# ---- block 1 ----
### Met3 routing, block 1

Scale: 8 px per um.
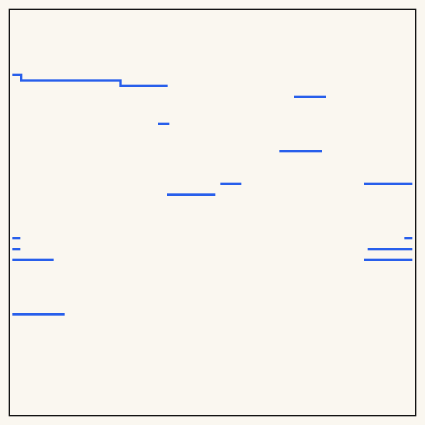

**src/rtl/serial_paralelo_pkg.sv**
```systemverilog
// Shared phy definitions: the idle/alignment comma and the receive alignment FSM encoding.
package serial_paralelo_pkg;

  localparam logic [7:0] COMMA_BC = 8'hBC;

  typedef enum logic [1:0] {
    SEARCH = 2'd0,
    ALIGN  = 2'd1,
    ACTIVE = 2'd2
  } state_e;

endpackage

```
**src/rtl/serial_paralelo_if.sv**
```systemverilog
// Serial lane receive bundle: serial bit in, recovered byte, valid flag and link-active out.
interface serial_paralelo_if;

  logic       data_in;
  logic [7:0] data_out;
  logic       valid_out;
  logic       active;

  modport master (output data_in, input data_out, input valid_out, input active);
  modport slave  (input data_in, output data_out, output valid_out, output active);

endinterface

```
**src/rtl/serial_paralelo.sv**
```systemverilog
// Serial-to-parallel receiver: MSB-first deserializer that locks byte phase on repeated
// commas and then presents each non-comma byte for one full byte period.
module serial_paralelo
  import serial_paralelo_pkg::*;
#(
  parameter int BC_COUNT = 4
) (
  input  logic              clk_32f,
  input  logic              reset,
  serial_paralelo_if.slave  lnk
);

  localparam logic [3:0] BC_TARGET = 4'(BC_COUNT);

  state_e      state_q, state_d;
  logic [7:0]  sr_q, sr_d;
  logic [2:0]  bit_cnt_q, bit_cnt_d;
  logic [3:0]  bc_cnt_q, bc_cnt_d;
  logic [7:0]  data_out_q, data_out_d;
  logic        valid_q, valid_d;
  logic        active_q, active_d;

  logic [7:0]  byte_next;
  logic        boundary;
  logic        is_comma;

  assign byte_next = {sr_q[6:0], lnk.data_in};
  assign boundary  = (bit_cnt_q == 3'd7);
  assign is_comma  = (byte_next == COMMA_BC);

  always_comb begin
    state_d    = state_q;
    sr_d       = byte_next;
    bit_cnt_d  = bit_cnt_q;
    bc_cnt_d   = bc_cnt_q;
    data_out_d = data_out_q;
    valid_d    = valid_q;
    active_d   = active_q;

    unique case (state_q)
      SEARCH: begin
        // Any bit offset may match; a hit fixes the byte phase for good.
        if (is_comma) begin
          bit_cnt_d = 3'd0;
          bc_cnt_d  = 4'd1;
          if (BC_COUNT == 1) begin
            state_d  = ACTIVE;
            active_d = 1'b1;
          end else begin
            state_d = ALIGN;
          end
        end
      end
      ALIGN: begin
        bit_cnt_d = bit_cnt_q + 3'd1;
        if (boundary) begin
          if (is_comma) begin
            bc_cnt_d = bc_cnt_q + 4'd1;
            if ((bc_cnt_q + 4'd1) == BC_TARGET) begin
              state_d  = ACTIVE;
              active_d = 1'b1;
            end
          end else begin
            bc_cnt_d = 4'd0;
            state_d  = SEARCH;
          end
        end
      end
      ACTIVE: begin
        bit_cnt_d = bit_cnt_q + 3'd1;
        if (boundary) begin
          if (is_comma) begin
            valid_d = 1'b0;
          end else begin
            data_out_d = byte_next;
            valid_d    = 1'b1;
          end
        end
      end
      default: state_d = SEARCH;
    endcase
  end

  always_ff @(posedge clk_32f) begin
    if (reset) begin
      state_q    <= SEARCH;
      sr_q       <= 8'h00;
      bit_cnt_q  <= 3'd0;
      bc_cnt_q   <= 4'd0;
      data_out_q <= 8'h00;
      valid_q    <= 1'b0;
      active_q   <= 1'b0;
    end else begin
      state_q    <= state_d;
      sr_q       <= sr_d;
      bit_cnt_q  <= bit_cnt_d;
      bc_cnt_q   <= bc_cnt_d;
      data_out_q <= data_out_d;
      valid_q    <= valid_d;
      active_q   <= active_d;
    end
  end

  assign lnk.data_out  = data_out_q;
  assign lnk.valid_out = valid_q;
  assign lnk.active    = active_q;

endmodule

```
**src/flat_wrapper.sv**
```systemverilog
// flat-port wrapper written by rule: the top's interface ports become plain ports
module serial_paralelo_flat import serial_paralelo_pkg::*;
#(
  parameter int BC_COUNT = 4
)
  (clk_32f, reset, lnk_data_in, lnk_data_out, lnk_valid_out, lnk_active);
  serial_paralelo_if lnk_i ();
  input  logic clk_32f;
  input  logic reset;
  input wire logic [$bits(lnk_i.data_in)-1:0] lnk_data_in;
  output wire logic [$bits(lnk_i.data_out)-1:0] lnk_data_out;
  output wire logic [$bits(lnk_i.valid_out)-1:0] lnk_valid_out;
  output wire logic [$bits(lnk_i.active)-1:0] lnk_active;
  assign lnk_i.data_in = lnk_data_in;
  assign lnk_data_out = lnk_i.data_out;
  assign lnk_valid_out = lnk_i.valid_out;
  assign lnk_active = lnk_i.active;
  serial_paralelo #(.BC_COUNT(BC_COUNT)) u_core (.clk_32f(clk_32f), .reset(reset), .lnk(lnk_i));
endmodule
```
**config.mk**
```make
export PLATFORM = sky130hd
export DESIGN_NAME = serial_paralelo_flat
export DESIGN_NICKNAME = d
export VERILOG_FILES = /design/src/rtl/serial_paralelo_pkg.sv /design/src/rtl/serial_paralelo_if.sv /design/src/rtl/serial_paralelo.sv /design/src/flat_wrapper.sv
export SDC_FILE = /design/constraint.sdc
export NUM_CORES = 1
export LEC_CHECK = 0
export ABC_AREA = 0
export CAP_MARGIN = 10
export CORE_MARGIN = 3
export CORE_UTILIZATION = 57
export DETAILED_ROUTE_END_ITERATION = 7
export GPL_TIMING_DRIVEN = 0
export PLACE_DENSITY = 0.81
export SLEW_MARGIN = 20
export SYNTH_ARGS = -nofsm -noshare
export SYNTH_HDL_FRONTEND = slang
export SYNTH_SLANG_ARGS = --single-unit
```
**constraint.sdc**
```tcl
create_clock -name clk_32f -period 2.7 [get_ports clk_32f]
set_input_delay 0.54 -clock clk_32f [delete_from_list [all_inputs] [get_ports clk_32f]]
set_output_delay 0.54 -clock clk_32f [all_outputs]
set_load 0.01 [all_outputs]
```
# ---- block 2 ----
## src/rtl/keypad_pkg.sv

```systemverilog
// rtl/keypad_pkg.sv - shared types, sizes and key map for the matrix keypad scanner
// Contents: ROWS/COLS matrix size, scanner state enum, KEYMAP[row][col] hex codes,
//           first_row() lowest-index pressed row picker.
package keypad_pkg;

  localparam int ROWS = 4;
  localparam int COLS = 4;

  typedef enum logic [1:0] {
    SCAN,
    DEBOUNCE,
    HELD
  } state_e;

  // Row r, column c -> hex code. '*' maps to E and '#' maps to F.
  localparam logic [3:0] KEYMAP [ROWS][COLS] = '{
    '{4'h1, 4'h2, 4'h3, 4'hA},
    '{4'h4, 4'h5, 4'h6, 4'hB},
    '{4'h7, 4'h8, 4'h9, 4'hC},
    '{4'hE, 4'h0, 4'hF, 4'hD}
  };

  // Lowest-index set bit wins when several rows read pressed.
  function automatic logic [1:0] first_row(input logic [ROWS-1:0] rs);
    logic [1:0] idx;
    idx = 2'd0;
    for (int i = ROWS - 1; i >= 0; i--) begin
      if (rs[i]) idx = 2'(i);
    end
    return idx;
  endfunction

endpackage

```

## src/rtl/keypad_tick_gen.sv

```systemverilog
// rtl/keypad_tick_gen.sv - free-running prescaler producing a one-cycle scan tick
// Ports:
//   clk  - system clock
//   clr  - synchronous active-high reset
//   tick - high for one clk every 2^SCAN_DIV_W cycles (prescaler all-ones)
module keypad_tick_gen #(
  parameter int SCAN_DIV_W = 13
) (
  input  logic clk,
  input  logic clr,
  output logic tick
);

  logic [SCAN_DIV_W-1:0] presc_q;
  logic [SCAN_DIV_W-1:0] presc_d;

  assign presc_d = presc_q + SCAN_DIV_W'(1);
  assign tick    = &presc_q;

  always_ff @(posedge clk) begin
    if (clr) presc_q <= '0;
    else     presc_q <= presc_d;
  end

endmodule

```

## src/rtl/keypad_scanner.sv

```systemverilog
// rtl/keypad_scanner.sv - 4x4 matrix keypad scanner with debounce and hex key output
// Ports:
//   clk       - system clock
//   clr       - synchronous active-high reset
//   row       - keypad rows, active-low, asynchronous to clk
//   col       - column strobes, active-low, exactly one low
//   key       - hex code of the last accepted key
//   key_valid - one-cycle pulse when key is updated
//   key_held  - high while the accepted key stays pressed
// Optional: define KEY_REPEAT_EN to add auto-repeat pulses while a key is held.
module keypad_scanner
  import keypad_pkg::*;
#(
  parameter int SCAN_DIV_W   = 13,
  parameter int DEBOUNCE_CNT = 4,
  parameter int REPEAT_DELAY = 64,
  parameter int REPEAT_RATE  = 16
) (
  input  logic            clk,
  input  logic            clr,
  input  logic [ROWS-1:0] row,
  output logic [COLS-1:0] col,
  output logic [3:0]      key,
  output logic            key_valid,
  output logic            key_held
);

  localparam logic [3:0] DB_TARGET = 4'(DEBOUNCE_CNT);

  logic tick;

  keypad_tick_gen #(.SCAN_DIV_W(SCAN_DIV_W)) u_tick_gen (
    .clk  (clk),
    .clr  (clr),
    .tick (tick)
  );

  // Two-flop synchronizer; idle value is all-ones (rows pulled up).
  logic [ROWS-1:0] row_s1_q;
  logic [ROWS-1:0] row_s2_q;
  logic [ROWS-1:0] rs;

  always_ff @(posedge clk) begin
    if (clr) begin
      row_s1_q <= '1;
      row_s2_q <= '1;
    end else begin
      row_s1_q <= row;
      row_s2_q <= row_s1_q;
    end
  end

  assign rs = ~row_s2_q;

  state_e     state_q, state_d;
  logic [1:0] col_idx_q, col_idx_d;
  logic [1:0] row_idx_q, row_idx_d;
  logic [3:0] cnt_q, cnt_d;
  logic [3:0] cnt_inc;
  logic [3:0] key_q, key_d;
  logic       valid_q, valid_d;
  logic       held_q, held_d;
  logic       accept;
  logic       row_hit;
  logic       rpt_fire;

  assign cnt_inc = (cnt_q == 4'hF) ? cnt_q : cnt_q + 4'd1;
  assign row_hit = rs[row_idx_q];

`ifdef KEY_REPEAT_EN
  localparam int RPT_W = $clog2(REPEAT_DELAY + REPEAT_RATE + 1);
  localparam logic [RPT_W-1:0] RPT_FIRST = RPT_W'(REPEAT_DELAY);
  localparam logic [RPT_W-1:0] RPT_NEXT  = RPT_W'(REPEAT_DELAY + REPEAT_RATE);

  logic [RPT_W-1:0] rpt_q, rpt_d, rpt_inc;

  assign rpt_inc = rpt_q + RPT_W'(1);

  // Counts pressed ticks in HELD; after each repeat it restarts at RPT_FIRST so
  // the next one lands REPEAT_RATE ticks later. Outside HELD it sits at zero,
  // so it is already clear on the acceptance tick.
  always_comb begin
    rpt_d    = rpt_q;
    rpt_fire = 1'b0;
    if (state_q != HELD) begin
      rpt_d = '0;
    end else if (tick) begin
      if (!row_hit) begin
        rpt_d = '0;
      end else begin
        rpt_d = rpt_inc;
        if (rpt_inc == RPT_FIRST) begin
          rpt_fire = 1'b1;
        end else if (rpt_inc == RPT_NEXT) begin
          rpt_fire = 1'b1;
          rpt_d    = RPT_FIRST;
        end
      end
    end
  end

  always_ff @(posedge clk) begin
    if (clr) rpt_q <= '0;
    else     rpt_q <= rpt_d;
  end
`else
  logic unused_rpt_cfg;
  assign unused_rpt_cfg = (REPEAT_DELAY > 0) && (REPEAT_RATE > 0);
  assign rpt_fire       = 1'b0;
`endif

  always_comb begin
    state_d   = state_q;
    col_idx_d = col_idx_q;
    row_idx_d = row_idx_q;
    cnt_d     = cnt_q;
    key_d     = key_q;
    valid_d   = rpt_fire;
    held_d    = held_q;
    accept    = 1'b0;

    if (tick) begin
      unique case (state_q)
        SCAN: begin
          if (rs == '0) begin
            col_idx_d = col_idx_q + 2'd1;
          end else begin
            row_idx_d = first_row(rs);
            cnt_d     = 4'd1;
            state_d   = DEBOUNCE;
            accept    = (DB_TARGET == 4'd1);
          end
        end
        DEBOUNCE: begin
          if (row_hit) begin
            cnt_d  = cnt_inc;
            accept = (cnt_inc >= DB_TARGET);
          end else begin
            cnt_d     = 4'd0;
            state_d   = SCAN;
            col_idx_d = col_idx_q + 2'd1;
          end
        end
        HELD: begin
          // Only the captured row is watched; other keys cannot disturb it.
          cnt_d = row_hit ? 4'd0 : cnt_inc;
          if (!row_hit && (cnt_inc >= DB_TARGET)) begin
            held_d    = 1'b0;
            cnt_d     = 4'd0;
            state_d   = SCAN;
            col_idx_d = col_idx_q + 2'd1;
          end
        end
        default: state_d = SCAN;
      endcase
    end

    if (accept) begin
      key_d   = KEYMAP[row_idx_d][col_idx_q];
      valid_d = 1'b1;
      held_d  = 1'b1;
      cnt_d   = 4'd0;
      state_d = HELD;
    end
  end

  always_ff @(posedge clk) begin
    if (clr) begin
      state_q   <= SCAN;
      col_idx_q <= 2'd0;
      row_idx_q <= 2'd0;
      cnt_q     <= 4'd0;
      key_q     <= 4'd0;
      valid_q   <= 1'b0;
      held_q    <= 1'b0;
    end else begin
      state_q   <= state_d;
      col_idx_q <= col_idx_d;
      row_idx_q <= row_idx_d;
      cnt_q     <= cnt_d;
      key_q     <= key_d;
      valid_q   <= valid_d;
      held_q    <= held_d;
    end
  end

  // Column decode from the registered index: changes the cycle after a tick.
  assign col       = ~(COLS'(1) << col_idx_q);
  assign key       = key_q;
  assign key_valid = valid_q;
  assign key_held  = held_q;

endmodule

```

## config.mk

```make
export PLATFORM = sky130hd
export DESIGN_NAME = keypad_scanner
export DESIGN_NICKNAME = d
export VERILOG_FILES = /design/src/rtl/keypad_pkg.sv /design/src/rtl/keypad_tick_gen.sv /design/src/rtl/keypad_scanner.sv
export SDC_FILE = /design/constraint.sdc
export NUM_CORES = 1
export LEC_CHECK = 0
export CAP_MARGIN = 25
export CORE_ASPECT_RATIO = 1.1
export CORE_MARGIN = 2
export CORE_UTILIZATION = 60
export DETAILED_ROUTE_END_ITERATION = 10
export PLACE_DENSITY = 0.94
export SLEW_MARGIN = 30
export SYNTH_ARGS = -nofsm -noshare
export SYNTH_HDL_FRONTEND = slang
export SYNTH_SLANG_ARGS = --single-unit
```

## constraint.sdc

```tcl
create_clock -name clk -period 5.55 [get_ports clk]
set_input_delay 0.555 -clock clk [delete_from_list [all_inputs] [get_ports clk]]
set_output_delay 0.555 -clock clk [all_outputs]
set_load 0.1 [all_outputs]
```

### Metal layers overlaid, block 2

Scale: 6 px per um. Only two layers are drawn.
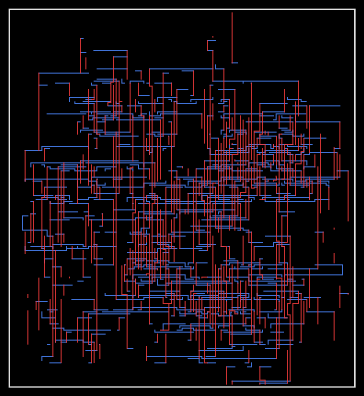
- blue: met1 (wire length 1550 um)
- red: met2 (wire length 1770 um)

==> results.env, block 2 <==
AREA_LEADERS='sky130_fd_sc_hd__dfxtp_1, sky130_fd_sc_hd__ha_1, sky130_fd_sc_hd__nor2_1, sky130_fd_sc_hd__a21oi_1, sky130_fd_sc_hd__xnor2_1'
SYNTH_CELLS=209
DPL.CELL_COUNT=251
HOLDPATHSTAGES=1
INITIAL_UTILIZATION=0.622
RUN_STATUS='finished, final reports clean'
WORST-PATH-MAX-FANOUT=13
SIMPLE_GATE_AREA_FRAC=0.244
POWER.TOTAL_W=0.000482
GRT_USE_MET1=0.250
FINAL_CORE_UTILIZATION=0.696
SYNTHESIS.NETS=225
SYNTH-WARNING-COUNT=0
CLK_PIN_SLEW_NS=0.12
ACHIEVABLE-FREQUENCY_GHz=0.326
POWER_REPORT.INTERNAL_TOTAL_W=0.000374
CRITPATHMOSTFREQUENTCELL='sky130_fd_sc_hd__inv_1'
AREA_DELTA_SYNTH_FINAL_PCT=11.9
CTS_INSERTED_BUFFERS=5
CRITPATHKIND='register to output port'
FINAL.PERIOD_UTILIZATION=0.553
HP-CLASS='register to register'
REQUIRED_NS=4.99
SETUP_FIX_BUFFERS_ADDED_AFTER_CLOCK_TREE_SYNTHESIS=0
TIMING.CRITICAL_PATH.CELLS='inv_1, ha_1, inv_1, clkdlybuf4s50_1'
FRACTION_OF_LAYOUT_INSTANCES_USING_A_DRIVE_STRENGTH_ABOVE_1=0.120
VDD.IR_DROP.WORST_V=0.000240
block 2: flip-flops by register name (all words and copies together) (netlist names):
name and flops:
row_idx_q 2, row_s1_q 4, u_tick_gen.presc_q 13, col_idx_q 2, key_valid 1, key_held 1, cnt_q 4, state_q 2
key 4, row_s2_q 4
block 2: power by group through the flow:
stage | clock network, W | logic, W | registers (W)
finish | 0.000190 | 0.0000188 | 0.000274
global route | 0.000208 | 0.0000208 | 0.000274
CTS | 0.000195 | 0.0000193 | 0.000273
detailed placement | 0 | 0.0000191 | 0.000279
global placement | 0 | 0.0000180 | 0.000279
floorplan | 0 | 0.0000141 | 0.000278
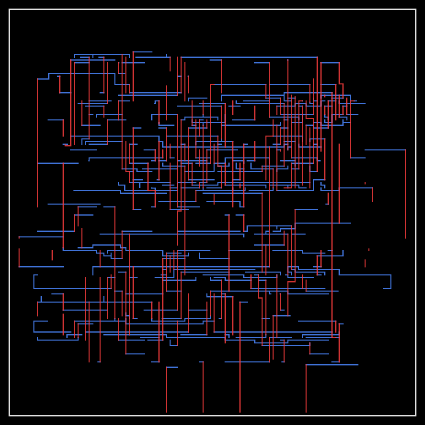
*Metal layers overlaid, block 1*
Scale: 8 px per um. Only two layers are drawn.
- blue: met1 (wire length 1020 um)
- red: met2 (wire length 890 um)

About 'Met3 routing' of block 1:
- main direction: horizontal
- share of all routed wire: 3.4%
- nets with wire on the layer: 13
- longest straight run: 12.4 um
- wire length on this layer: 68.3 um

==> results.env, block 1 <==
LAYOUT.AREA.SEQ_UM2=520
CTS.SINKS=26
RSZ0062_AT_GRT='no'
N_SEQUENTIAL_CELL=26
COMB_CELL_POWER_W=0.0000133
TOTALNEGATIVESETUPSLACK_NS=0
POWER.NET_SWITCHING_W=0.000123
CLOCK-ROOT-BUFFER='sky130_fd_sc_hd__clkbuf_4'
CLOCKNETWORKPOWER_W=0.000263
DIEWIDTH_UM=50.6
FINAL.PERIOD_UTILIZATION=0.776
SLEW_HEADROOM=0.514
SYNTH-AREA-YOSYS_UM2=1130
CTS_RESIZED=0
ROUTED_WIRELENGTH_MM=1.99
POST-ROUTE-CELL-AREA_UM2=1340
INITIAL_UTILIZATION=0.630
WORST_SETUP_PATH_ENDPOINT='u_core.state_q[0]$_SDFFE_PP0P_'
SYNTH_ADDER_AREA_SHARE=0.0882
AREA_LEADERS='sky130_fd_sc_hd__dfxtp_1, sky130_fd_sc_hd__ha_1, sky130_fd_sc_hd__mux2i_1, sky130_fd_sc_hd__a21oi_1, sky130_fd_sc_hd__nor2_1'
WORST_HOLD_SLACK_NS=0.480
NUMBER_OF_GLOBAL_ROUTE_VIAS_BEFORE_REPAIR=771
RUN_STATUS='finished, final reports clean'
DPL_WORST_SLACK_NS=0.282
-- block 1: sequential cells by signal (all words and copies together) (netlist names) --
name                  flops
u_core.lnk.active         1
u_core.lnk.data_out       8
u_core.bc_cnt_q           4
u_core.sr_q               7
u_core.state_q            2
u_core.bit_cnt_q          3
u_core.lnk.valid_out      1
-- block 1: worst max-delay path, stage by stage --
cell                              delay (ns)
sky130_fd_sc_hd__clkdlybuf4s50_1        0.46
sky130_fd_sc_hd__nor4_1                 0.67
sky130_fd_sc_hd__nand2_1                0.24
sky130_fd_sc_hd__o21a_1                 0.22
sky130_fd_sc_hd__o31ai_1                0.20

# ---- block 3 ----
`config.mk`:
```
export PLATFORM = sky130hd
export DESIGN_NAME = mem_io_bridge
export DESIGN_NICKNAME = d
export VERILOG_FILES = /design/src/rtl/mem_io_bridge_pkg.sv /design/src/rtl/mem_io_bridge_sync_2ff.sv /design/src/rtl/mem_io_bridge.sv
export SDC_FILE = /design/constraint.sdc
export NUM_CORES = 1
export LEC_CHECK = 0
export ABC_AREA = 1
export CAP_MARGIN = 20
export CORE_UTILIZATION = 42
export CTS_CLUSTER_DIAMETER = 120
export DETAILED_ROUTE_END_ITERATION = 10
export PLACE_DENSITY = 0.8
export SYNTH_ARGS = -nofsm -noshare
export SYNTH_HDL_FRONTEND = slang
export SYNTH_SLANG_ARGS = --single-unit
```
`constraint.sdc`:
```
create_clock -name clk -period 2.4 [get_ports clk]
set_clock_uncertainty 0.05 [all_clocks]
set_input_delay 0.48 -clock clk [delete_from_list [all_inputs] [get_ports clk]]
set_output_delay 0.48 -clock clk [all_outputs]
set_load 0.01 [all_outputs]
```
`src/rtl/mem_io_bridge_pkg.sv`:
```
// Shared SLC-3 memory bridge definitions: bridge state encoding and address map defaults.
package mem_io_bridge_pkg;

    localparam int unsigned DATA_W         = 16;
    localparam int unsigned ADDR_W         = 16;
    localparam int unsigned CNT_W          = 3;
    localparam logic [15:0] IO_ADDR_DFLT   = 16'hFFFF;
    localparam int unsigned RD_LAT_DFLT    = 2;

    typedef enum logic [1:0] {
        IDLE    = 2'd0,
        RD_WAIT = 2'd1,
        IO_WAIT = 2'd2,
        DONE    = 2'd3
    } bridge_state_e;

endpackage

```
`src/rtl/mem_io_bridge_sync_2ff.sv`:
```
// Two-flop synchroniser for a multi-bit quasi-static input, synchronous reset to zero.
module sync_2ff #(
    parameter int unsigned WIDTH = 16
) (
    input  logic             clk,
    input  logic             reset,
    input  logic [WIDTH-1:0] d,
    output logic [WIDTH-1:0] q
);

    logic [WIDTH-1:0] meta_q;
    logic [WIDTH-1:0] sync_q;

    always_ff @(posedge clk) begin
        if (reset) begin
            meta_q <= '0;
            sync_q <= '0;
        end else begin
            meta_q <= d;
            sync_q <= meta_q;
        end
    end

    assign q = sync_q;

endmodule

```
`src/rtl/mem_io_bridge.sv`:
```
// Bridges the SLC-3 control FSM's MAR/MDR memory requests onto a BRAM port and a
// single memory-mapped I/O address (switches on read, hex display on write).
module mem_io_bridge
    import mem_io_bridge_pkg::*;
#(
    parameter logic [15:0] IO_ADDR = IO_ADDR_DFLT,
    parameter int unsigned RD_LAT  = RD_LAT_DFLT
) (
    input  logic        clk,
    input  logic        reset,
    input  logic        mem_mem_ena,
    input  logic        mem_wr_ena,
    input  logic [15:0] addr,
    input  logic [15:0] wdata,
    input  logic [15:0] sw_i,
    input  logic [15:0] bram_dout,
    output logic        bram_en,
    output logic        bram_we,
    output logic [15:0] bram_addr,
    output logic [15:0] bram_din,
    output logic [15:0] rdata,
    output logic        mem_rdy,
    output logic [15:0] hex_o
);

    bridge_state_e     state_q, state_d;
    logic              arm_q, arm_d;
    logic [CNT_W-1:0]  cnt_q, cnt_d;
    logic [DATA_W-1:0] rdata_q, rdata_d;
    logic [DATA_W-1:0] hex_q, hex_d;
    logic              wr_rdy_q, wr_rdy_d;

    logic [DATA_W-1:0] sw_sync;
    logic [DATA_W-1:0] rd_src;
    logic              is_io;
    logic              accept;
    logic              rd_fin;

    sync_2ff #(.WIDTH(DATA_W)) u_sw_sync (
        .clk   (clk),
        .reset (reset),
        .d     (sw_i),
        .q     (sw_sync)
    );

    // Next-state: only the transaction type is captured, addr/wdata are consumed in the accept cycle.
    always_comb begin
        state_d  = state_q;
        arm_d    = arm_q;
        cnt_d    = cnt_q;
        rdata_d  = rdata_q;
        hex_d    = hex_q;
        wr_rdy_d = 1'b0;

        is_io  = (addr == IO_ADDR);
        accept = !reset && (state_q == IDLE) && mem_mem_ena && arm_q;
        rd_fin = !reset && ((state_q == RD_WAIT) || (state_q == IO_WAIT))
                 && (cnt_q == CNT_W'(RD_LAT));
        rd_src = (state_q == IO_WAIT) ? sw_sync : bram_dout;

        if (!mem_mem_ena) begin
            arm_d = 1'b1;
        end else if (accept) begin
            arm_d = 1'b0;
        end

        case (state_q)
            IDLE: begin
                if (accept) begin
                    if (mem_wr_ena) begin
                        state_d  = DONE;
                        wr_rdy_d = 1'b1;
                        if (is_io) begin
                            hex_d = wdata;
                        end
                    end else begin
                        state_d = is_io ? IO_WAIT : RD_WAIT;
                        cnt_d   = CNT_W'(1);
                    end
                end
            end
            RD_WAIT, IO_WAIT: begin
                if (rd_fin) begin
                    state_d = DONE;
                    cnt_d   = '0;
                    rdata_d = rd_src;
                end else begin
                    cnt_d = cnt_q + CNT_W'(1);
                end
            end
            DONE: begin
                state_d = IDLE;
            end
            default: begin
                state_d = IDLE;
            end
        endcase
    end

    always_ff @(posedge clk) begin
        if (reset) begin
            state_q  <= IDLE;
            arm_q    <= 1'b1;
            cnt_q    <= '0;
            rdata_q  <= '0;
            hex_q    <= '0;
            wr_rdy_q <= 1'b0;
        end else begin
            state_q  <= state_d;
            arm_q    <= arm_d;
            cnt_q    <= cnt_d;
            rdata_q  <= rdata_d;
            hex_q    <= hex_d;
            wr_rdy_q <= wr_rdy_d;
        end
    end

    // Read data is forwarded in its completion cycle so the MDR can load alongside mem_rdy.
    assign bram_en   = accept && !is_io;
    assign bram_we   = accept && !is_io && mem_wr_ena;
    assign bram_addr = addr;
    assign bram_din  = wdata;
    assign rdata     = rd_fin ? rd_src : rdata_q;
    assign mem_rdy   = rd_fin || (wr_rdy_q && !reset);
    assign hex_o     = hex_q;

endmodule

```
# ---- block 4 ----
File: src/rtl/tpu_pkg.sv
// Shared types and constants for the TPU instruction path.
//   instr_type        : raw instruction as it leaves the instruction FIFO
//   weight_instr_type : instruction as seen by the weight unit, with the
//                       accumulator and buffer addresses fused into one
//                       40-bit weight address
package tpu_pkg;

  typedef struct packed {
    logic [7:0]  opcode;
    logic [31:0] length;
    logic [15:0] acc_addr;
    logic [23:0] buffer_addr;
  } instr_type;

  typedef struct packed {
    logic [7:0]  opcode;
    logic [31:0] length;
    logic [39:0] weight_addr;
  } weight_instr_type;

  localparam instr_type        INIT_INSTR        = '0;
  localparam weight_instr_type INIT_WEIGHT_INSTR = '0;

  // Opcode classes, checked in this priority order: sync, weight, matrix,
  // activation, otherwise nop.
  localparam logic [7:0] OP_SYNC        = 8'hFF;
  localparam logic [7:0] OP_WEIGHT_MASK = 8'hF8;
  localparam logic [7:0] OP_WEIGHT_VAL  = 8'h08;
  localparam logic [7:0] OP_MATRIX_MASK = 8'hE0;
  localparam logic [7:0] OP_MATRIX_VAL  = 8'h20;
  localparam logic [7:0] OP_ACT_MASK    = 8'h80;
  localparam logic [7:0] OP_ACT_VAL     = 8'h80;

  function automatic weight_instr_type to_weight_instr(input instr_type i);
    weight_instr_type w;
    w.opcode      = i.opcode;
    w.length      = i.length;
    w.weight_addr = {i.acc_addr, i.buffer_addr};
    return w;
  endfunction

endpackage

File: src/rtl/instr_decoder.sv
// Combinational opcode classifier. Exactly one output is high for any opcode.
//   opcode_i      : opcode of the held instruction
//   is_sync_o     : synchronize barrier
//   is_weight_o   : weight-unit instruction
//   is_matrix_o   : matrix-multiply instruction
//   is_act_o      : activation instruction
//   is_nop_o      : no recognised target, retired without a strobe
module instr_decoder
  import tpu_pkg::*;
(
  input  logic [7:0] opcode_i,
  output logic       is_sync_o,
  output logic       is_weight_o,
  output logic       is_matrix_o,
  output logic       is_act_o,
  output logic       is_nop_o
);

  always_comb begin
    is_sync_o   = 1'b0;
    is_weight_o = 1'b0;
    is_matrix_o = 1'b0;
    is_act_o    = 1'b0;
    is_nop_o    = 1'b0;
    // 0xFF also has bit 7 set, so sync must win over activation.
    if (opcode_i == OP_SYNC)
      is_sync_o = 1'b1;
    else if ((opcode_i & OP_WEIGHT_MASK) == OP_WEIGHT_VAL)
      is_weight_o = 1'b1;
    else if ((opcode_i & OP_MATRIX_MASK) == OP_MATRIX_VAL)
      is_matrix_o = 1'b1;
    else if ((opcode_i & OP_ACT_MASK) == OP_ACT_VAL)
      is_act_o = 1'b1;
    else
      is_nop_o = 1'b1;
  end

endmodule

File: src/rtl/tpu_instr_dispatcher.sv
// Single-issue instruction dispatcher. One instruction is buffered in a
// holding register, decoded, and forwarded to the weight, matrix or
// activation unit once that unit is free; 0xFF waits for all units to go
// idle and release their resources, then pulses synchronize.
//   clk, rst                    : clock, synchronous active-high reset
//   enable                      : global enable, 0 freezes all state
//   instr, instr_enable         : incoming instruction and its valid
//   busy                        : cannot accept an instruction this cycle
//   *_busy                      : unit executing
//   *_resource_busy             : unit holds shared resources (sync only)
//   weight/matrix/activation_instr(_enable) : dispatched instruction + strobe
//   synchronize                 : one-cycle pulse when a barrier completes
module tpu_instr_dispatcher
  import tpu_pkg::*;
(
  input  logic             clk,
  input  logic             rst,
  input  logic             enable,
  input  instr_type        instr,
  input  logic             instr_enable,
  output logic             busy,
  input  logic             weight_busy,
  input  logic             matrix_busy,
  input  logic             activation_busy,
  input  logic             weight_resource_busy,
  input  logic             matrix_resource_busy,
  input  logic             activation_resource_busy,
  output weight_instr_type weight_instr,
  output logic             weight_instr_enable,
  output instr_type        matrix_instr,
  output logic             matrix_instr_enable,
  output instr_type        activation_instr,
  output logic             activation_instr_enable,
  output logic             synchronize
);

  instr_type        hold_q, hold_d;
  logic             hv_q, hv_d;
  weight_instr_type weight_instr_q, weight_instr_d;
  instr_type        matrix_instr_q, matrix_instr_d;
  instr_type        act_instr_q, act_instr_d;
  logic             weight_en_q, weight_en_d;
  logic             matrix_en_q, matrix_en_d;
  logic             act_en_q, act_en_d;
  logic             sync_q, sync_d;

  logic is_sync, is_weight, is_matrix, is_act, is_nop;
  logic w_eff, m_eff, a_eff;
  logic go, disp_w, disp_m, disp_a, sync_done, nop_done, done, accept;

  instr_decoder u_decoder (
    .opcode_i    (hold_q.opcode),
    .is_sync_o   (is_sync),
    .is_weight_o (is_weight),
    .is_matrix_o (is_matrix),
    .is_act_o    (is_act),
    .is_nop_o    (is_nop)
  );

  always_comb begin
    // Units raise busy one cycle after the strobe, so the strobe cycle
    // itself must be treated as busy to avoid a double dispatch.
    w_eff = weight_busy | weight_en_q;
    m_eff = matrix_busy | matrix_en_q;
    a_eff = activation_busy | act_en_q;

    go        = hv_q & enable;
    disp_w    = go & is_weight & ~w_eff;
    disp_m    = go & is_matrix & ~m_eff;
    disp_a    = go & is_act & ~a_eff;
    sync_done = go & is_sync & ~(w_eff | m_eff | a_eff |
                weight_resource_busy | matrix_resource_busy |
                activation_resource_busy);
    nop_done  = go & is_nop;
    done      = disp_w | disp_m | disp_a | sync_done | nop_done;

    // A retiring cycle frees the holding register for the next instruction,
    // giving one instruction per cycle when targets differ.
    busy   = hv_q & ~done;
    accept = enable & instr_enable & ~busy;

    hv_d   = hv_q;
    hold_d = hold_q;
    if (accept) begin
      hv_d   = 1'b1;
      hold_d = instr;
    end else if (done) begin
      hv_d = 1'b0;
    end

    weight_instr_d = disp_w ? to_weight_instr(hold_q) : weight_instr_q;
    matrix_instr_d = disp_m ? hold_q : matrix_instr_q;
    act_instr_d    = disp_a ? hold_q : act_instr_q;

    // Strobes fall to zero whenever enable is low since disp_* include it.
    weight_en_d = disp_w;
    matrix_en_d = disp_m;
    act_en_d    = disp_a;
    sync_d      = sync_done;
  end

  always_ff @(posedge clk) begin
    if (rst) begin
      hold_q         <= INIT_INSTR;
      hv_q           <= 1'b0;
      weight_instr_q <= INIT_WEIGHT_INSTR;
      matrix_instr_q <= INIT_INSTR;
      act_instr_q    <= INIT_INSTR;
      weight_en_q    <= 1'b0;
      matrix_en_q    <= 1'b0;
      act_en_q       <= 1'b0;
      sync_q         <= 1'b0;
    end else begin
      hold_q         <= hold_d;
      hv_q           <= hv_d;
      weight_instr_q <= weight_instr_d;
      matrix_instr_q <= matrix_instr_d;
      act_instr_q    <= act_instr_d;
      weight_en_q    <= weight_en_d;
      matrix_en_q    <= matrix_en_d;
      act_en_q       <= act_en_d;
      sync_q         <= sync_d;
    end
  end

  assign weight_instr            = weight_instr_q;
  assign weight_instr_enable     = weight_en_q;
  assign matrix_instr            = matrix_instr_q;
  assign matrix_instr_enable     = matrix_en_q;
  assign activation_instr        = act_instr_q;
  assign activation_instr_enable = act_en_q;
  assign synchronize             = sync_q;

endmodule

File: config.mk
export PLATFORM = sky130hd
export DESIGN_NAME = tpu_instr_dispatcher
export DESIGN_NICKNAME = d
export VERILOG_FILES = /design/src/rtl/tpu_pkg.sv /design/src/rtl/instr_decoder.sv /design/src/rtl/tpu_instr_dispatcher.sv
export SDC_FILE = /design/constraint.sdc
export NUM_CORES = 1
export LEC_CHECK = 0
export ABC_AREA = 1
export CORE_MARGIN = 5
export CORE_UTILIZATION = 52
export CTS_CLUSTER_DIAMETER = 80
export DETAILED_ROUTE_END_ITERATION = 6
export HOLD_SLACK_MARGIN = 0.03
export PLACE_DENSITY = 0.86
export SKIP_LAST_GASP = 1
export SLEW_MARGIN = 20
export SYNTH_ARGS = -nofsm -noshare
export SYNTH_HDL_FRONTEND = slang
export SYNTH_SLANG_ARGS = --single-unit
export TNS_END_PERCENT = 1
File: constraint.sdc
create_clock -name clk -period 5.3 [get_ports clk]
set_clock_uncertainty 0.2 [all_clocks]
set_input_delay 0.795 -clock clk [delete_from_list [all_inputs] [get_ports clk]]
set_output_delay 0.795 -clock clk [all_outputs]
set_load 0.05 [all_outputs]
# ---- block 5 ----
==> config.mk <==
export PLATFORM = sky130hd
export DESIGN_NAME = manch_enc_gen
export DESIGN_NICKNAME = d
export VERILOG_FILES = /design/src/rtl/manch_enc_gen.sv
export SDC_FILE = /design/constraint.sdc
export NUM_CORES = 1
export LEC_CHECK = 0
export ABC_AREA = 1
export ABC_CLOCK_PERIOD_IN_PS = 5200
export CAP_MARGIN = 10
export CORE_UTILIZATION = 50
export DETAILED_ROUTE_END_ITERATION = 10
export PLACE_DENSITY = 0.75
export SLEW_MARGIN = 15
export SYNTH_ARGS = -nofsm -noshare
export SYNTH_HDL_FRONTEND = slang
export SYNTH_SLANG_ARGS = --single-unit
==> constraint.sdc <==
create_clock -name clk16x -period 5.2 [get_ports clk16x]
set_input_delay 1.04 -clock clk16x [delete_from_list [all_inputs] [get_ports clk16x]]
set_output_delay 1.04 -clock clk16x [all_outputs]
set_load 0.02 [all_outputs]
==> src/rtl/manch_enc_gen.sv <==
// manch_enc_gen: buffered Manchester transmitter.
// Words are queued in a DEPTH-deep FIFO. Each word is sent as a frame:
// a 3-bit-time sync (high 1.5 bits, low 1.5 bits), DW data bits MSB first,
// and an optional odd-parity bit. Every bit lasts OVS clocks and is made of
// two half-bits. Queued frames go out back-to-back with no idle gap.
//
// Ports:
//   clk16x  oversampling clock, rising edge
//   rstn    asynchronous reset, active-high (1 = reset)
//   wr      write strobe; din is queued when wr=1 and full=0
//   din     data word
//   conv    0 = IEEE (~b then b), 1 = G.E. Thomas (b then ~b); sampled at pop
//   par_en  1 = append odd parity after the data; sampled at pop
//   full    FIFO holds DEPTH words (registered)
//   tbre    FIFO empty (registered)
//   busy    a frame is being sent (registered)
//   ovf     one-cycle pulse after a write was dropped because full was set
//   mdo     Manchester serial output (registered)
module manch_enc_gen #(
  parameter int DW    = 8,
  parameter int DEPTH = 4,
  parameter int OVS   = 16
) (
  input  logic          clk16x,
  input  logic          rstn,
  input  logic          wr,
  input  logic [DW-1:0] din,
  input  logic          conv,
  input  logic          par_en,
  output logic          full,
  output logic          tbre,
  output logic          busy,
  output logic          ovf,
  output logic          mdo
);

  localparam int AW   = $clog2(DEPTH);
  localparam int PW   = $clog2(OVS);
  // The sync phase reuses the bit counter to count 3 bit times, so it needs
  // at least two bits even for very narrow words.
  localparam int BW   = ($clog2(DW + 1) < 2) ? 2 : $clog2(DW + 1);
  localparam int HALF = OVS / 2;

  typedef enum logic [1:0] {
    S_IDLE,
    S_SYNC,
    S_DATA,
    S_PAR
  } state_t;

  // ---------------------------------------------------------------- FIFO
  logic [DW-1:0] mem_q [DEPTH];
  logic [AW:0]   wptr_q, wptr_d, rptr_q, rptr_d;
  logic [AW:0]   count_d;
  logic          full_q, full_d, tbre_q, tbre_d, ovf_q, ovf_d;
  logic          push, pop, empty;
  logic [DW-1:0] head;

  // Acceptance looks at the registered full flag, so a write in a full cycle
  // is dropped even if the FSM pops in that same cycle.
  assign push  = wr && !full_q;
  assign empty = (wptr_q == rptr_q);
  assign head  = mem_q[rptr_q[AW-1:0]];

  always_comb begin
    wptr_d  = wptr_q + {{AW{1'b0}}, push};
    rptr_d  = rptr_q + {{AW{1'b0}}, pop};
    count_d = wptr_d - rptr_d;
    full_d  = (count_d == (AW + 1)'(DEPTH));
    tbre_d  = (wptr_d == rptr_d);
    ovf_d   = wr && full_q;
  end

  // NOTE: storage array has no reset; the pointers alone define which
  // entries are valid, and resetting the array would only cost logic.
  always_ff @(posedge clk16x) begin
    if (push) mem_q[wptr_q[AW-1:0]] <= din;
  end

  // ------------------------------------------------------------------ FSM
  state_t        state_q, state_d;
  logic [PW-1:0] phase_q, phase_d;
  logic [BW-1:0] bitc_q, bitc_d;
  logic [DW-1:0] shreg_q, shreg_d;
  logic          par_bit_q, par_bit_d;
  logic          conv_f_q, conv_f_d;
  logic          par_en_f_q, par_en_f_d;
  logic          mdo_q, mdo_d, busy_q, busy_d;
  logic          last_phase, first_half, level, do_load, frame_end;

  assign last_phase = (phase_q == PW'(OVS - 1));
  assign first_half = (phase_q < PW'(HALF));

  // NOTE: every signal assigned here gets a default first, so no path can
  // leave one unassigned and infer a latch.
  always_comb begin
    state_d    = state_q;
    phase_d    = phase_q;
    bitc_d     = bitc_q;
    shreg_d    = shreg_q;
    par_bit_d  = par_bit_q;
    conv_f_d   = conv_f_q;
    par_en_f_d = par_en_f_q;
    level      = 1'b0;
    do_load    = 1'b0;
    frame_end  = 1'b0;

    if (state_q != S_IDLE) phase_d = last_phase ? '0 : phase_q + 1'b1;

    case (state_q)
      S_IDLE: begin
        do_load = !empty;
      end
      S_SYNC: begin
        // High for bit time 0 and the first half of bit time 1, low after.
        level = (bitc_q == '0) || ((bitc_q == BW'(1)) && first_half);
        if (last_phase) begin
          if (bitc_q == BW'(2)) begin
            bitc_d  = '0;
            state_d = S_DATA;
          end else begin
            bitc_d = bitc_q + 1'b1;
          end
        end
      end
      S_DATA: begin
        // First half sends b ^ ~conv, second half b ^ conv.
        level = shreg_q[DW-1] ^ conv_f_q ^ first_half;
        if (last_phase) begin
          shreg_d = shreg_q << 1;
          if (bitc_q == BW'(DW - 1)) begin
            bitc_d = '0;
            if (par_en_f_q) state_d = S_PAR;
            else            frame_end = 1'b1;
          end else begin
            bitc_d = bitc_q + 1'b1;
          end
        end
      end
      S_PAR: begin
        level = par_bit_q ^ conv_f_q ^ first_half;
        if (last_phase) frame_end = 1'b1;
      end
      default: state_d = S_IDLE;
    endcase

    // Last clock of a frame: chain straight into the next queued word.
    if (frame_end) begin
      if (!empty) do_load = 1'b1;
      else        state_d = S_IDLE;
    end

    if (do_load) begin
      state_d    = S_SYNC;
      phase_d    = '0;
      bitc_d     = '0;
      shreg_d    = head;
      par_bit_d  = ~^head;
      conv_f_d   = conv;
      par_en_f_d = par_en;
    end

    pop    = do_load;
    mdo_d  = level;
    busy_d = (state_q != S_IDLE);
  end

  // NOTE: sequential state uses non-blocking assignments so every flop
  // samples its _d value from before the edge, independent of order.
  always_ff @(posedge clk16x or posedge rstn) begin
    if (rstn) begin
      wptr_q     <= '0;
      rptr_q     <= '0;
      full_q     <= 1'b0;
      tbre_q     <= 1'b1;
      ovf_q      <= 1'b0;
      state_q    <= S_IDLE;
      phase_q    <= '0;
      bitc_q     <= '0;
      shreg_q    <= '0;
      par_bit_q  <= 1'b0;
      conv_f_q   <= 1'b0;
      par_en_f_q <= 1'b0;
      mdo_q      <= 1'b0;
      busy_q     <= 1'b0;
    end else begin
      wptr_q     <= wptr_d;
      rptr_q     <= rptr_d;
      full_q     <= full_d;
      tbre_q     <= tbre_d;
      ovf_q      <= ovf_d;
      state_q    <= state_d;
      phase_q    <= phase_d;
      bitc_q     <= bitc_d;
      shreg_q    <= shreg_d;
      par_bit_q  <= par_bit_d;
      conv_f_q   <= conv_f_d;
      par_en_f_q <= par_en_f_d;
      mdo_q      <= mdo_d;
      busy_q     <= busy_d;
    end
  end

  assign full = full_q;
  assign tbre = tbre_q;
  assign ovf  = ovf_q;
  assign busy = busy_q;
  assign mdo  = mdo_q;

endmodule
# ---- block 6 ----
[src/rtl/memory_stage.sv]
// memory_stage: pipeline stage after execute. Performs loads/stores on an
// internal word-addressed array with a fixed multi-cycle latency, stalls the
// upstream stage while busy and registers results toward writeback.
// Optional feature macro: MEM_FAULT_EN (adds mem_fault_out; accesses whose
// upper address bits are non-zero are suppressed and flagged).
module memory_stage #(
  parameter int ADDR_W      = 8,
  parameter int MEM_LATENCY = 2
) (
  input  logic        clk,
  input  logic        rst,
  input  logic [15:0] alu_in,
  input  logic [15:0] memory_data_in,
  input  logic        memory_we_in,
  input  logic        writeback_src_in,
  input  logic        writeback_en_in,
  input  logic [2:0]  writeback_address_in,
  output logic [15:0] alu_out,
  output logic [15:0] memory_read_data_out,
  output logic        writeback_src_out,
  output logic        writeback_en_out,
  output logic [2:0]  writeback_address_out,
`ifdef MEM_FAULT_EN
  output logic        mem_fault_out,
`endif
  output logic        stall_out
);

  typedef enum logic {IDLE = 1'b0, BUSY = 1'b1} state_t;

  state_t             state_q, state_d;
  logic [3:0]         cnt_q, cnt_d;
  logic [15:0]        alu_lat_q, alu_lat_d;
  logic [15:0]        data_q, data_d;
  logic               we_q, we_d;
  logic               src_q, src_d;
  logic               wen_q, wen_d;
  logic [2:0]         wa_q, wa_d;
  logic [15:0]        alu_out_q, alu_out_d;
  logic [15:0]        rd_q, rd_d;
  logic               src_out_q, src_out_d;
  logic               wen_out_q, wen_out_d;
  logic [2:0]         wa_out_q, wa_out_d;
  logic               fault_q, fault_d;
  logic               mem_wr_s;
  logic               mem_op_s;
  logic [ADDR_W-1:0]  addr_s;

  // Data array; deliberately not reset, contents undefined until written.
  logic [15:0] mem_q [0:(2**ADDR_W)-1];

  assign mem_op_s = memory_we_in | writeback_src_in;
  assign addr_s   = alu_lat_q[ADDR_W-1:0];

  // Next-state, latch and output computation for the IDLE/BUSY controller.
  always_comb begin
    state_d   = state_q;
    cnt_d     = cnt_q;
    alu_lat_d = alu_lat_q;
    data_d    = data_q;
    we_d      = we_q;
    src_d     = src_q;
    wen_d     = wen_q;
    wa_d      = wa_q;
    alu_out_d = alu_out_q;
    rd_d      = rd_q;
    src_out_d = src_out_q;
    wen_out_d = wen_out_q;
    wa_out_d  = wa_out_q;
    fault_d   = 1'b0;
    mem_wr_s  = 1'b0;
    case (state_q)
      IDLE: begin
        if (mem_op_s) begin
          // Accept the op, latch it, and issue a bubble while the access runs.
          alu_lat_d = alu_in;
          data_d    = memory_data_in;
          we_d      = memory_we_in;
          src_d     = writeback_src_in;
          wen_d     = writeback_en_in;
          wa_d      = writeback_address_in;
          cnt_d     = 4'(MEM_LATENCY - 1);
          state_d   = BUSY;
          wen_out_d = 1'b0;
        end else begin
          alu_out_d = alu_in;
          rd_d      = 16'h0000;
          src_out_d = writeback_src_in;
          wen_out_d = writeback_en_in;
          wa_out_d  = writeback_address_in;
        end
      end
      BUSY: begin
        if (cnt_q != 4'd0) begin
          cnt_d = cnt_q - 4'd1;
        end else begin
          state_d   = IDLE;
          alu_out_d = alu_lat_q;
          src_out_d = src_q;
          wen_out_d = wen_q;
          wa_out_d  = wa_q;
          // A store takes precedence over a load when both are requested.
          if (we_q) begin
            mem_wr_s = 1'b1;
            rd_d     = 16'h0000;
          end else begin
            rd_d     = mem_q[addr_s];
          end
`ifdef MEM_FAULT_EN
          if (|alu_lat_q[15:ADDR_W]) begin
            mem_wr_s  = 1'b0;
            rd_d      = 16'h0000;
            wen_out_d = 1'b0;
            fault_d   = 1'b1;
          end else begin
            fault_d   = 1'b0;
          end
`endif
        end
      end
      default: begin
        state_d = IDLE;
      end
    endcase
  end

  // State and pipeline registers with synchronous reset.
  always_ff @(posedge clk) begin
    if (rst) begin
      state_q   <= IDLE;
      cnt_q     <= 4'd0;
      alu_lat_q <= 16'h0000;
      data_q    <= 16'h0000;
      we_q      <= 1'b0;
      src_q     <= 1'b0;
      wen_q     <= 1'b0;
      wa_q      <= 3'd0;
      alu_out_q <= 16'h0000;
      rd_q      <= 16'h0000;
      src_out_q <= 1'b0;
      wen_out_q <= 1'b0;
      wa_out_q  <= 3'd0;
      fault_q   <= 1'b0;
    end else begin
      state_q   <= state_d;
      cnt_q     <= cnt_d;
      alu_lat_q <= alu_lat_d;
      data_q    <= data_d;
      we_q      <= we_d;
      src_q     <= src_d;
      wen_q     <= wen_d;
      wa_q      <= wa_d;
      alu_out_q <= alu_out_d;
      rd_q      <= rd_d;
      src_out_q <= src_out_d;
      wen_out_q <= wen_out_d;
      wa_out_q  <= wa_out_d;
      fault_q   <= fault_d;
    end
  end

  // Array write port; a reset in the completing cycle discards the store.
  always_ff @(posedge clk) begin
    if (mem_wr_s && !rst) begin
      mem_q[addr_s] <= data_q;
    end
  end

  assign alu_out               = alu_out_q;
  assign memory_read_data_out  = rd_q;
  assign writeback_src_out     = src_out_q;
  assign writeback_en_out      = wen_out_q;
  assign writeback_address_out = wa_out_q;
  assign stall_out             = (state_q == BUSY);
`ifdef MEM_FAULT_EN
  assign mem_fault_out         = fault_q;
`else
  // Fault flag has no consumer when the feature is disabled.
  logic unused_fault_s;
  assign unused_fault_s        = fault_q;
`endif

endmodule

[config.mk]
export PLATFORM = sky130hd
export DESIGN_NAME = memory_stage
export DESIGN_NICKNAME = d
export VERILOG_FILES = /design/src/rtl/memory_stage.sv
export SDC_FILE = /design/constraint.sdc
export NUM_CORES = 2
export LEC_CHECK = 0
export CORE_MARGIN = 8
export CORE_UTILIZATION = 25
export CTS_CLUSTER_SIZE = 25
export DETAILED_ROUTE_END_ITERATION = 10
export HOLD_SLACK_MARGIN = 0.12
export PLACE_DENSITY = 0.36
export SYNTH_ARGS = -nofsm -noshare
export SYNTH_HDL_FRONTEND = slang
export SYNTH_SLANG_ARGS = --single-unit
[constraint.sdc]
create_clock -name clk -period 11.1 [get_ports clk]
set_input_delay 2.22 -clock clk [delete_from_list [all_inputs] [get_ports clk]]
set_output_delay 2.22 -clock clk [all_outputs]
set_load 0.03 [all_outputs]
### Where the registers sit, block 6

Scale: 1 px per um.
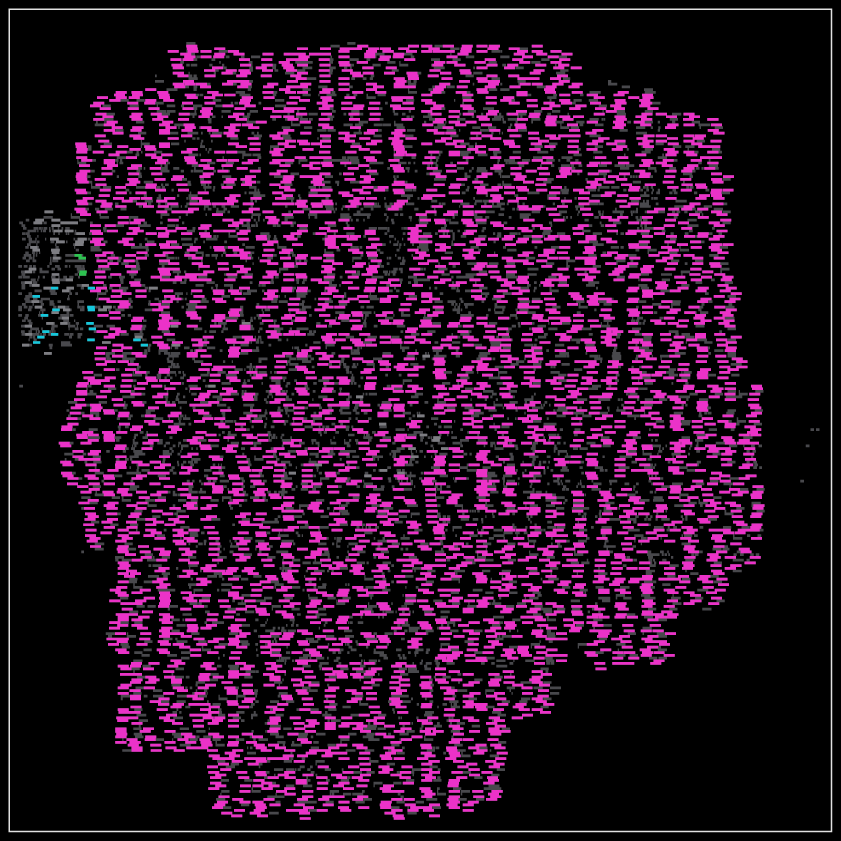
- cyan: alu_lat_q (sequential cells 16; where west)
- magenta: mem_q (sequential cells 4096; where all over the die)
- green: cnt_q (sequential cells 4)
- not colored: 68
final core utilization: 0.294
sequential share of cell area: 0.659

==> results.env, block 6 <==
POSTSYNTH.ASYNCRESETSHARE=0
MET2_LENGTH_MM=275
DIE.SIZE.Y_UM=821
HOLDPATHSTAGES=2
FAILING_CHECKS='max-capacitance violations, max-slew violations'
CTS-HOLD-FIX-BUFFERS=0
YOSYS.AREA_SHARE.XOR_XNOR=0.000108
FINAL-MAX-SLEW-VIOLATION-COUNT=4
RUN_STATUS='finished, violations left'
DRV_CAP=2
STD_CELL_ROWS=295
BUFFER_PORTS.INSERTED=77
MOST_COMMON_CELL='sky130_fd_sc_hd__edfxtp_1'
SYNTHFLOPTYPE='sky130_fd_sc_hd__edfxtp_1'
TOTALNEGATIVESETUPSLACK_NS=0
CHIP_AREA_UM2=674000
==> block 6: area by class of cell <==
class | count | area [um^2]
Fill cell | 63200 | 456000
Tap cell | 8613 | 10800
Timing Repair Buffer | 346 | 3080
Clock buffer | 560 | 12100
Antenna cell | 32 | 80.1
Multi-Input combinational cell | 3156 | 34900
Sequential cell | 4184 | 125000
Clock inverter | 320 | 3540
Inverter | 10 | 56.3
==> block 6: metrics by stage <==
step,cells,power (W)
after floorplan,7820,0.0194
after global placement,16300,0.0209
after detailed placement,16300,0.0209
after CTS,17200,0.0369
after global routing,17200,0.0374
final,17200,0.0364
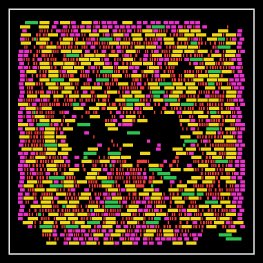
*Cell classes on the final placement, block 4*
Scale: 1.5 px per um.
- yellow: flip-flops (cells 325; share of their area 40%)
- green: clock drivers and dummy loads (cells 58; share of their area 7.4%)
- red: all other logic (cells 1165; share of their area 31%)
- magenta: other buffers and delay cells (cells 347; share of their area 21%)
number of core rows: 55
final core utilization: 0.728

==> results.env, block 4 <==
GROUTE.LAYER.MET3.USAGE=0.0672
NUMBER_OF_DETAILED_ROUTE_ITERATIONS_IN_THE_FIRST_PASS=6
POWER_REPORT.INTERNAL_TOTAL_W=0.00420
CORE_REGION_AREA_UM2=22700
CTS.SINKS=325
HOLDPATHSTAGES=2
HOLD_END='matrix_instr[78]$_SDFFE_PP0P_'
YOSYS.AREA_SHARE.XOR_XNOR=0
REQUIRED_NS=4.30
WORST-PATH-MAX-FANOUT=102
YOSYS.AREA_SHARE.AOI=0.138
ANT_NETS=0
POST-SYNTH-TOP-AREA-FRACTION=0.540
RUN_STATUS='finished, final reports clean'
WL_PER_CELL_UM=16.6
CRITICAL_PATH_ORIGIN='matrix_busy'
CLK_PIN_SLEW_NS=0.06
TIMING.RR.START='hold_q[77]$_SDFFE_PP0P_'
CLOCK-ROOT-BUFFER='sky130_fd_sc_hd__clkbuf_16'
P_LEAK_nW=6.86
==> block 4: area by class of cell <==
cell class | count | share of cell area
antenna | 1 | 0.000151
clock buffer | 49 | 0.0642
clock inverter | 9 | 0.00780
inverter | 104 | 0.0242
multi-input combinational | 1061 | 0.279
sequential | 325 | 0.394
tap | 285 | 0.0216
timing repair buffer | 347 | 0.210
==> block 4: Yosys cell counts (all sizes together) <==
library cell	n
inv	103
nand4	1
nor3	2
buf	33
a211oi	5
clkbuf	85
nor2	555
nand3	87
clkinv	1
o21ai	226
dfxtp	325
nand2	101
a21oi	84
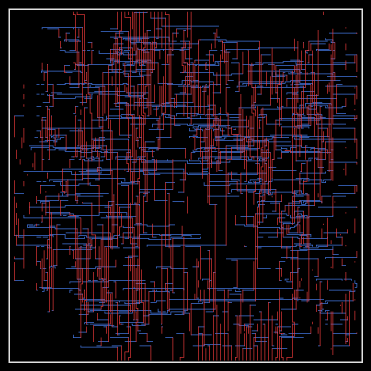
*Metal layers overlaid, block 3*
Scale: 4 px per um. Only two layers are drawn.
- blue: met1 (wire length 3140 um)
- red: met2 (wire length 3920 um)
per-cell routed wire length: 12.3 um
total global routing track utilization: 0.201
overall routed net length: 7.82 mm
count of vias placed by the detailed router: 2815

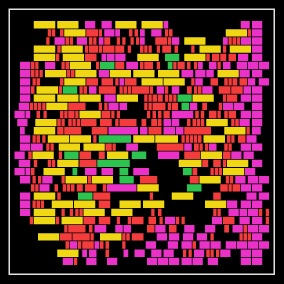
*Cell classes on the final placement, block 3*
Scale: 3 px per um.
- green: clock drivers and dummy loads (cells 16; share of their area 4.5%)
- red: all other logic (cells 282; share of their area 32%)
- magenta: other buffers and delay cells (cells 170; share of their area 34%)
- yellow: flip-flops (cells 71; share of their area 29%)

==> results.env, block 3 <==
SETUP_VIOLATIONS=6
USE_MET2=0.357
CHIP_AREA_UM2=7720
CRITICAL_PATH_ORIGIN='state_q[0]$_SDFFE_PP0P_'
CLOCKNETWORKPOWER_W=0.00105
CRIT_PATH_TOP_DELAY_CELL='sky130_fd_sc_hd__dfxtp_2'
TIMING.FINAL.HOLD_VIOLATIONS=0
AREA_LEADERS='sky130_fd_sc_hd__dfxtp_1, sky130_fd_sc_hd__nor2_1, sky130_fd_sc_hd__inv_1, sky130_fd_sc_hd__buf_4, sky130_fd_sc_hd__mux2_2'
FINAL-MAX-SLEW-VIOLATION-COUNT=0
REG_TO_REG_SLACK_SETUP_NS=0.33
CRITPATHBUFINV=6
VDD.IR_DROP.WORST_V=0.000539
CTS_INSERTED_BUFFERS=9
WORST_R2R_ENDPOINT='state_q[1]$_SDFFE_PP0P_'
FINISH.CELL_COUNT_WITHOUT_FILLERS=635
CORE_REGION_AREA_UM2=6940
LAYOUT_TOP_CELL_EXCL_FILL_TAP='sky130_fd_sc_hd__clkdlybuf4s50_1'
REQUIRED_NS=1.87
SETUP_FIX_BUFFERS_ADDED_AFTER_CLOCK_TREE_SYNTHESIS=14
LAYOUT.AREA.SEQ_UM2=1420
POST-SYNTH-TOP-AREA-FRACTION=0.459
WORST_SLACK_NS=-0.0722
FAILING_CHECKS='negative setup slack'
ANT_NETS=0
DOMINANT_POWER_GROUP='sequential cells'
RUN_STATUS='finished, violations left'
-- block 3: flip-flops by register name (all words and copies together) (netlist names) --
name,cells
state_q,2
hex_o,16
u_sw_sync.q,16
rdata_q,16
cnt_q,3
u_sw_sync.meta_q,16
wr_rdy_q,1
arm_q,1
-- block 3: layout make-up --
class | instances | share of cell area
clock buffer | 9 | 0.0249
clock inverter | 7 | 0.0191
inverter | 74 | 0.0574
multi-input combinational | 208 | 0.258
sequential | 71 | 0.287
tap | 96 | 0.0242
timing repair buffer | 170 | 0.329
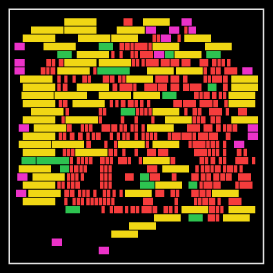
*Cell classes on the final placement, block 5*
Scale: 3 px per um.
- green: clock drivers and dummy loads (cells 16; share of their area 6.2%)
- yellow: flip-flops (cells 64; share of their area 48%)
- magenta: other buffers and delay cells (cells 18; share of their area 4.8%)
- red: all other logic (cells 291; share of their area 41%)

==> results.env, block 5 <==
RUN_STATUS='finished, violations left'
FAILING_CHECKS='design-rule violations'
CTS.PATH.MAX_BUFFERS=2
DRC_VIOLATIONS_LEFT=2
SETUP_FIX_BUFFERS_ADDED_AFTER_CLOCK_TREE_SYNTHESIS=0
DPL_WORST_SLACK_NS=2.14
CRIT_ARRIVAL_NS=3.23
YOSYS.AREA_SHARE.AOI=0.0637
SWITCHING_SHARE=0.426
SYNTH_CELLS=364
COMB.MULTI_INPUT.COUNT=250
SETUP_VIOLATIONS=0
TIMING.CRITICAL_PATH.CELLS='inv_1, ha_1, inv_1, nor3_2, o21ai_2, nand2_2, nand2_4, clkinv_4, ha_1, ha_1, inv_1, ha_1, inv_1, nor2_1, nor2_1, xnor2_1, nor3_1'
SYNTH_LOGIC_FAMILY='simple AND/OR/NAND/NOR gates'
AREA.COMBINATIONAL_UM2=1350
CORE_REGION_AREA_UM2=6420
PLACEDINSTANCEAREA_UM2=3550
FINAL.PERIOD_UTILIZATION=0.576
CRIT_PATH_MAX_INCR_DELAY_NS=0.38
DR.FIRST_ITER.DRC_COUNT=93
[block 5: critical path: cells and delay by family (launching register included)]
family,cells,cell delay [ns]
flops,1,0.38
buf+inv,5,0.61
fa+ha+maj,4,1.05
simple gates,6,0.54
xor+xnor,1,0.14
compound gates,1,0.17
[block 5: registers in the layout, summed over array words and instances, names as in the netlist]
register    count
bitc_q          4
busy            1
conv_f_q        1
full            1
mdo             1
mem_q          32
ovf             1
par_bit_q       1
par_en_f_q      1
phase_q         4
rptr_q          3
shreg_q         8
state_q         2
tbre            1
wptr_q          3

==> notes/layouts.md <==
Pictures saved along the way, in no particular order.

Met3 routing.
shot_01.png
Scale: 4 px per um.
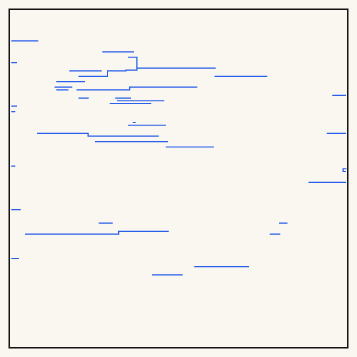
shot_02.png
Scale: 1 px per um.
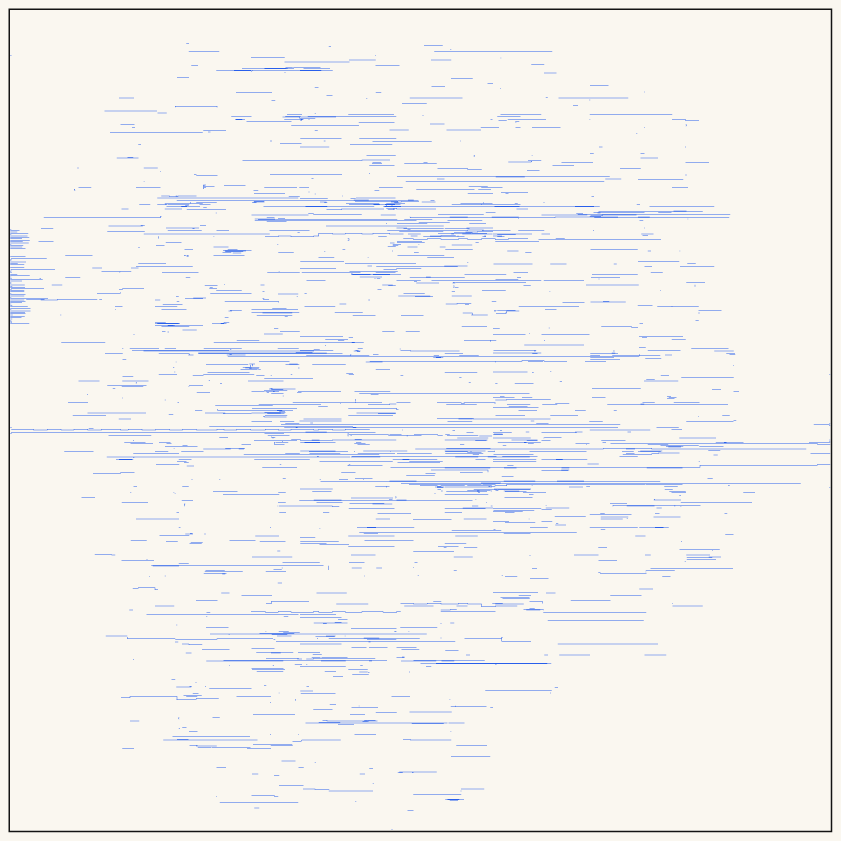
shot_03.png
Scale: 2 px per um.
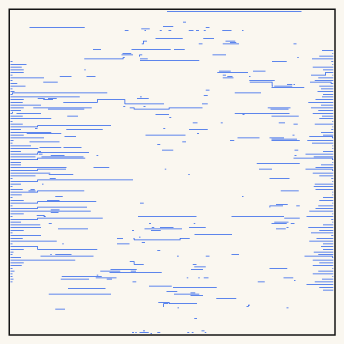
shot_04.png
Scale: 4 px per um.
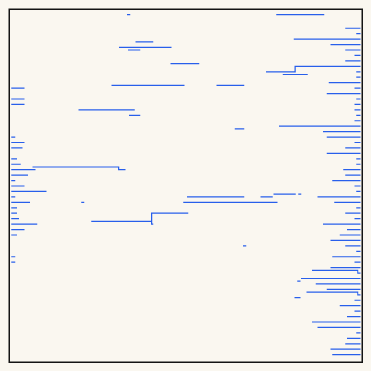
- largest die: shot_02.png
shot_02.png: block 6
shot_03.png: block 4
shot_04.png: block 3
shot_01.png: block 5


# ---- block 7 ----
==> src/rtl/onehot_alloc_sched.sv <==
// Round-robin allocation scheduler for the one-hot encoder lines.
// Tracks held lines and drives the encoder one cycle after a request is consumed.
module onehot_alloc_sched #(
  parameter int NREQ  = 4,
  parameter int IDX_W = 4,
  parameter int NRES  = 15
) (
  input  logic                   clk,
  input  logic                   rst,
  input  logic [NREQ-1:0]        req_valid,
  input  logic [NREQ*IDX_W-1:0]  req_idx,
  output logic [NREQ-1:0]        req_ready,
  input  logic                   rel_valid,
  input  logic [IDX_W-1:0]       rel_idx,
  output logic                   enc_in_valid,
  output logic [IDX_W-1:0]       enc_in,
  output logic                   gnt_valid,
  output logic [2:0]             gnt_id,
  output logic                   gnt_err,
  output logic                   rel_err,
  output logic [NRES-1:0]        busy
);

  localparam int PTR_W = 3;
  localparam logic [IDX_W:0] NRES_L = (IDX_W+1)'(NRES);

  // Out-of-range indices never match a line, so they read as not busy.
  function automatic logic line_busy(input logic [NRES-1:0] mask, input logic [IDX_W-1:0] idx);
    logic hit;
    hit = 1'b0;
    for (int i = 0; i < NRES; i++) begin
      hit = hit | (mask[i] & (idx == IDX_W'(i)));
    end
    return hit;
  endfunction

  function automatic logic [NRES-1:0] line_mask(input logic [IDX_W-1:0] idx);
    logic [NRES-1:0] m;
    m = {NRES{1'b0}};
    for (int i = 0; i < NRES; i++) begin
      m[i] = (idx == IDX_W'(i));
    end
    return m;
  endfunction

  logic [NRES-1:0]  busy_r;
  logic [PTR_W-1:0] ptr_r;
  logic             enc_valid_r;
  logic [IDX_W-1:0] enc_idx_r;
  logic             gnt_valid_r;
  logic [PTR_W-1:0] gnt_id_r;
  logic             gnt_err_r;
  logic             rel_err_r;

  logic [NREQ-1:0]  elig_s;
  logic             win_found_s;
  logic [PTR_W-1:0] win_id_s;
  logic [IDX_W-1:0] win_idx_s;
  logic             win_oor_s;
  logic             rel_hit_s;
  logic [NRES-1:0]  busy_nxt_s;
  logic [PTR_W-1:0] ptr_nxt_s;

  // Eligibility uses the registered busy mask only; a same-cycle release does not help.
  always_comb begin
    elig_s = {NREQ{1'b0}};
    for (int k = 0; k < NREQ; k++) begin
      elig_s[k] = req_valid[k] & ~line_busy(busy_r, req_idx[k*IDX_W +: IDX_W]);
    end
  end

  // Two passes: requesters at or above ptr first, then the wrapped-around low ones.
  always_comb begin
    win_found_s = 1'b0;
    win_id_s    = {PTR_W{1'b0}};
    win_idx_s   = {IDX_W{1'b0}};
    for (int k = 0; k < NREQ; k++) begin
      if (!win_found_s && elig_s[k] && (PTR_W'(k) >= ptr_r)) begin
        win_found_s = 1'b1;
        win_id_s    = PTR_W'(k);
        win_idx_s   = req_idx[k*IDX_W +: IDX_W];
      end else begin
        win_found_s = win_found_s;
      end
    end
    for (int k = 0; k < NREQ; k++) begin
      if (!win_found_s && elig_s[k]) begin
        win_found_s = 1'b1;
        win_id_s    = PTR_W'(k);
        win_idx_s   = req_idx[k*IDX_W +: IDX_W];
      end else begin
        win_found_s = win_found_s;
      end
    end
  end

  // One-hot ready for the winner, suppressed while reset is held.
  always_comb begin
    req_ready = {NREQ{1'b0}};
    for (int k = 0; k < NREQ; k++) begin
      req_ready[k] = rst & win_found_s & (win_id_s == PTR_W'(k));
    end
  end

  // Next busy mask and round-robin pointer.
  always_comb begin
    win_oor_s  = ({1'b0, win_idx_s} >= NRES_L);
    rel_hit_s  = rel_valid & line_busy(busy_r, rel_idx);
    busy_nxt_s = (busy_r & ~(rel_hit_s ? line_mask(rel_idx) : {NRES{1'b0}}))
               | ((win_found_s & ~win_oor_s) ? line_mask(win_idx_s) : {NRES{1'b0}});
    if (win_found_s) begin
      ptr_nxt_s = (win_id_s == PTR_W'(NREQ-1)) ? {PTR_W{1'b0}} : (win_id_s + PTR_W'(1));
    end else begin
      ptr_nxt_s = ptr_r;
    end
  end

  // State and registered output stage.
  always_ff @(posedge clk or negedge rst) begin
    if (!rst) begin
      busy_r      <= {NRES{1'b0}};
      ptr_r       <= {PTR_W{1'b0}};
      enc_valid_r <= 1'b0;
      enc_idx_r   <= {IDX_W{1'b0}};
      gnt_valid_r <= 1'b0;
      gnt_id_r    <= {PTR_W{1'b0}};
      gnt_err_r   <= 1'b0;
      rel_err_r   <= 1'b0;
    end else begin
      busy_r      <= busy_nxt_s;
      ptr_r       <= ptr_nxt_s;
      enc_valid_r <= win_found_s & ~win_oor_s;
      if (win_found_s && !win_oor_s) begin
        enc_idx_r <= win_idx_s;
      end
      gnt_valid_r <= win_found_s;
      if (win_found_s) begin
        gnt_id_r <= win_id_s;
      end
      gnt_err_r   <= win_found_s & win_oor_s;
      rel_err_r   <= rel_valid & ~rel_hit_s;
    end
  end

  assign busy         = busy_r;
  assign enc_in_valid = enc_valid_r;
  assign enc_in       = enc_idx_r;
  assign gnt_valid    = gnt_valid_r;
  assign gnt_id       = gnt_id_r;
  assign gnt_err      = gnt_err_r;
  assign rel_err      = rel_err_r;

endmodule
==> config.mk <==
export PLATFORM = sky130hd
export DESIGN_NAME = onehot_alloc_sched
export DESIGN_NICKNAME = d
export VERILOG_FILES = /design/src/rtl/onehot_alloc_sched.sv
export SDC_FILE = /design/constraint.sdc
export NUM_CORES = 1
export LEC_CHECK = 0
export CORE_MARGIN = 10
export CORE_UTILIZATION = 30
export CTS_CLUSTER_DIAMETER = 150
export CTS_CLUSTER_SIZE = 10
export DETAILED_ROUTE_END_ITERATION = 10
export DONT_BUFFER_PORTS = 1
export GPL_TIMING_DRIVEN = 0
export PLACE_DENSITY = 0.49
export SETUP_SLACK_MARGIN = 0.1
export SKIP_CTS_REPAIR_TIMING = 1
export SLEW_MARGIN = 10
export SYNTH_ARGS = -nofsm -noshare
export SYNTH_HDL_FRONTEND = slang
export SYNTH_SLANG_ARGS = --single-unit
export TNS_END_PERCENT = 50
==> constraint.sdc <==
create_clock -name clk -period 5.1 [get_ports clk]
set_input_delay 1.02 -clock clk [delete_from_list [all_inputs] [get_ports clk]]
set_output_delay 1.02 -clock clk [all_outputs]
set_load 0.1 [all_outputs]
# ---- block 8 ----
`src/rtl/alu_legv8_pkg.sv`:
```
// Shared definitions for the LEGv8 ALU and the blocks that borrow it.
// Function-select codes, status-flag positions and the multiplier sequencer states.
package alu_legv8_pkg;

  localparam logic [4:0] FS_AND = 5'b00000;
  localparam logic [4:0] FS_OR  = 5'b00100;
  localparam logic [4:0] FS_ADD = 5'b01000;
  localparam logic [4:0] FS_XOR = 5'b01100;
  localparam logic [4:0] FS_LSL = 5'b10000;
  localparam logic [4:0] FS_LSR = 5'b10100;

  localparam int unsigned ST_Z = 0;
  localparam int unsigned ST_N = 1;
  localparam int unsigned ST_C = 2;
  localparam int unsigned ST_V = 3;

  typedef enum logic [2:0] {
    S_IDLE,
    S_ADD,
    S_SHL,
    S_SHR,
    S_DONE
  } mul_state_t;

endpackage

```
`src/rtl/alu_mul_sequencer.sv`:
```
// Shift-and-add unsigned multiplier (low WIDTH product bits) that borrows the
// external LEGv8 ALU for every add and shift, one ALU operation per clock.
module alu_mul_sequencer
  import alu_legv8_pkg::*;
#(
  parameter int unsigned WIDTH = 64
) (
  input  logic             clock,
  input  logic             reset_n,
  input  logic             start,
  input  logic [WIDTH-1:0] a_in,
  input  logic [WIDTH-1:0] b_in,
  output logic             busy,
  output logic             done,
  output logic [WIDTH-1:0] product,
  output logic             overflow,
  output logic [WIDTH-1:0] alu_A,
  output logic [WIDTH-1:0] alu_B,
  output logic [4:0]       alu_FS,
  output logic             alu_C0,
  input  logic [WIDTH-1:0] alu_F,
  input  logic [3:0]       alu_status
);

  mul_state_t       state;
  logic [WIDTH-1:0] mcand;
  logic [WIDTH-1:0] mplier;
  logic [WIDTH-1:0] acc;
  logic             ovf;
  logic             ovf_pend;
  logic             status_unused;

  assign status_unused = ^{alu_status[ST_V], alu_status[ST_N]};
  assign alu_C0        = 1'b0;

  always_ff @(posedge clock or negedge reset_n) begin
    if (!reset_n) begin
      state    <= S_IDLE;
      mcand    <= '0;
      mplier   <= '0;
      acc      <= '0;
      ovf      <= 1'b0;
      ovf_pend <= 1'b0;
      busy     <= 1'b0;
      done     <= 1'b0;
      product  <= '0;
      overflow <= 1'b0;
    end else begin
      done <= 1'b0;
      case (state)
        S_IDLE: begin
          if (start) begin
            mcand    <= a_in;
            mplier   <= b_in;
            acc      <= '0;
            ovf      <= 1'b0;
            ovf_pend <= 1'b0;
            busy     <= 1'b1;
            if (b_in == '0) begin
              state    <= S_DONE;
              done     <= 1'b1;
              product  <= '0;
              overflow <= 1'b0;
            end else if (b_in[0]) begin
              state <= S_ADD;
            end else begin
              state <= S_SHL;
            end
          end
        end
        S_ADD: begin
          acc <= alu_F;
          if (alu_status[ST_C]) ovf <= 1'b1;
          state <= S_SHL;
        end
        S_SHL: begin
          mcand    <= alu_F;
          ovf_pend <= mcand[WIDTH-1];
          state    <= S_SHR;
        end
        S_SHR: begin
          mplier <= alu_F;
          if (alu_status[ST_Z]) begin
            // done/product are registered on entry so they are visible during DONE
            state    <= S_DONE;
            done     <= 1'b1;
            product  <= acc;
            overflow <= ovf;
          end else begin
            // a bit lost by the last shift only matters if multiplier bits remain
            if (ovf_pend) ovf <= 1'b1;
            state <= alu_F[0] ? S_ADD : S_SHL;
          end
        end
        S_DONE: begin
          busy  <= 1'b0;
          state <= S_IDLE;
        end
        default: begin
          busy  <= 1'b0;
          state <= S_IDLE;
        end
      endcase
    end
  end

  always_comb begin
    alu_A  = '0;
    alu_B  = '0;
    alu_FS = FS_AND;
    case (state)
      S_ADD: begin
        alu_A  = acc;
        alu_B  = mcand;
        alu_FS = FS_ADD;
      end
      S_SHL: begin
        alu_A  = mcand;
        alu_B  = WIDTH'(1);
        alu_FS = FS_LSL;
      end
      S_SHR: begin
        alu_A  = mplier;
        alu_B  = WIDTH'(1);
        alu_FS = FS_LSR;
      end
      default: begin
        alu_A  = '0;
        alu_B  = '0;
        alu_FS = FS_AND;
      end
    endcase
  end

endmodule

```
`config.mk`:
```
export PLATFORM = sky130hd
export DESIGN_NAME = alu_mul_sequencer
export DESIGN_NICKNAME = d
export VERILOG_FILES = /design/src/rtl/alu_legv8_pkg.sv /design/src/rtl/alu_mul_sequencer.sv
export SDC_FILE = /design/constraint.sdc
export NUM_CORES = 1
export LEC_CHECK = 0
export CORE_MARGIN = 2
export CORE_UTILIZATION = 43
export CTS_CLUSTER_SIZE = 20
export DETAILED_ROUTE_END_ITERATION = 6
export HOLD_SLACK_MARGIN = 0.02
export PLACE_DENSITY = 0.77
export SETUP_SLACK_MARGIN = 0.2
export SYNTH_ARGS = -nofsm -noshare
export SYNTH_HDL_FRONTEND = slang
export SYNTH_SLANG_ARGS = --single-unit
```
`constraint.sdc`:
```
create_clock -name clock -period 1.6 [get_ports clock]
set_input_delay 0.32 -clock clock [delete_from_list [all_inputs] [get_ports clock]]
set_output_delay 0.32 -clock clock [all_outputs]
set_load 0.01 [all_outputs]
```
# ---- block 9 ----
**src/rtl/instruction_fetch_stage.sv**
```systemverilog
// RV32I instruction fetch stage: owns the PC, addresses the ROM and fills the IF/ID register.
// Handles hazard stalls, EX redirects (flush) and sticky fetch-fault detection.
module instruction_fetch_stage #(
    parameter int unsigned            DATA_WIDTH   = 32,
    parameter logic [DATA_WIDTH-1:0]  RESET_PC     = 32'h00400000,
    parameter int unsigned            MEMORY_DEPTH = 64,
    parameter logic [DATA_WIDTH-1:0]  NOP_INSTR    = 32'h00000013
) (
    input  logic                  clk,
    input  logic                  reset,
    input  logic                  stall_i,
    input  logic                  redirect_i,
    input  logic [DATA_WIDTH-1:0] redirect_target_i,
    input  logic [DATA_WIDTH-1:0] instruction_i,
    output logic [DATA_WIDTH-1:0] pc_o,
    output logic [DATA_WIDTH-1:0] ifid_pc_o,
    output logic [DATA_WIDTH-1:0] ifid_pc_plus4_o,
    output logic [DATA_WIDTH-1:0] ifid_instruction_o,
    output logic                  ifid_valid_o,
    output logic                  fetch_fault_o,
    output logic [DATA_WIDTH-1:0] fetch_count_o
);

    typedef enum logic {StFetch, StFault} state_e;

    localparam logic [DATA_WIDTH:0] RomLo = {1'b0, RESET_PC};
    localparam logic [DATA_WIDTH:0] RomHi = {1'b0, RESET_PC} + (DATA_WIDTH + 1)'(4 * MEMORY_DEPTH);

    state_e                state_q, state_d;
    logic [DATA_WIDTH-1:0] pc_q, pc_d;
    logic [DATA_WIDTH-1:0] ifid_pc_q, ifid_pc_d;
    logic [DATA_WIDTH-1:0] ifid_pc_plus4_q, ifid_pc_plus4_d;
    logic [DATA_WIDTH-1:0] ifid_instr_q, ifid_instr_d;
    logic                  ifid_valid_q, ifid_valid_d;
    logic                  fault_q, fault_d;
    logic [DATA_WIDTH-1:0] count_q, count_d;

    logic [DATA_WIDTH-1:0] pc_plus4;
    logic [DATA_WIDTH-1:0] target;
    logic [DATA_WIDTH:0]   target_ext;
    logic                  target_legal;

    assign pc_plus4   = pc_q + DATA_WIDTH'(4);
    assign target     = redirect_i ? redirect_target_i : (stall_i ? pc_q : pc_plus4);
    // Zero-extended compare so a target near 2^32 cannot alias into the ROM window.
    assign target_ext = {1'b0, target};
    assign target_legal = (target[1:0] == 2'b00) && (target_ext >= RomLo) && (target_ext < RomHi);

    always_comb begin
        state_d         = state_q;
        pc_d            = pc_q;
        ifid_pc_d       = ifid_pc_q;
        ifid_pc_plus4_d = ifid_pc_plus4_q;
        ifid_instr_d    = ifid_instr_q;
        ifid_valid_d    = ifid_valid_q;
        fault_d         = fault_q;
        count_d         = count_q;

        if (state_q == StFetch) begin
            if (target_legal) begin
                pc_d = target;
            end else begin
                fault_d = 1'b1;
                state_d = StFault;
            end

            if (redirect_i) begin
                ifid_instr_d = NOP_INSTR;
                ifid_valid_d = 1'b0;
            end else if (!stall_i) begin
                ifid_pc_d       = pc_q;
                ifid_pc_plus4_d = pc_plus4;
                ifid_instr_d    = instruction_i;
                ifid_valid_d    = 1'b1;
                count_d         = count_q + DATA_WIDTH'(1);
            end
        end else begin
            ifid_instr_d = NOP_INSTR;
            ifid_valid_d = 1'b0;
        end
    end

    always_ff @(posedge clk) begin
        if (reset) begin
            state_q         <= StFetch;
            pc_q            <= RESET_PC;
            ifid_pc_q       <= '0;
            ifid_pc_plus4_q <= '0;
            ifid_instr_q    <= NOP_INSTR;
            ifid_valid_q    <= 1'b0;
            fault_q         <= 1'b0;
            count_q         <= '0;
        end else begin
            state_q         <= state_d;
            pc_q            <= pc_d;
            ifid_pc_q       <= ifid_pc_d;
            ifid_pc_plus4_q <= ifid_pc_plus4_d;
            ifid_instr_q    <= ifid_instr_d;
            ifid_valid_q    <= ifid_valid_d;
            fault_q         <= fault_d;
            count_q         <= count_d;
        end
    end

    assign pc_o               = pc_q;
    assign ifid_pc_o          = ifid_pc_q;
    assign ifid_pc_plus4_o    = ifid_pc_plus4_q;
    assign ifid_instruction_o = ifid_instr_q;
    assign ifid_valid_o       = ifid_valid_q;
    assign fetch_fault_o      = fault_q;
    assign fetch_count_o      = count_q;

endmodule

```
**config.mk**
```make
export PLATFORM = sky130hd
export DESIGN_NAME = instruction_fetch_stage
export DESIGN_NICKNAME = d
export VERILOG_FILES = /design/src/rtl/instruction_fetch_stage.sv
export SDC_FILE = /design/constraint.sdc
export NUM_CORES = 1
export LEC_CHECK = 0
export ABC_CLOCK_PERIOD_IN_PS = 3170
export CAP_MARGIN = 20
export CORE_AREA = 2 2 134 136
export CTS_CLUSTER_DIAMETER = 150
export DETAILED_ROUTE_END_ITERATION = 10
export DIE_AREA = 0 0 136 138
export PLACE_DENSITY = 0.79
export SLEW_MARGIN = 20
export SYNTH_ARGS = -nofsm -noshare
export SYNTH_HDL_FRONTEND = slang
export SYNTH_SLANG_ARGS = --single-unit
```
**constraint.sdc**
```tcl
create_clock -name clk -period 3.17 [get_ports clk]
set_clock_uncertainty 0.2 [all_clocks]
set_input_delay 0.4755 -clock clk [delete_from_list [all_inputs] [get_ports clk]]
set_output_delay 0.4755 -clock clk [all_outputs]
set_load 0.05 [all_outputs]
```
### Cell classes on the final placement, block 9

Scale: 2 px per um.
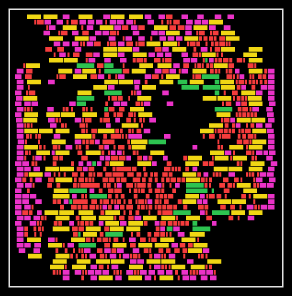
- magenta: other buffers and delay cells (cells 277; share of their area 27%)
- green: clock drivers and dummy loads (cells 31; share of their area 5.6%)
- yellow: flip-flops (cells 161; share of their area 33%)
- red: all other logic (cells 588; share of their area 35%)

==> results.env, block 9 <==
RUN_STATUS='finished, final reports clean'
CORE_REGION_AREA_UM2=17500
YS_TYPES=54
HPWL_MM=14.2
TOPROUTINGLAYERUSED='met4'
SYNTH_CELLS=811
SETUP_VIOLATIONS=0
HP-CLASS='register to register'
P_LEAK_nW=3.63
PWR.GROUP.SEQUENTIAL_W=0.00209
POWER.SHARE.SEQUENTIAL=0.461
DIEWIDTH_UM=136
SETUP_FIX_BUFFERS_ADDED_AFTER_CLOCK_TREE_SYNTHESIS=0
ACHIEVABLE-FREQUENCY_GHz=0.327
LAYOUT.NETS=1115
DOMINANT_POWER_GROUP='sequential cells'
TIMING.FINAL.HOLD_VIOLATIONS=0
VIASPERCELL=5.10
DIE.SIZE.Y_UM=138
CLK_PIN_SLEW_NS=0.06
RR_WORST_DEPTH=10
ROUTE.MET3.WL_MM=1.19
WORST_HOLD_SLACK_NS=0.247
SYNTH_LOGIC_FAMILY='simple AND/OR/NAND/NOR gates'
FINAL_CORE_UTILIZATION=0.587
POST-ROUTE-CELL-AREA_UM2=10300
SYNTHESIS.NETS=881
STAGE_LOG_WARNINGS=26
CRITICAL_PATH_ORIGIN='pc_o[9]$_SDFFE_PP0P_'
PIN_COUNT_OF_THE_BIGGEST_NET_ENTERING_GLOBAL_ROUTING=71
GRT_USE_MET1=0.268
CLKLATENCYLATEPIN_NS=0.42
-- block 9: cell type report --
| type | instances | area (um^2) |
|---|---|---|
| clock buffer | 23 | 478 |
| clock inverter | 8 | 78.8 |
| fill | 1568 | 7250 |
| inverter | 7 | 26.3 |
| multi-input combinational | 581 | 3500 |
| sequential | 161 | 3260 |
| tap | 229 | 287 |
| timing repair buffer | 277 | 2660 |
-- block 9: state kept, by name, indices dropped and copies added (netlist names) --
signal,cells
fetch_count_o,32
ifid_instruction_o,32
ifid_pc_o,32
pc_o,32
ifid_pc_plus4_o,30
fetch_fault_o,1
ifid_valid_o,1
state_q,1
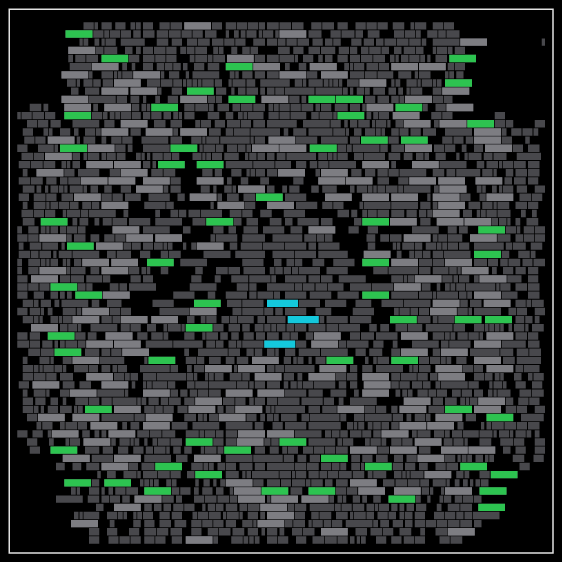
*Where the registers sit, block 8*
Scale: 3 px per um.
- cyan: state (sequential cells 3)
- green: mplier (sequential cells 64; where all over the die)
- not colored: 197

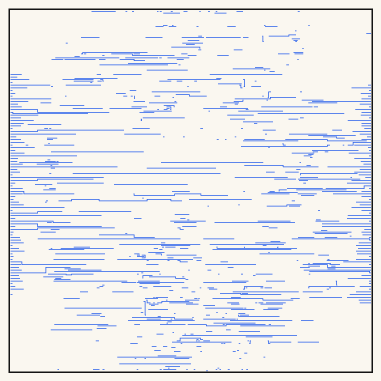
*Met3 routing, block 8*
Scale: 2 px per um.
- main direction: horizontal
- nets with wire on the layer: 434
- share of all routed wire: 9.4%
met3 Usage GRT: 0.0667
overall routed net length: 63.5 mm
count of vias placed by the detailed router: 14400

==> results.env, block 8 <==
PATH_DELAY_FAMILY='buffers and inverters'
WORST_HOLD_SLACK_NS=0.267
SWITCHING_SHARE=0.397
CRITPATHKIND='register to output port'
SYNTH-AREA-YOSYS_UM2=13400
WORST_SLACK_NS=-0.943
STD_CELL_ROWS=64
CTS_INSERTED_BUFFERS=29
CLOCK_TREE_FROM_TRITONCTS='yes'
SYNTH_LOGIC_FAMILY='multiplexers'
RUN_STATUS='finished, violations left'
DPL_WORST_SLACK_NS=-1.29
CORE_REGION_AREA_UM2=30700
COMB_CELL_POWER_W=0.0331
STAGE_LOG_WARNINGS=31
SETUP_VIOLATIONS=461
PWR.GROUP.SEQUENTIAL_W=0.0121
INV_COUNT=3
FAILING_CHECKS='negative setup slack'
==> block 8: per-layer routing <==
layer	up-vias	wire [um]
met5	-	23
met4	4	4140
met3	290	6000
met2	957	29900
met1	7095	23400
li1	6051	-
==> block 8: state kept, by name, summed over array words and instances, names as in the netlist, 3 cells and up <==
register and cells:
mplier 64, mcand 64, product 64, state 3, acc 64
==> block 8: repair_timing <==
action	CTS	global route
resized	645	260
pin swaps	35	76
buffers inserted	45	50
hold buffers	1	0
gates cloned	15	36
endpoints found under the hold margin	32	0
setup endpoints to repair	461	461
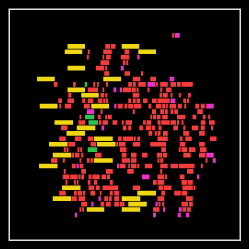
*Cell classes on the final placement, block 7*
Scale: 2 px per um.
- yellow: flip-flops (cells 27; share of their area 25%)
- magenta: other buffers and delay cells (cells 27; share of their area 5.8%)
- red: all other logic (cells 262; share of their area 68%)
- green: clock drivers and dummy loads (cells 4; share of their area 1.6%)
core region area: 8720 um^2
number of core rows: 34
sequential share of cell area: 0.238
final core utilization: 0.335

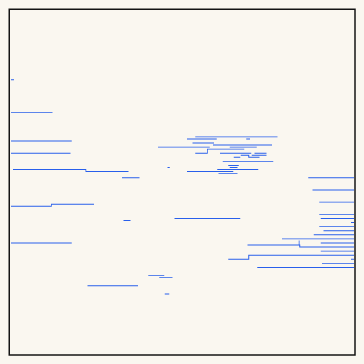
*Met3 routing, block 7*
Scale: 3 px per um.
- share of all routed wire: 7.1%
- nets with wire on the layer: 46
- longest straight run: 35.0 um
- main direction: horizontal
- wire length on this layer: 653 um
overall routed net length: 9.23 mm
met3 Usage GRT: 0.0246
count of vias placed by the detailed router: 2552

==> results.env, block 7 <==
SYNTH.FF_LATCH_COUNT=27
SETUP_VIOLATIONS=0
CLOCK-ROOT-BUFFER='sky130_fd_sc_hd__clkbuf_8'
CTS.SINKS=27
YOSYS.AREA_SHARE.AOI=0.276
LAYOUT.NETS=352
SYNTH_LOGIC_FAMILY='AND-OR/OR-AND gates'
AREA.SHARE.COMBINATIONAL=0.625
BUFFERS_EXCL_CLOCK=27
POST-SYNTH-TOP-AREA-FRACTION=0.251
CELLPOWERDENSITY_nW_PER_UM2=701
WL_PER_CELL_UM=21.6
TIMING.RR.START='busy[4]$_DFF_PN0_'
CLOCKBUFFERCOUNT=4
CRITPATHBUFINV=1
ACHIEVABLE-FREQUENCY_GHz=0.210
SYNTHFLOPTYPE='sky130_fd_sc_hd__dfrtp_1'
SYNTH_CELLS=314
PATH_DELAY_FAMILY='simple AND/OR/NAND/NOR gates'
TOPROUTINGLAYERUSED='met4'
AREA.COMBINATIONAL_UM2=1820
STAGE_LOG_WARNINGS=29
LAYOUT.CELLS.LARGEST_CLASS='combinational gates'
COUNT_OF_FLIP_FLOPS_WITH_A_BUILT_IN_ENABLE_AFTER_SYNTHESIS=0
PERIOD_NEEDED_NS=4.77
DR.FIRST_ITER.DRC_COUNT=157
USE_MET2=0.227
ANT_NETS=0
FIN_SKEW_NS=0.00905
CLK_SHARE=0.0154
DRV_CAP=0
RSZ0062_AT_GRT='no'
TIMING.CRITICAL_PATH.CELLS='buf_2, mux2_2, a221o_1, a21o_1, nor3_1, nand3_1, nand2_1, ha_1, and3_2'
SIMPLE_GATE_AREA_FRAC=0.264
POSTSYNTH.ASYNCRESETSHARE=1.00
CLOCK_TREE_FROM_TRITONCTS='yes'
REQUIRED_NS=4.08
PLACEDINSTANCEAREA_UM2=2830
RUN_STATUS='finished, final reports clean'
MUX_AREA_FRAC=0.113
GRT-BUSIEST-LAYER='met2'
CLK_PIN_SLEW_NS=0.10
CRIT_PATH_MAX_INCR_DELAY_NS=0.52
LAYOUT.AREA.SEQ_UM2=694
block 7: stage by stage:
step / cells / setup WS, ns / util / TNS [ns]
floorplan: 314 / 0.346 / - / 0
global placement: 422 / -0.133 / 0.324 / -0.252
detailed placement: 422 / -0.137 / 0.324 / -0.264
CTS: 426 / -0.237 / 0.329 / -0.905
global route: 428 / 0.156 / 0.335 / 0
finish: 428 / 0.332 / 0.335 / 0
block 7: report_power, final:
part	internal (W)	switching, W
Clock	0.0000561	0.0000717
Sequential	0.000303	0.000818
Combinational	0.000323	0.000474

==> notes/layouts.md <==
Pictures saved along the way, in no particular order.

Metal layers overlaid.
picture 1
Scale: 2 px per um. Only two layers are drawn.
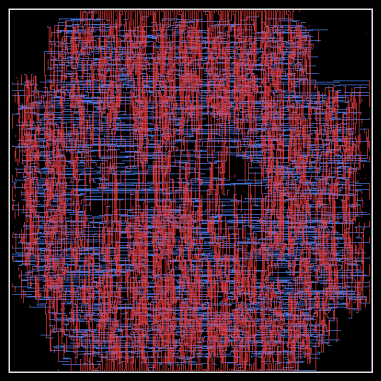
picture 2
Scale: 3 px per um. Only two layers are drawn.
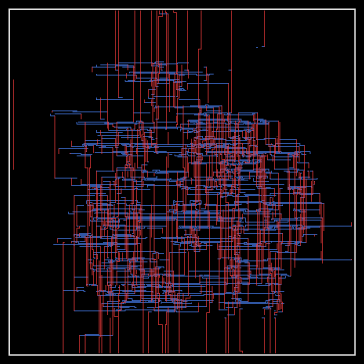
picture 3
Scale: 3 px per um. Only two layers are drawn.
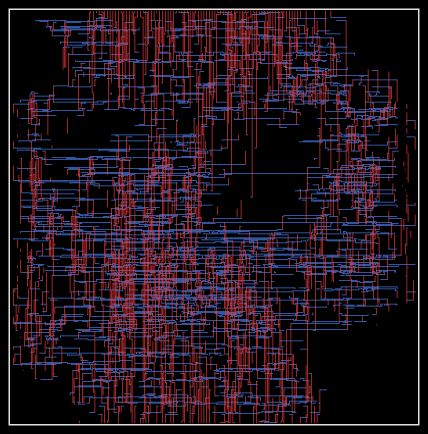
- least wire: picture 2
- block 9 = picture 3
- block 8 = picture 1
- block 7 = picture 2


# ---- block 10 ----
## src/rtl/uart_tx_fifo_if.sv

```systemverilog
// Producer-side push handshake for the buffered UART transmitter.
// The producer holds word and valid; the transmitter answers with ready.
interface uart_tx_fifo_if #(
    parameter int DATA_W = 8
);
    logic [DATA_W-1:0] tx_din_i;
    logic              tx_valid_i;
    logic              tx_ready_o;

    modport master (
        output tx_din_i,
        output tx_valid_i,
        input  tx_ready_o
    );

    modport slave (
        input  tx_din_i,
        input  tx_valid_i,
        output tx_ready_o
    );
endinterface

```

## src/rtl/uart_tx_fifo.sv

```systemverilog
// Buffered UART transmitter with runtime baud divisor, parity and stop bits.
// Frame settings are captured when a word leaves the FIFO.
module uart_tx_fifo #(
    parameter int DATA_W     = 8,
    parameter int FIFO_DEPTH = 4,
    parameter int DIV_W      = 16
) (
    input  logic                          clk_i,
    input  logic                          rstn_i,
    uart_tx_fifo_if.slave                 bus,
    input  logic [DIV_W-1:0]              baud_div_i,
    input  logic [1:0]                    parity_mode_i,
    input  logic                          stop2_i,
    output logic                          tx_o,
    output logic                          tx_active_o,
    output logic                          tx_done_tick_o,
    output logic [$clog2(FIFO_DEPTH):0]   fifo_level_o
);
    localparam int AW = $clog2(FIFO_DEPTH);
    localparam int LW = AW + 1;
    localparam int BW = $clog2(DATA_W);
    localparam logic [BW-1:0] LAST_BIT = BW'(DATA_W - 1);
    localparam logic [LW-1:0] FULL     = LW'(FIFO_DEPTH);

    localparam logic [2:0] IDLE   = 3'd0;
    localparam logic [2:0] START  = 3'd1;
    localparam logic [2:0] DATA   = 3'd2;
    localparam logic [2:0] PARITY = 3'd3;
    localparam logic [2:0] STOP   = 3'd4;

    logic [DATA_W-1:0] mem [FIFO_DEPTH];
    logic [AW-1:0]     wr_ptr, rd_ptr;
    logic [LW-1:0]     level;
    logic              push, pop;
    logic [DATA_W-1:0] head;

    logic [2:0]        state, state_n;
    logic [DIV_W-1:0]  cnt, cnt_n;
    logic [DIV_W-1:0]  div_q, div_n;
    logic [BW-1:0]     bidx, bidx_n;
    logic              sidx, sidx_n;
    logic [DATA_W-1:0] shreg, shreg_n;
    logic              par_q, par_n;
    logic [1:0]        mode_q, mode_n;
    logic              stop2_q, stop2_n;
    logic              tx_n;
    logic              bit_end;

    assign bus.tx_ready_o = (level != FULL);
    assign push           = bus.tx_valid_i && (level != FULL);
    assign head           = mem[rd_ptr];
    assign fifo_level_o   = level;

    always_ff @(posedge clk_i) begin
        if (push) mem[wr_ptr] <= bus.tx_din_i;
    end

    always_ff @(posedge clk_i) begin
        if (!rstn_i) begin
            wr_ptr <= '0;
            rd_ptr <= '0;
            level  <= '0;
        end else begin
            if (push) wr_ptr <= wr_ptr + 1'b1;
            if (pop)  rd_ptr <= rd_ptr + 1'b1;
            unique case ({push, pop})
                2'b10:   level <= level + 1'b1;
                2'b01:   level <= level - 1'b1;
                default: level <= level;
            endcase
        end
    end

    always_comb begin
        state_n = state;
        bidx_n  = bidx;
        sidx_n  = sidx;
        shreg_n = shreg;
        par_n   = par_q;
        div_n   = div_q;
        mode_n  = mode_q;
        stop2_n = stop2_q;
        pop     = 1'b0;
        bit_end = (cnt == div_q);
        unique case (state)
            IDLE: pop = (level != '0);
            START: begin
                if (bit_end) begin
                    state_n = DATA;
                    bidx_n  = '0;
                end
            end
            DATA: begin
                if (bit_end) begin
                    shreg_n = shreg >> 1;
                    if (bidx == LAST_BIT) begin
                        state_n = (mode_q != 2'b00) ? PARITY : STOP;
                        sidx_n  = 1'b0;
                    end else begin
                        bidx_n = bidx + 1'b1;
                    end
                end
            end
            PARITY: begin
                if (bit_end) begin
                    state_n = STOP;
                    sidx_n  = 1'b0;
                end
            end
            STOP: begin
                if (bit_end) begin
                    if (sidx == stop2_q) begin
                        if (level != '0) pop = 1'b1;
                        else state_n = IDLE;
                    end else begin
                        sidx_n = 1'b1;
                    end
                end
            end
            default: state_n = IDLE;
        endcase
        cnt_n = (bit_end || state == IDLE) ? '0 : cnt + 1'b1;
        // Popping a word also freezes the settings for that whole frame.
        if (pop) begin
            state_n = START;
            cnt_n   = '0;
            shreg_n = head;
            div_n   = baud_div_i;
            mode_n  = parity_mode_i;
            stop2_n = stop2_i;
            unique case (parity_mode_i)
                2'b01:   par_n = ^head;
                2'b10:   par_n = ~^head;
                default: par_n = 1'b1;
            endcase
        end
        unique case (state_n)
            START:   tx_n = 1'b0;
            DATA:    tx_n = shreg_n[0];
            PARITY:  tx_n = par_n;
            default: tx_n = 1'b1;
        endcase
    end

    always_ff @(posedge clk_i) begin
        if (!rstn_i) begin
            state          <= IDLE;
            cnt            <= '0;
            div_q          <= '0;
            bidx           <= '0;
            sidx           <= 1'b0;
            shreg          <= '0;
            par_q          <= 1'b0;
            mode_q         <= 2'b00;
            stop2_q        <= 1'b0;
            tx_o           <= 1'b1;
            tx_active_o    <= 1'b0;
            tx_done_tick_o <= 1'b0;
        end else begin
            state          <= state_n;
            cnt            <= cnt_n;
            div_q          <= div_n;
            bidx           <= bidx_n;
            sidx           <= sidx_n;
            shreg          <= shreg_n;
            par_q          <= par_n;
            mode_q         <= mode_n;
            stop2_q        <= stop2_n;
            tx_o           <= tx_n;
            tx_active_o    <= (state_n != IDLE);
            // Tick lands on the clock that is the last one of the final stop bit.
            tx_done_tick_o <= (state_n == STOP) && (sidx_n == stop2_n)
                              && (cnt_n == div_n);
        end
    end
endmodule

```

## src/flat_wrapper.sv

```systemverilog
// flat-port wrapper written by rule: the top's interface ports become plain ports
module uart_tx_fifo_flat 
#(
    parameter int DATA_W     = 8,
    parameter int FIFO_DEPTH = 4,
    parameter int DIV_W      = 16
)
  (clk_i, rstn_i, baud_div_i, parity_mode_i, stop2_i, tx_o, tx_active_o, tx_done_tick_o, fifo_level_o, bus_tx_din_i, bus_tx_valid_i, bus_tx_ready_o);
  uart_tx_fifo_if #(.DATA_W(DATA_W)) bus_i ();
  input  logic clk_i;
  input  logic rstn_i;
  input  logic [DIV_W-1:0] baud_div_i;
  input  logic [1:0] parity_mode_i;
  input  logic stop2_i;
  output logic tx_o;
  output logic tx_active_o;
  output logic tx_done_tick_o;
  output logic [$clog2(FIFO_DEPTH):0] fifo_level_o;
  input wire logic [$bits(bus_i.tx_din_i)-1:0] bus_tx_din_i;
  input wire logic [$bits(bus_i.tx_valid_i)-1:0] bus_tx_valid_i;
  output wire logic [$bits(bus_i.tx_ready_o)-1:0] bus_tx_ready_o;
  assign bus_i.tx_din_i = bus_tx_din_i;
  assign bus_i.tx_valid_i = bus_tx_valid_i;
  assign bus_tx_ready_o = bus_i.tx_ready_o;
  uart_tx_fifo #(.DATA_W(DATA_W), .FIFO_DEPTH(FIFO_DEPTH), .DIV_W(DIV_W)) u_core (.clk_i(clk_i), .rstn_i(rstn_i), .bus(bus_i), .baud_div_i(baud_div_i), .parity_mode_i(parity_mode_i), .stop2_i(stop2_i), .tx_o(tx_o), .tx_active_o(tx_active_o), .tx_done_tick_o(tx_done_tick_o), .fifo_level_o(fifo_level_o));
endmodule
```

## config.mk

```make
export PLATFORM = sky130hd
export DESIGN_NAME = uart_tx_fifo_flat
export DESIGN_NICKNAME = d
export VERILOG_FILES = /design/src/rtl/uart_tx_fifo_if.sv /design/src/rtl/uart_tx_fifo.sv /design/src/flat_wrapper.sv
export SDC_FILE = /design/constraint.sdc
export NUM_CORES = 1
export LEC_CHECK = 0
export CAP_MARGIN = 20
export CORE_ASPECT_RATIO = 0.8
export CORE_MARGIN = 1
export CORE_UTILIZATION = 62
export CTS_CLUSTER_DIAMETER = 50
export DETAILED_ROUTE_END_ITERATION = 8
export GPL_TIMING_DRIVEN = 1
export PLACE_DENSITY = 0.93
export SKIP_LAST_GASP = 1
export SYNTH_ARGS = -nofsm -noshare
export SYNTH_HDL_FRONTEND = slang
export SYNTH_SLANG_ARGS = --single-unit
```

## constraint.sdc

```tcl
create_clock -name clk_i -period 10.09 [get_ports clk_i]
set_input_delay 3.027 -clock clk_i [delete_from_list [all_inputs] [get_ports clk_i]]
set_output_delay 3.027 -clock clk_i [all_outputs]
set_load 0.05 [all_outputs]
```

# ---- block 11 ----
==> src/rtl/upht_ctrl.sv <==
// Micro-PHT direction predictor control: gshare-style index, write forwarding,
// in-flight prediction queue, counter update on resolve and flush on mispredict.
module upht_ctrl #(
   parameter int SAT_TABLE_SIZE = 64,
   parameter int PC_W           = 32,
   parameter int Q_DEPTH        = 4,
   localparam int IDX_W         = $clog2(SAT_TABLE_SIZE),
   localparam int GHR_W         = IDX_W
) (
   input  logic             i_clk,
   input  logic             i_rstn,
   input  logic             i_pred_req,
   input  logic [PC_W-1:0]  i_pred_pc,
   input  logic [1:0]       i_upht_cnt,
   input  logic             i_res_vld,
   input  logic             i_res_taken,
   output logic             o_upht_rd_vld,
   output logic [IDX_W-1:0] o_upht_rd_addr,
   output logic             o_pred_vld,
   output logic             o_pred_taken,
   output logic             o_full,
   output logic             o_mispredict,
   output logic             o_upht_wr_vld,
   output logic [IDX_W-1:0] o_upht_wr_addr,
   output logic [1:0]       o_commit_cnt
);

   localparam int QW = $clog2(Q_DEPTH);
   localparam logic [QW:0] FULL_OCC = (QW+1)'(Q_DEPTH);

   logic [GHR_W-1:0] ghr_q, ghr_d;
   logic [QW:0]      wr_ptr_q, wr_ptr_d;
   logic [QW:0]      rd_ptr_q, rd_ptr_d;
   logic             wr_vld_q, wr_vld_d;
   logic [IDX_W-1:0] wr_addr_q, wr_addr_d;
   logic [1:0]       commit_q, commit_d;
   logic             mispred_q, mispred_d;

   logic [IDX_W-1:0] q_idx_q [Q_DEPTH];
   logic [1:0]       q_cnt_q [Q_DEPTH];
   logic [GHR_W-1:0] q_ghr_q [Q_DEPTH];
   logic             q_dir_q [Q_DEPTH];

   logic [IDX_W-1:0] rd_addr;
   logic [1:0]       eff_cnt;
   logic [QW:0]      occ;
   logic             full, empty;
   logic [QW-1:0]    head, tail;
   logic [IDX_W-1:0] head_idx;
   logic [1:0]       head_cnt;
   logic [GHR_W-1:0] head_ghr;
   logic             head_dir;
   logic             pop, flush, push;
   logic [1:0]       sat_cnt;
   logic             unused_bits;

   assign rd_addr  = i_pred_pc[IDX_W+1:2] ^ ghr_q;
   assign eff_cnt  = (wr_vld_q && (wr_addr_q == rd_addr)) ? commit_q : i_upht_cnt;
   assign occ      = wr_ptr_q - rd_ptr_q;
   assign full     = (occ == FULL_OCC);
   assign empty    = (wr_ptr_q == rd_ptr_q);
   assign head     = rd_ptr_q[QW-1:0];
   assign tail     = wr_ptr_q[QW-1:0];
   assign head_idx = q_idx_q[head];
   assign head_cnt = q_cnt_q[head];
   assign head_ghr = q_ghr_q[head];
   assign head_dir = q_dir_q[head];
   assign pop      = i_res_vld & ~empty;
   assign flush    = pop & (i_res_taken != head_dir);
   assign push     = i_pred_req & ~full & ~flush;

   assign unused_bits = ^{i_pred_pc[PC_W-1:IDX_W+2], i_pred_pc[1:0], head_ghr[GHR_W-1]};

   assign o_upht_rd_vld  = i_pred_req;
   assign o_upht_rd_addr = rd_addr;
   assign o_pred_vld     = push;
   assign o_pred_taken   = eff_cnt[1];
   assign o_full         = full;
   assign o_mispredict   = mispred_q;
   assign o_upht_wr_vld  = wr_vld_q;
   assign o_upht_wr_addr = wr_addr_q;
   assign o_commit_cnt   = commit_q;

   // Saturating 2-bit counter update toward the resolved outcome.
   always_comb begin
      sat_cnt = head_cnt;
      if (i_res_taken) begin
         if (head_cnt != 2'd3) sat_cnt = head_cnt + 2'd1;
      end else begin
         if (head_cnt != 2'd0) sat_cnt = head_cnt - 2'd1;
      end
   end

   // Next-state for history, queue pointers and the registered write port.
   always_comb begin
      ghr_d     = ghr_q;
      wr_ptr_d  = wr_ptr_q;
      rd_ptr_d  = rd_ptr_q;
      wr_vld_d  = pop;
      wr_addr_d = wr_addr_q;
      commit_d  = commit_q;
      mispred_d = flush;
      if (pop) begin
         wr_addr_d = head_idx;
         commit_d  = sat_cnt;
      end
      if (flush) begin
         ghr_d    = {head_ghr[GHR_W-2:0], i_res_taken};
         rd_ptr_d = wr_ptr_q;
      end else begin
         if (push) begin
            ghr_d    = {ghr_q[GHR_W-2:0], eff_cnt[1]};
            wr_ptr_d = wr_ptr_q + 1'b1;
         end
         if (pop) rd_ptr_d = rd_ptr_q + 1'b1;
      end
   end

   // Control state with asynchronous active-low reset.
   always_ff @(posedge i_clk or negedge i_rstn) begin
      if (!i_rstn) begin
         ghr_q     <= '0;
         wr_ptr_q  <= '0;
         rd_ptr_q  <= '0;
         wr_vld_q  <= 1'b0;
         wr_addr_q <= '0;
         commit_q  <= '0;
         mispred_q <= 1'b0;
      end else begin
         ghr_q     <= ghr_d;
         wr_ptr_q  <= wr_ptr_d;
         rd_ptr_q  <= rd_ptr_d;
         wr_vld_q  <= wr_vld_d;
         wr_addr_q <= wr_addr_d;
         commit_q  <= commit_d;
         mispred_q <= mispred_d;
      end
   end

   // Queue payload storage; validity is tracked solely by the pointers.
   always_ff @(posedge i_clk) begin
      if (push) begin
         q_idx_q[tail] <= rd_addr;
         q_cnt_q[tail] <= eff_cnt;
         q_ghr_q[tail] <= ghr_q;
         q_dir_q[tail] <= eff_cnt[1];
      end
   end

endmodule

==> config.mk <==
export PLATFORM = sky130hd
export DESIGN_NAME = upht_ctrl
export DESIGN_NICKNAME = d
export VERILOG_FILES = /design/src/rtl/upht_ctrl.sv
export SDC_FILE = /design/constraint.sdc
export NUM_CORES = 1
export LEC_CHECK = 0
export CORE_ASPECT_RATIO = 1.4
export CORE_MARGIN = 3
export CORE_UTILIZATION = 56
export CTS_CLUSTER_SIZE = 14
export DETAILED_ROUTE_END_ITERATION = 6
export PLACE_DENSITY = 0.83
export SLEW_MARGIN = 20
export SYNTH_ARGS = -nofsm -noshare
export SYNTH_HDL_FRONTEND = slang
export SYNTH_SLANG_ARGS = --single-unit
==> constraint.sdc <==
create_clock -name i_clk -period 5.8 [get_ports i_clk]
set_input_delay 1.45 -clock i_clk [delete_from_list [all_inputs] [get_ports i_clk]]
set_output_delay 1.45 -clock i_clk [all_outputs]
set_load 0.005 [all_outputs]
# ---- block 12 ----
File: src/rtl/pixel_write_queue.sv
// Pixel write FIFO between the MCU register interface and the memory manager.
// Optional `PIXEL_QUEUE_COALESCE_EN merges same-address writes into the tail-most entry.
module pixel_write_queue #(
    parameter int DEPTH         = 8,
    parameter int ADDRESS_WIDTH = 17,
    parameter int DATA_WIDTH    = 8
) (
    input  logic                       clock,
    input  logic                       reset,
    input  logic [ADDRESS_WIDTH-1:0]   inAddress,
    input  logic [DATA_WIDTH-1:0]      inData,
    input  logic                       inWriteRequest,
    output logic                       inWriteComplete,
    output logic [ADDRESS_WIDTH-1:0]   outAddress,
    output logic [DATA_WIDTH-1:0]      outData,
    output logic                       outWriteRequest,
    input  logic                       outWriteComplete,
    output logic [$clog2(DEPTH+1)-1:0] queueLevel,
    output logic                       queueFull,
    output logic                       queueEmpty
);
    localparam int PW = $clog2(DEPTH);
    localparam int LW = $clog2(DEPTH+1);

    typedef enum logic {IDLE, ISSUE} state_t;

    logic [ADDRESS_WIDTH-1:0] addr_mem [DEPTH];
    logic [DATA_WIDTH-1:0]    data_mem [DEPTH];
    logic [PW-1:0]            head, tail, last;
    logic [LW-1:0]            level_next;
    logic                     armed, offer, push, pop, coalesce;
    state_t                   state;

    assign last  = tail - 1'b1;
    assign offer = inWriteRequest && armed;
    assign pop   = (state == ISSUE) && outWriteComplete;

`ifdef PIXEL_QUEUE_COALESCE_EN
    // A lone entry is the head, which is either being loaded or issued; never merge into it.
    assign coalesce = offer && !queueEmpty && (queueLevel != LW'(1))
                      && (addr_mem[last] == inAddress);
`else
    assign coalesce = 1'b0;
`endif

    // A completing head frees its slot on the same edge, so a full queue can still accept.
    assign push       = offer && !coalesce && (!queueFull || pop);
    assign level_next = queueLevel + LW'(push) - LW'(pop);

    always_ff @(posedge clock) begin
        if (push) begin
            addr_mem[tail] <= inAddress;
            data_mem[tail] <= inData;
        end else if (coalesce) begin
            data_mem[last] <= inData;
        end
    end

    always_ff @(posedge clock or posedge reset) begin
        if (reset) begin
            head            <= '0;
            tail            <= '0;
            queueLevel      <= '0;
            queueFull       <= 1'b0;
            queueEmpty      <= 1'b1;
            armed           <= 1'b1;
            inWriteComplete <= 1'b0;
            state           <= IDLE;
            outWriteRequest <= 1'b0;
            outAddress      <= '0;
            outData         <= '0;
        end else begin
            inWriteComplete <= push || coalesce;
            if (!inWriteRequest)
                armed <= 1'b1;
            else if (push || coalesce)
                armed <= 1'b0;

            if (push)
                tail <= tail + 1'b1;
            queueLevel <= level_next;
            queueFull  <= (level_next == LW'(DEPTH));
            queueEmpty <= (level_next == '0);

            case (state)
                IDLE: begin
                    if (!queueEmpty) begin
                        outAddress      <= addr_mem[head];
                        outData         <= data_mem[head];
                        outWriteRequest <= 1'b1;
                        state           <= ISSUE;
                    end
                end
                ISSUE: begin
                    if (outWriteComplete) begin
                        head            <= head + 1'b1;
                        outWriteRequest <= 1'b0;
                        state           <= IDLE;
                    end
                end
                default: state <= IDLE;
            endcase
        end
    end
endmodule
File: config.mk
export PLATFORM = sky130hd
export DESIGN_NAME = pixel_write_queue
export DESIGN_NICKNAME = d
export VERILOG_FILES = /design/src/rtl/pixel_write_queue.sv
export SDC_FILE = /design/constraint.sdc
export NUM_CORES = 1
export LEC_CHECK = 0
export ABC_CLOCK_PERIOD_IN_PS = 5500
export CAP_MARGIN = 15
export CORE_ASPECT_RATIO = 1.75
export CORE_MARGIN = 10
export CORE_UTILIZATION = 55
export CTS_CLUSTER_SIZE = 16
export DETAILED_ROUTE_END_ITERATION = 8
export GPL_TIMING_DRIVEN = 0
export PLACE_DENSITY = 0.72
export SLEW_MARGIN = 10
export SYNTH_ARGS = -nofsm -noshare
export SYNTH_HDL_FRONTEND = slang
export SYNTH_SLANG_ARGS = --single-unit
File: constraint.sdc
create_clock -name clock -period 5.5 [get_ports clock]
set_input_delay 0.55 -clock clock [delete_from_list [all_inputs] [get_ports clock]]
set_output_delay 0.55 -clock clock [all_outputs]
set_load 0.1 [all_outputs]

## Gallery

Metal layers overlaid.
(a)
Scale: 4 px per um. Only two layers are drawn.
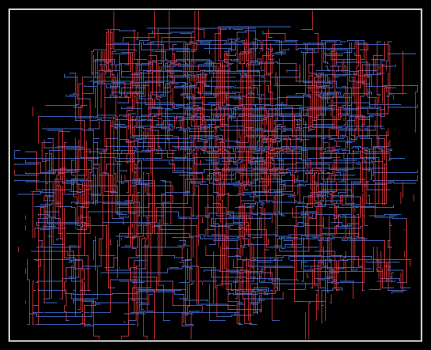
(b)
Scale: 2 px per um. Only two layers are drawn.
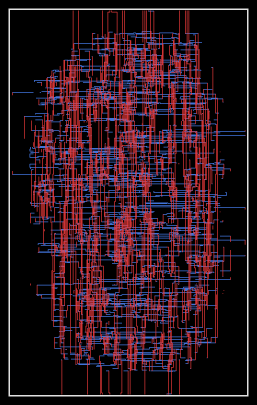
(c)
Scale: 4 px per um. Only two layers are drawn.
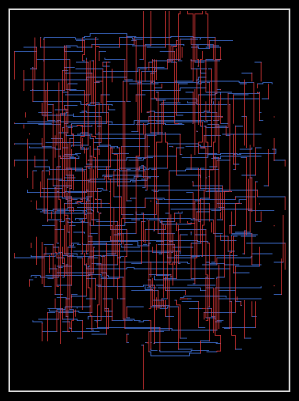
- block 10 = (a)
- block 12 = (b)
- block 11 = (c)
The one with the least wire is (c).
The one with the smallest die is (c).

Key to (b):
- red: met2 (wire length 11400 um)
- blue: met1 (wire length 7540 um)

### Cell classes on the final placement, block 11

Scale: 3 px per um.
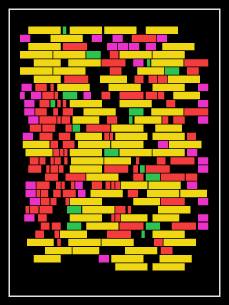
- yellow: flip-flops (cells 74; share of their area 58%)
- red: all other logic (cells 102; share of their area 28%)
- green: clock drivers and dummy loads (cells 16; share of their area 4.3%)
- magenta: other buffers and delay cells (cells 35; share of their area 9.3%)
sequential share of cell area: 0.567
Non-Filler Cell Area, Final: 3720 um^2
number of core rows: 31
final core utilization: 0.701
core region area: 5310 um^2

==> results.env, block 11 <==
RSZ0062_AT_GRT='no'
CRIT_PATH_MAX_INCR_DELAY_NS=0.47
FINISH.CELL_COUNT_WITHOUT_FILLERS=293
CTS.PATH.MAX_BUFFERS=2
AREA_DELTA_SYNTH_FINAL_PCT=17.1
WORST-PATH-MAX-FANOUT=6
REG_TOP3='q_idx_q x24, q_ghr_q x20'
LAYOUT.NETS=268
GRT_PASS1_WL_MM=9.54
NUMBER_OF_GLOBAL_ROUTE_VIAS_BEFORE_REPAIR=1897
SYNTHESIS.NETS=227
SYNTH.FF_LATCH_COUNT=74
YS_TYPES=35
RUN_STATUS='finished, final reports clean'
DIEWIDTH_UM=69.7
CLK_PIN_SLEW_NS=0.07
DR.FIRST_ITER.DRC_COUNT=132
CTS_INSERTED_BUFFERS=9
CLOCK-ROOT-BUFFER='sky130_fd_sc_hd__clkbuf_8'
BOUNDARYPINS=59
ACHIEVABLE-FREQUENCY_GHz=0.186
## block 11: final cells by class
| cell class | count | area [um^2] |
|---|---|---|
| clock buffer | 13 | 139 |
| clock inverter | 3 | 17.5 |
| fill | 340 | 1590 |
| inverter | 5 | 18.8 |
| multi-input combinational | 97 | 1020 |
| sequential | 74 | 2110 |
| tap | 66 | 82.6 |
| timing repair buffer | 35 | 338 |
## block 11: routing by layer
layer | up-vias | share of wire | global-route usage
met3 | 15 | 0.047 | 0.0580
met4 | 0 | 0.023 | 0.0958
li1 | 772 | - | -
met2 | 53 | 0.52 | 0.325
met1 | 874 | 0.41 | 0.241
met5 | - | 0 | 0
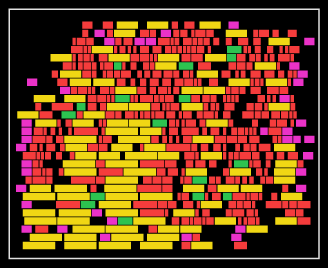
*Cell classes on the final placement, block 10*
Scale: 3 px per um.
- red: all other logic (cells 383; share of their area 49%)
- green: clock drivers and dummy loads (cells 16; share of their area 3.5%)
- magenta: other buffers and delay cells (cells 38; share of their area 6.8%)
- yellow: flip-flops (cells 95; share of their area 40%)

==> results.env, block 10 <==
SYNTH_CELLS=503
MET2_LENGTH_MM=5.59
NUMBER_OF_GLOBAL_ROUTE_VIAS_BEFORE_REPAIR=3784
M1WIRELENGTH_MM=4.90
GRT_ANTENNA_BEFORE_REPAIR=0
VDD.IR_DROP.WORST_V=0.000210
HP-CLASS='register to register'
FRACTION_OF_LAYOUT_INSTANCES_USING_A_DRIVE_STRENGTH_ABOVE_1=0.0771
REG_TO_REG_SLACK_SETUP_NS=6.10
DPL.CELL_COUNT=621
RSZ0062_AT_GRT='no'
YS_TYPES=64
NETLIST_TOP_CELLS_COUNT='sky130_fd_sc_hd__dfxtp_1, sky130_fd_sc_hd__nand2_1, sky130_fd_sc_hd__edfxtp_1'
TOPROUTINGLAYERUSED='met4'
RUN_STATUS='finished, final reports clean'
WL_PER_CELL_UM=18.6
CRIT_PATH_TOP_DELAY_CELL='sky130_fd_sc_hd__clkdlybuf4s50_1'
SYNTH.YOSYS.SEQ_AREA_SHARE=0.442
SYNTH_ADDER_AREA_SHARE=0.0313
SYNTHFLOPTYPE='sky130_fd_sc_hd__dfxtp_1'
CTS.PATH.MAX_BUFFERS=2
CLKLATENCYLATEPIN_NS=0.37
SLEW_HEADROOM=0.317
FIN_SKEW_NS=0.00759
PIN_COUNT_OF_THE_BIGGEST_NET_ENTERING_GLOBAL_ROUTING=50
CRIT_ARRIVAL_NS=1.90
VIASPERCELL=6.35
P_LEAK_nW=2.08
CLOCKNETWORKPOWER_W=0.000249
LARGEST_AREA_CELL='sky130_fd_sc_hd__dfxtp_1'
ROUTABILITY_CONGESTION=0.896
TIMING.FINAL.HOLD_VIOLATIONS=0
RR_WORST_DEPTH=11
YOSYS.AREA_SHARE.AOI=0.129
## block 10: through the flow
step	hold WS (ns)	cell area [um^2]	utilization	power [W]	setup slack, ns
finish	0.473	5620	0.736	0.00157	5.16
global placement	0.451	5430	0.711	0.00126	5.11
detailed placement	0.460	5430	0.711	0.00130	4.92
CTS	0.478	5620	0.736	0.00155	5.16
global route	0.498	5620	0.736	0.00165	5.07
floorplan	0.441	5030	-	0.00112	5.61
## block 10: layout make-up
class	instances	area, um^2
multi-input combinational	365	2630
sequential	95	2220
fill	556	2010
timing repair buffer	38	375
clock buffer	10	138
tap	105	131
inverter	18	72.6
clock inverter	6	56.3
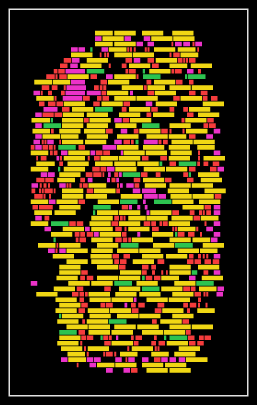
*Cell classes on the final placement, block 12*
Scale: 2 px per um.
- magenta: other buffers and delay cells (cells 101; share of their area 9.8%)
- green: clock drivers and dummy loads (cells 37; share of their area 5.5%)
- yellow: flip-flops (cells 241; share of their area 65%)
- red: all other logic (cells 285; share of their area 20%)
final core utilization: 0.662
number of core rows: 63
core region area: 16800 um^2

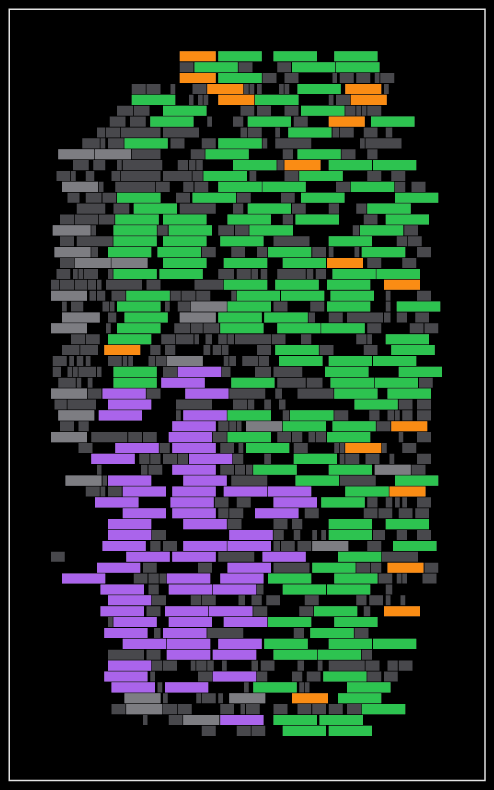
*Where the registers sit, block 12*
Scale: 4 px per um.
- purple: data_mem (sequential cells 64)
- green: addr_mem (sequential cells 136)
- orange: outAddress (sequential cells 17)

==> results.env, block 12 <==
RUN_STATUS='finished, final reports clean'
MUX_AREA_FRAC=0.109
PIN_COUNT_OF_THE_BIGGEST_NET_ENTERING_GLOBAL_ROUTING=31
N_TAP_CELL=227
HTREE_LEVELS=1
SETUP_VIOLATIONS=0
AVGSYNTHCELLAREA_UM2=16.9
POST-SYNTH-TOP-AREA-FRACTION=0.642
REG_TOP3='addr_mem x136, data_mem x64, outAddress x17'
POWER_REPORT.INTERNAL_TOTAL_W=0.00376
MOST-COMMON-LAYOUT-CELLS='sky130_fd_sc_hd__edfxtp_1, sky130_fd_sc_hd__mux2i_1, sky130_fd_sc_hd__clkdlybuf4s50_1, sky130_fd_sc_hd__nand2_1, sky130_fd_sc_hd__a22oi_1'
CRITPATHKIND='input port to register'
SYNTHESIS.NETS=589
FINAL.PERIOD_UTILIZATION=0.528
START_KIND='input port'
DIEWIDTH_UM=119
YS_TYPES=31
TIMING.CRITICAL_PATH.CELLS='clkdlybuf4s50_1, nand2_2, a21oi_4, nand2b_1, nor3_2, buf_6, buf_4, buf_4'
SYNTH_CELLS=553
FIN_SKEW_NS=0.00862
REGISTERS.TOP_BY_FF_COUNT='addr_mem'
DRV_CAP=0
FINISH.CELL_COUNT_WITHOUT_FILLERS=892
-- block 12: logic make-up after synthesis --
group	count (synthesis)
multiplexers	102
buffers and inverters	37
flip-flops	241
adder cells (fa/ha/maj)	7
AND-OR/OR-AND	54
AND/OR/NAND/NOR	105
XOR/XNOR	7
-- block 12: per-layer routing --
metal / part of all wire / vias to the layer above / GRT usage
met3: 0.057 / 43 / 0.0316
met2: 0.55 / 178 / 0.343
met1: 0.37 / 2658 / 0.203
met5: 0 / - / 0
li1: - / 2290 / -
met4: 0.026 / 0 / 0.0608


==> notes/layouts.md <==
Pictures saved along the way, in no particular order.

Metal layers overlaid.
panel A
Scale: 1 px per um. Only two layers are drawn.
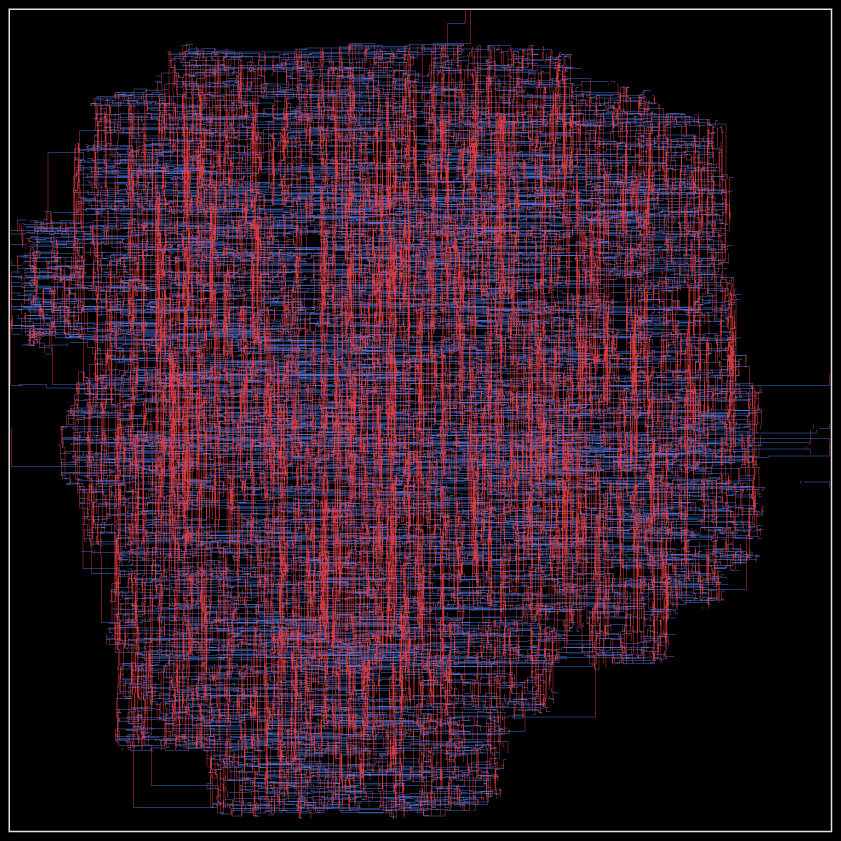
panel B
Scale: 4 px per um. Only two layers are drawn.
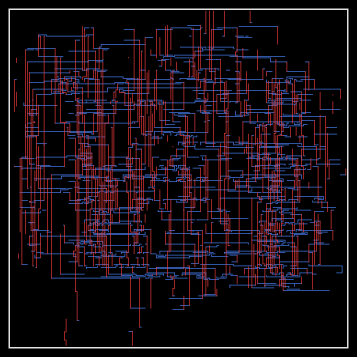
panel C
Scale: 2 px per um. Only two layers are drawn.
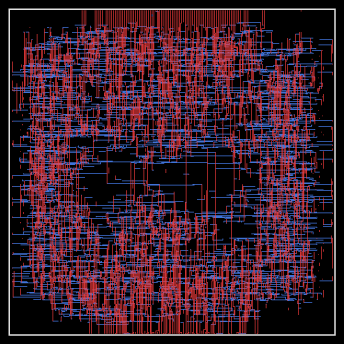
| from | picture |
|---|---|
| block 6 | panel A |
| block 5 | panel B |
| block 4 | panel C |


## Gallery

Cell classes on the final placement.
image #1
Scale: 6 px per um.
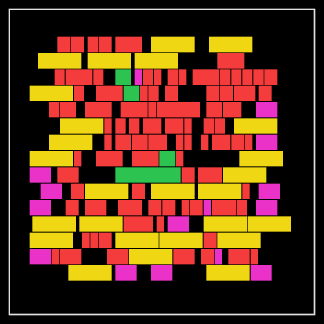
image #2
Scale: 4 px per um.
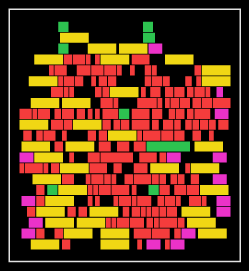
image #3
Scale: 1 px per um.
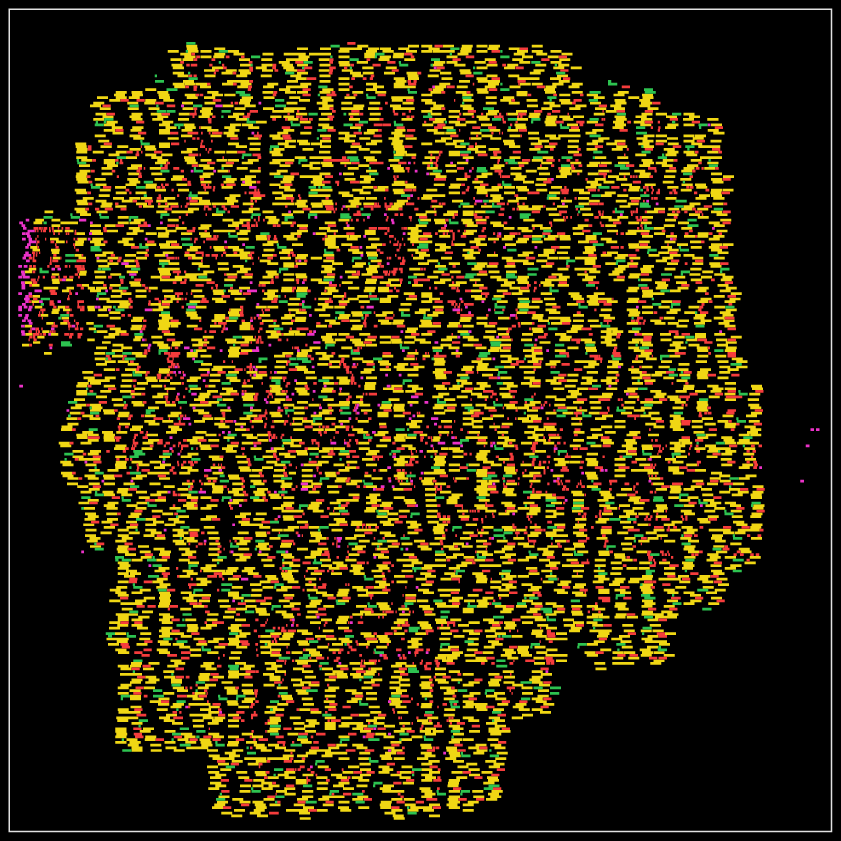
image #4
Scale: 1.5 px per um.
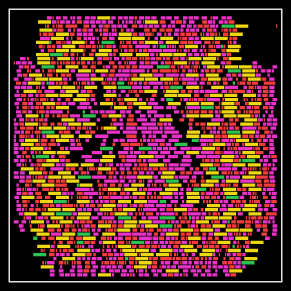
Image #2 is block 2.
Image #4 is block 8.
Image #1 is block 1.
Image #3 is block 6.

Power figures rest on the tool's default switching activity, not on a simulated workload.
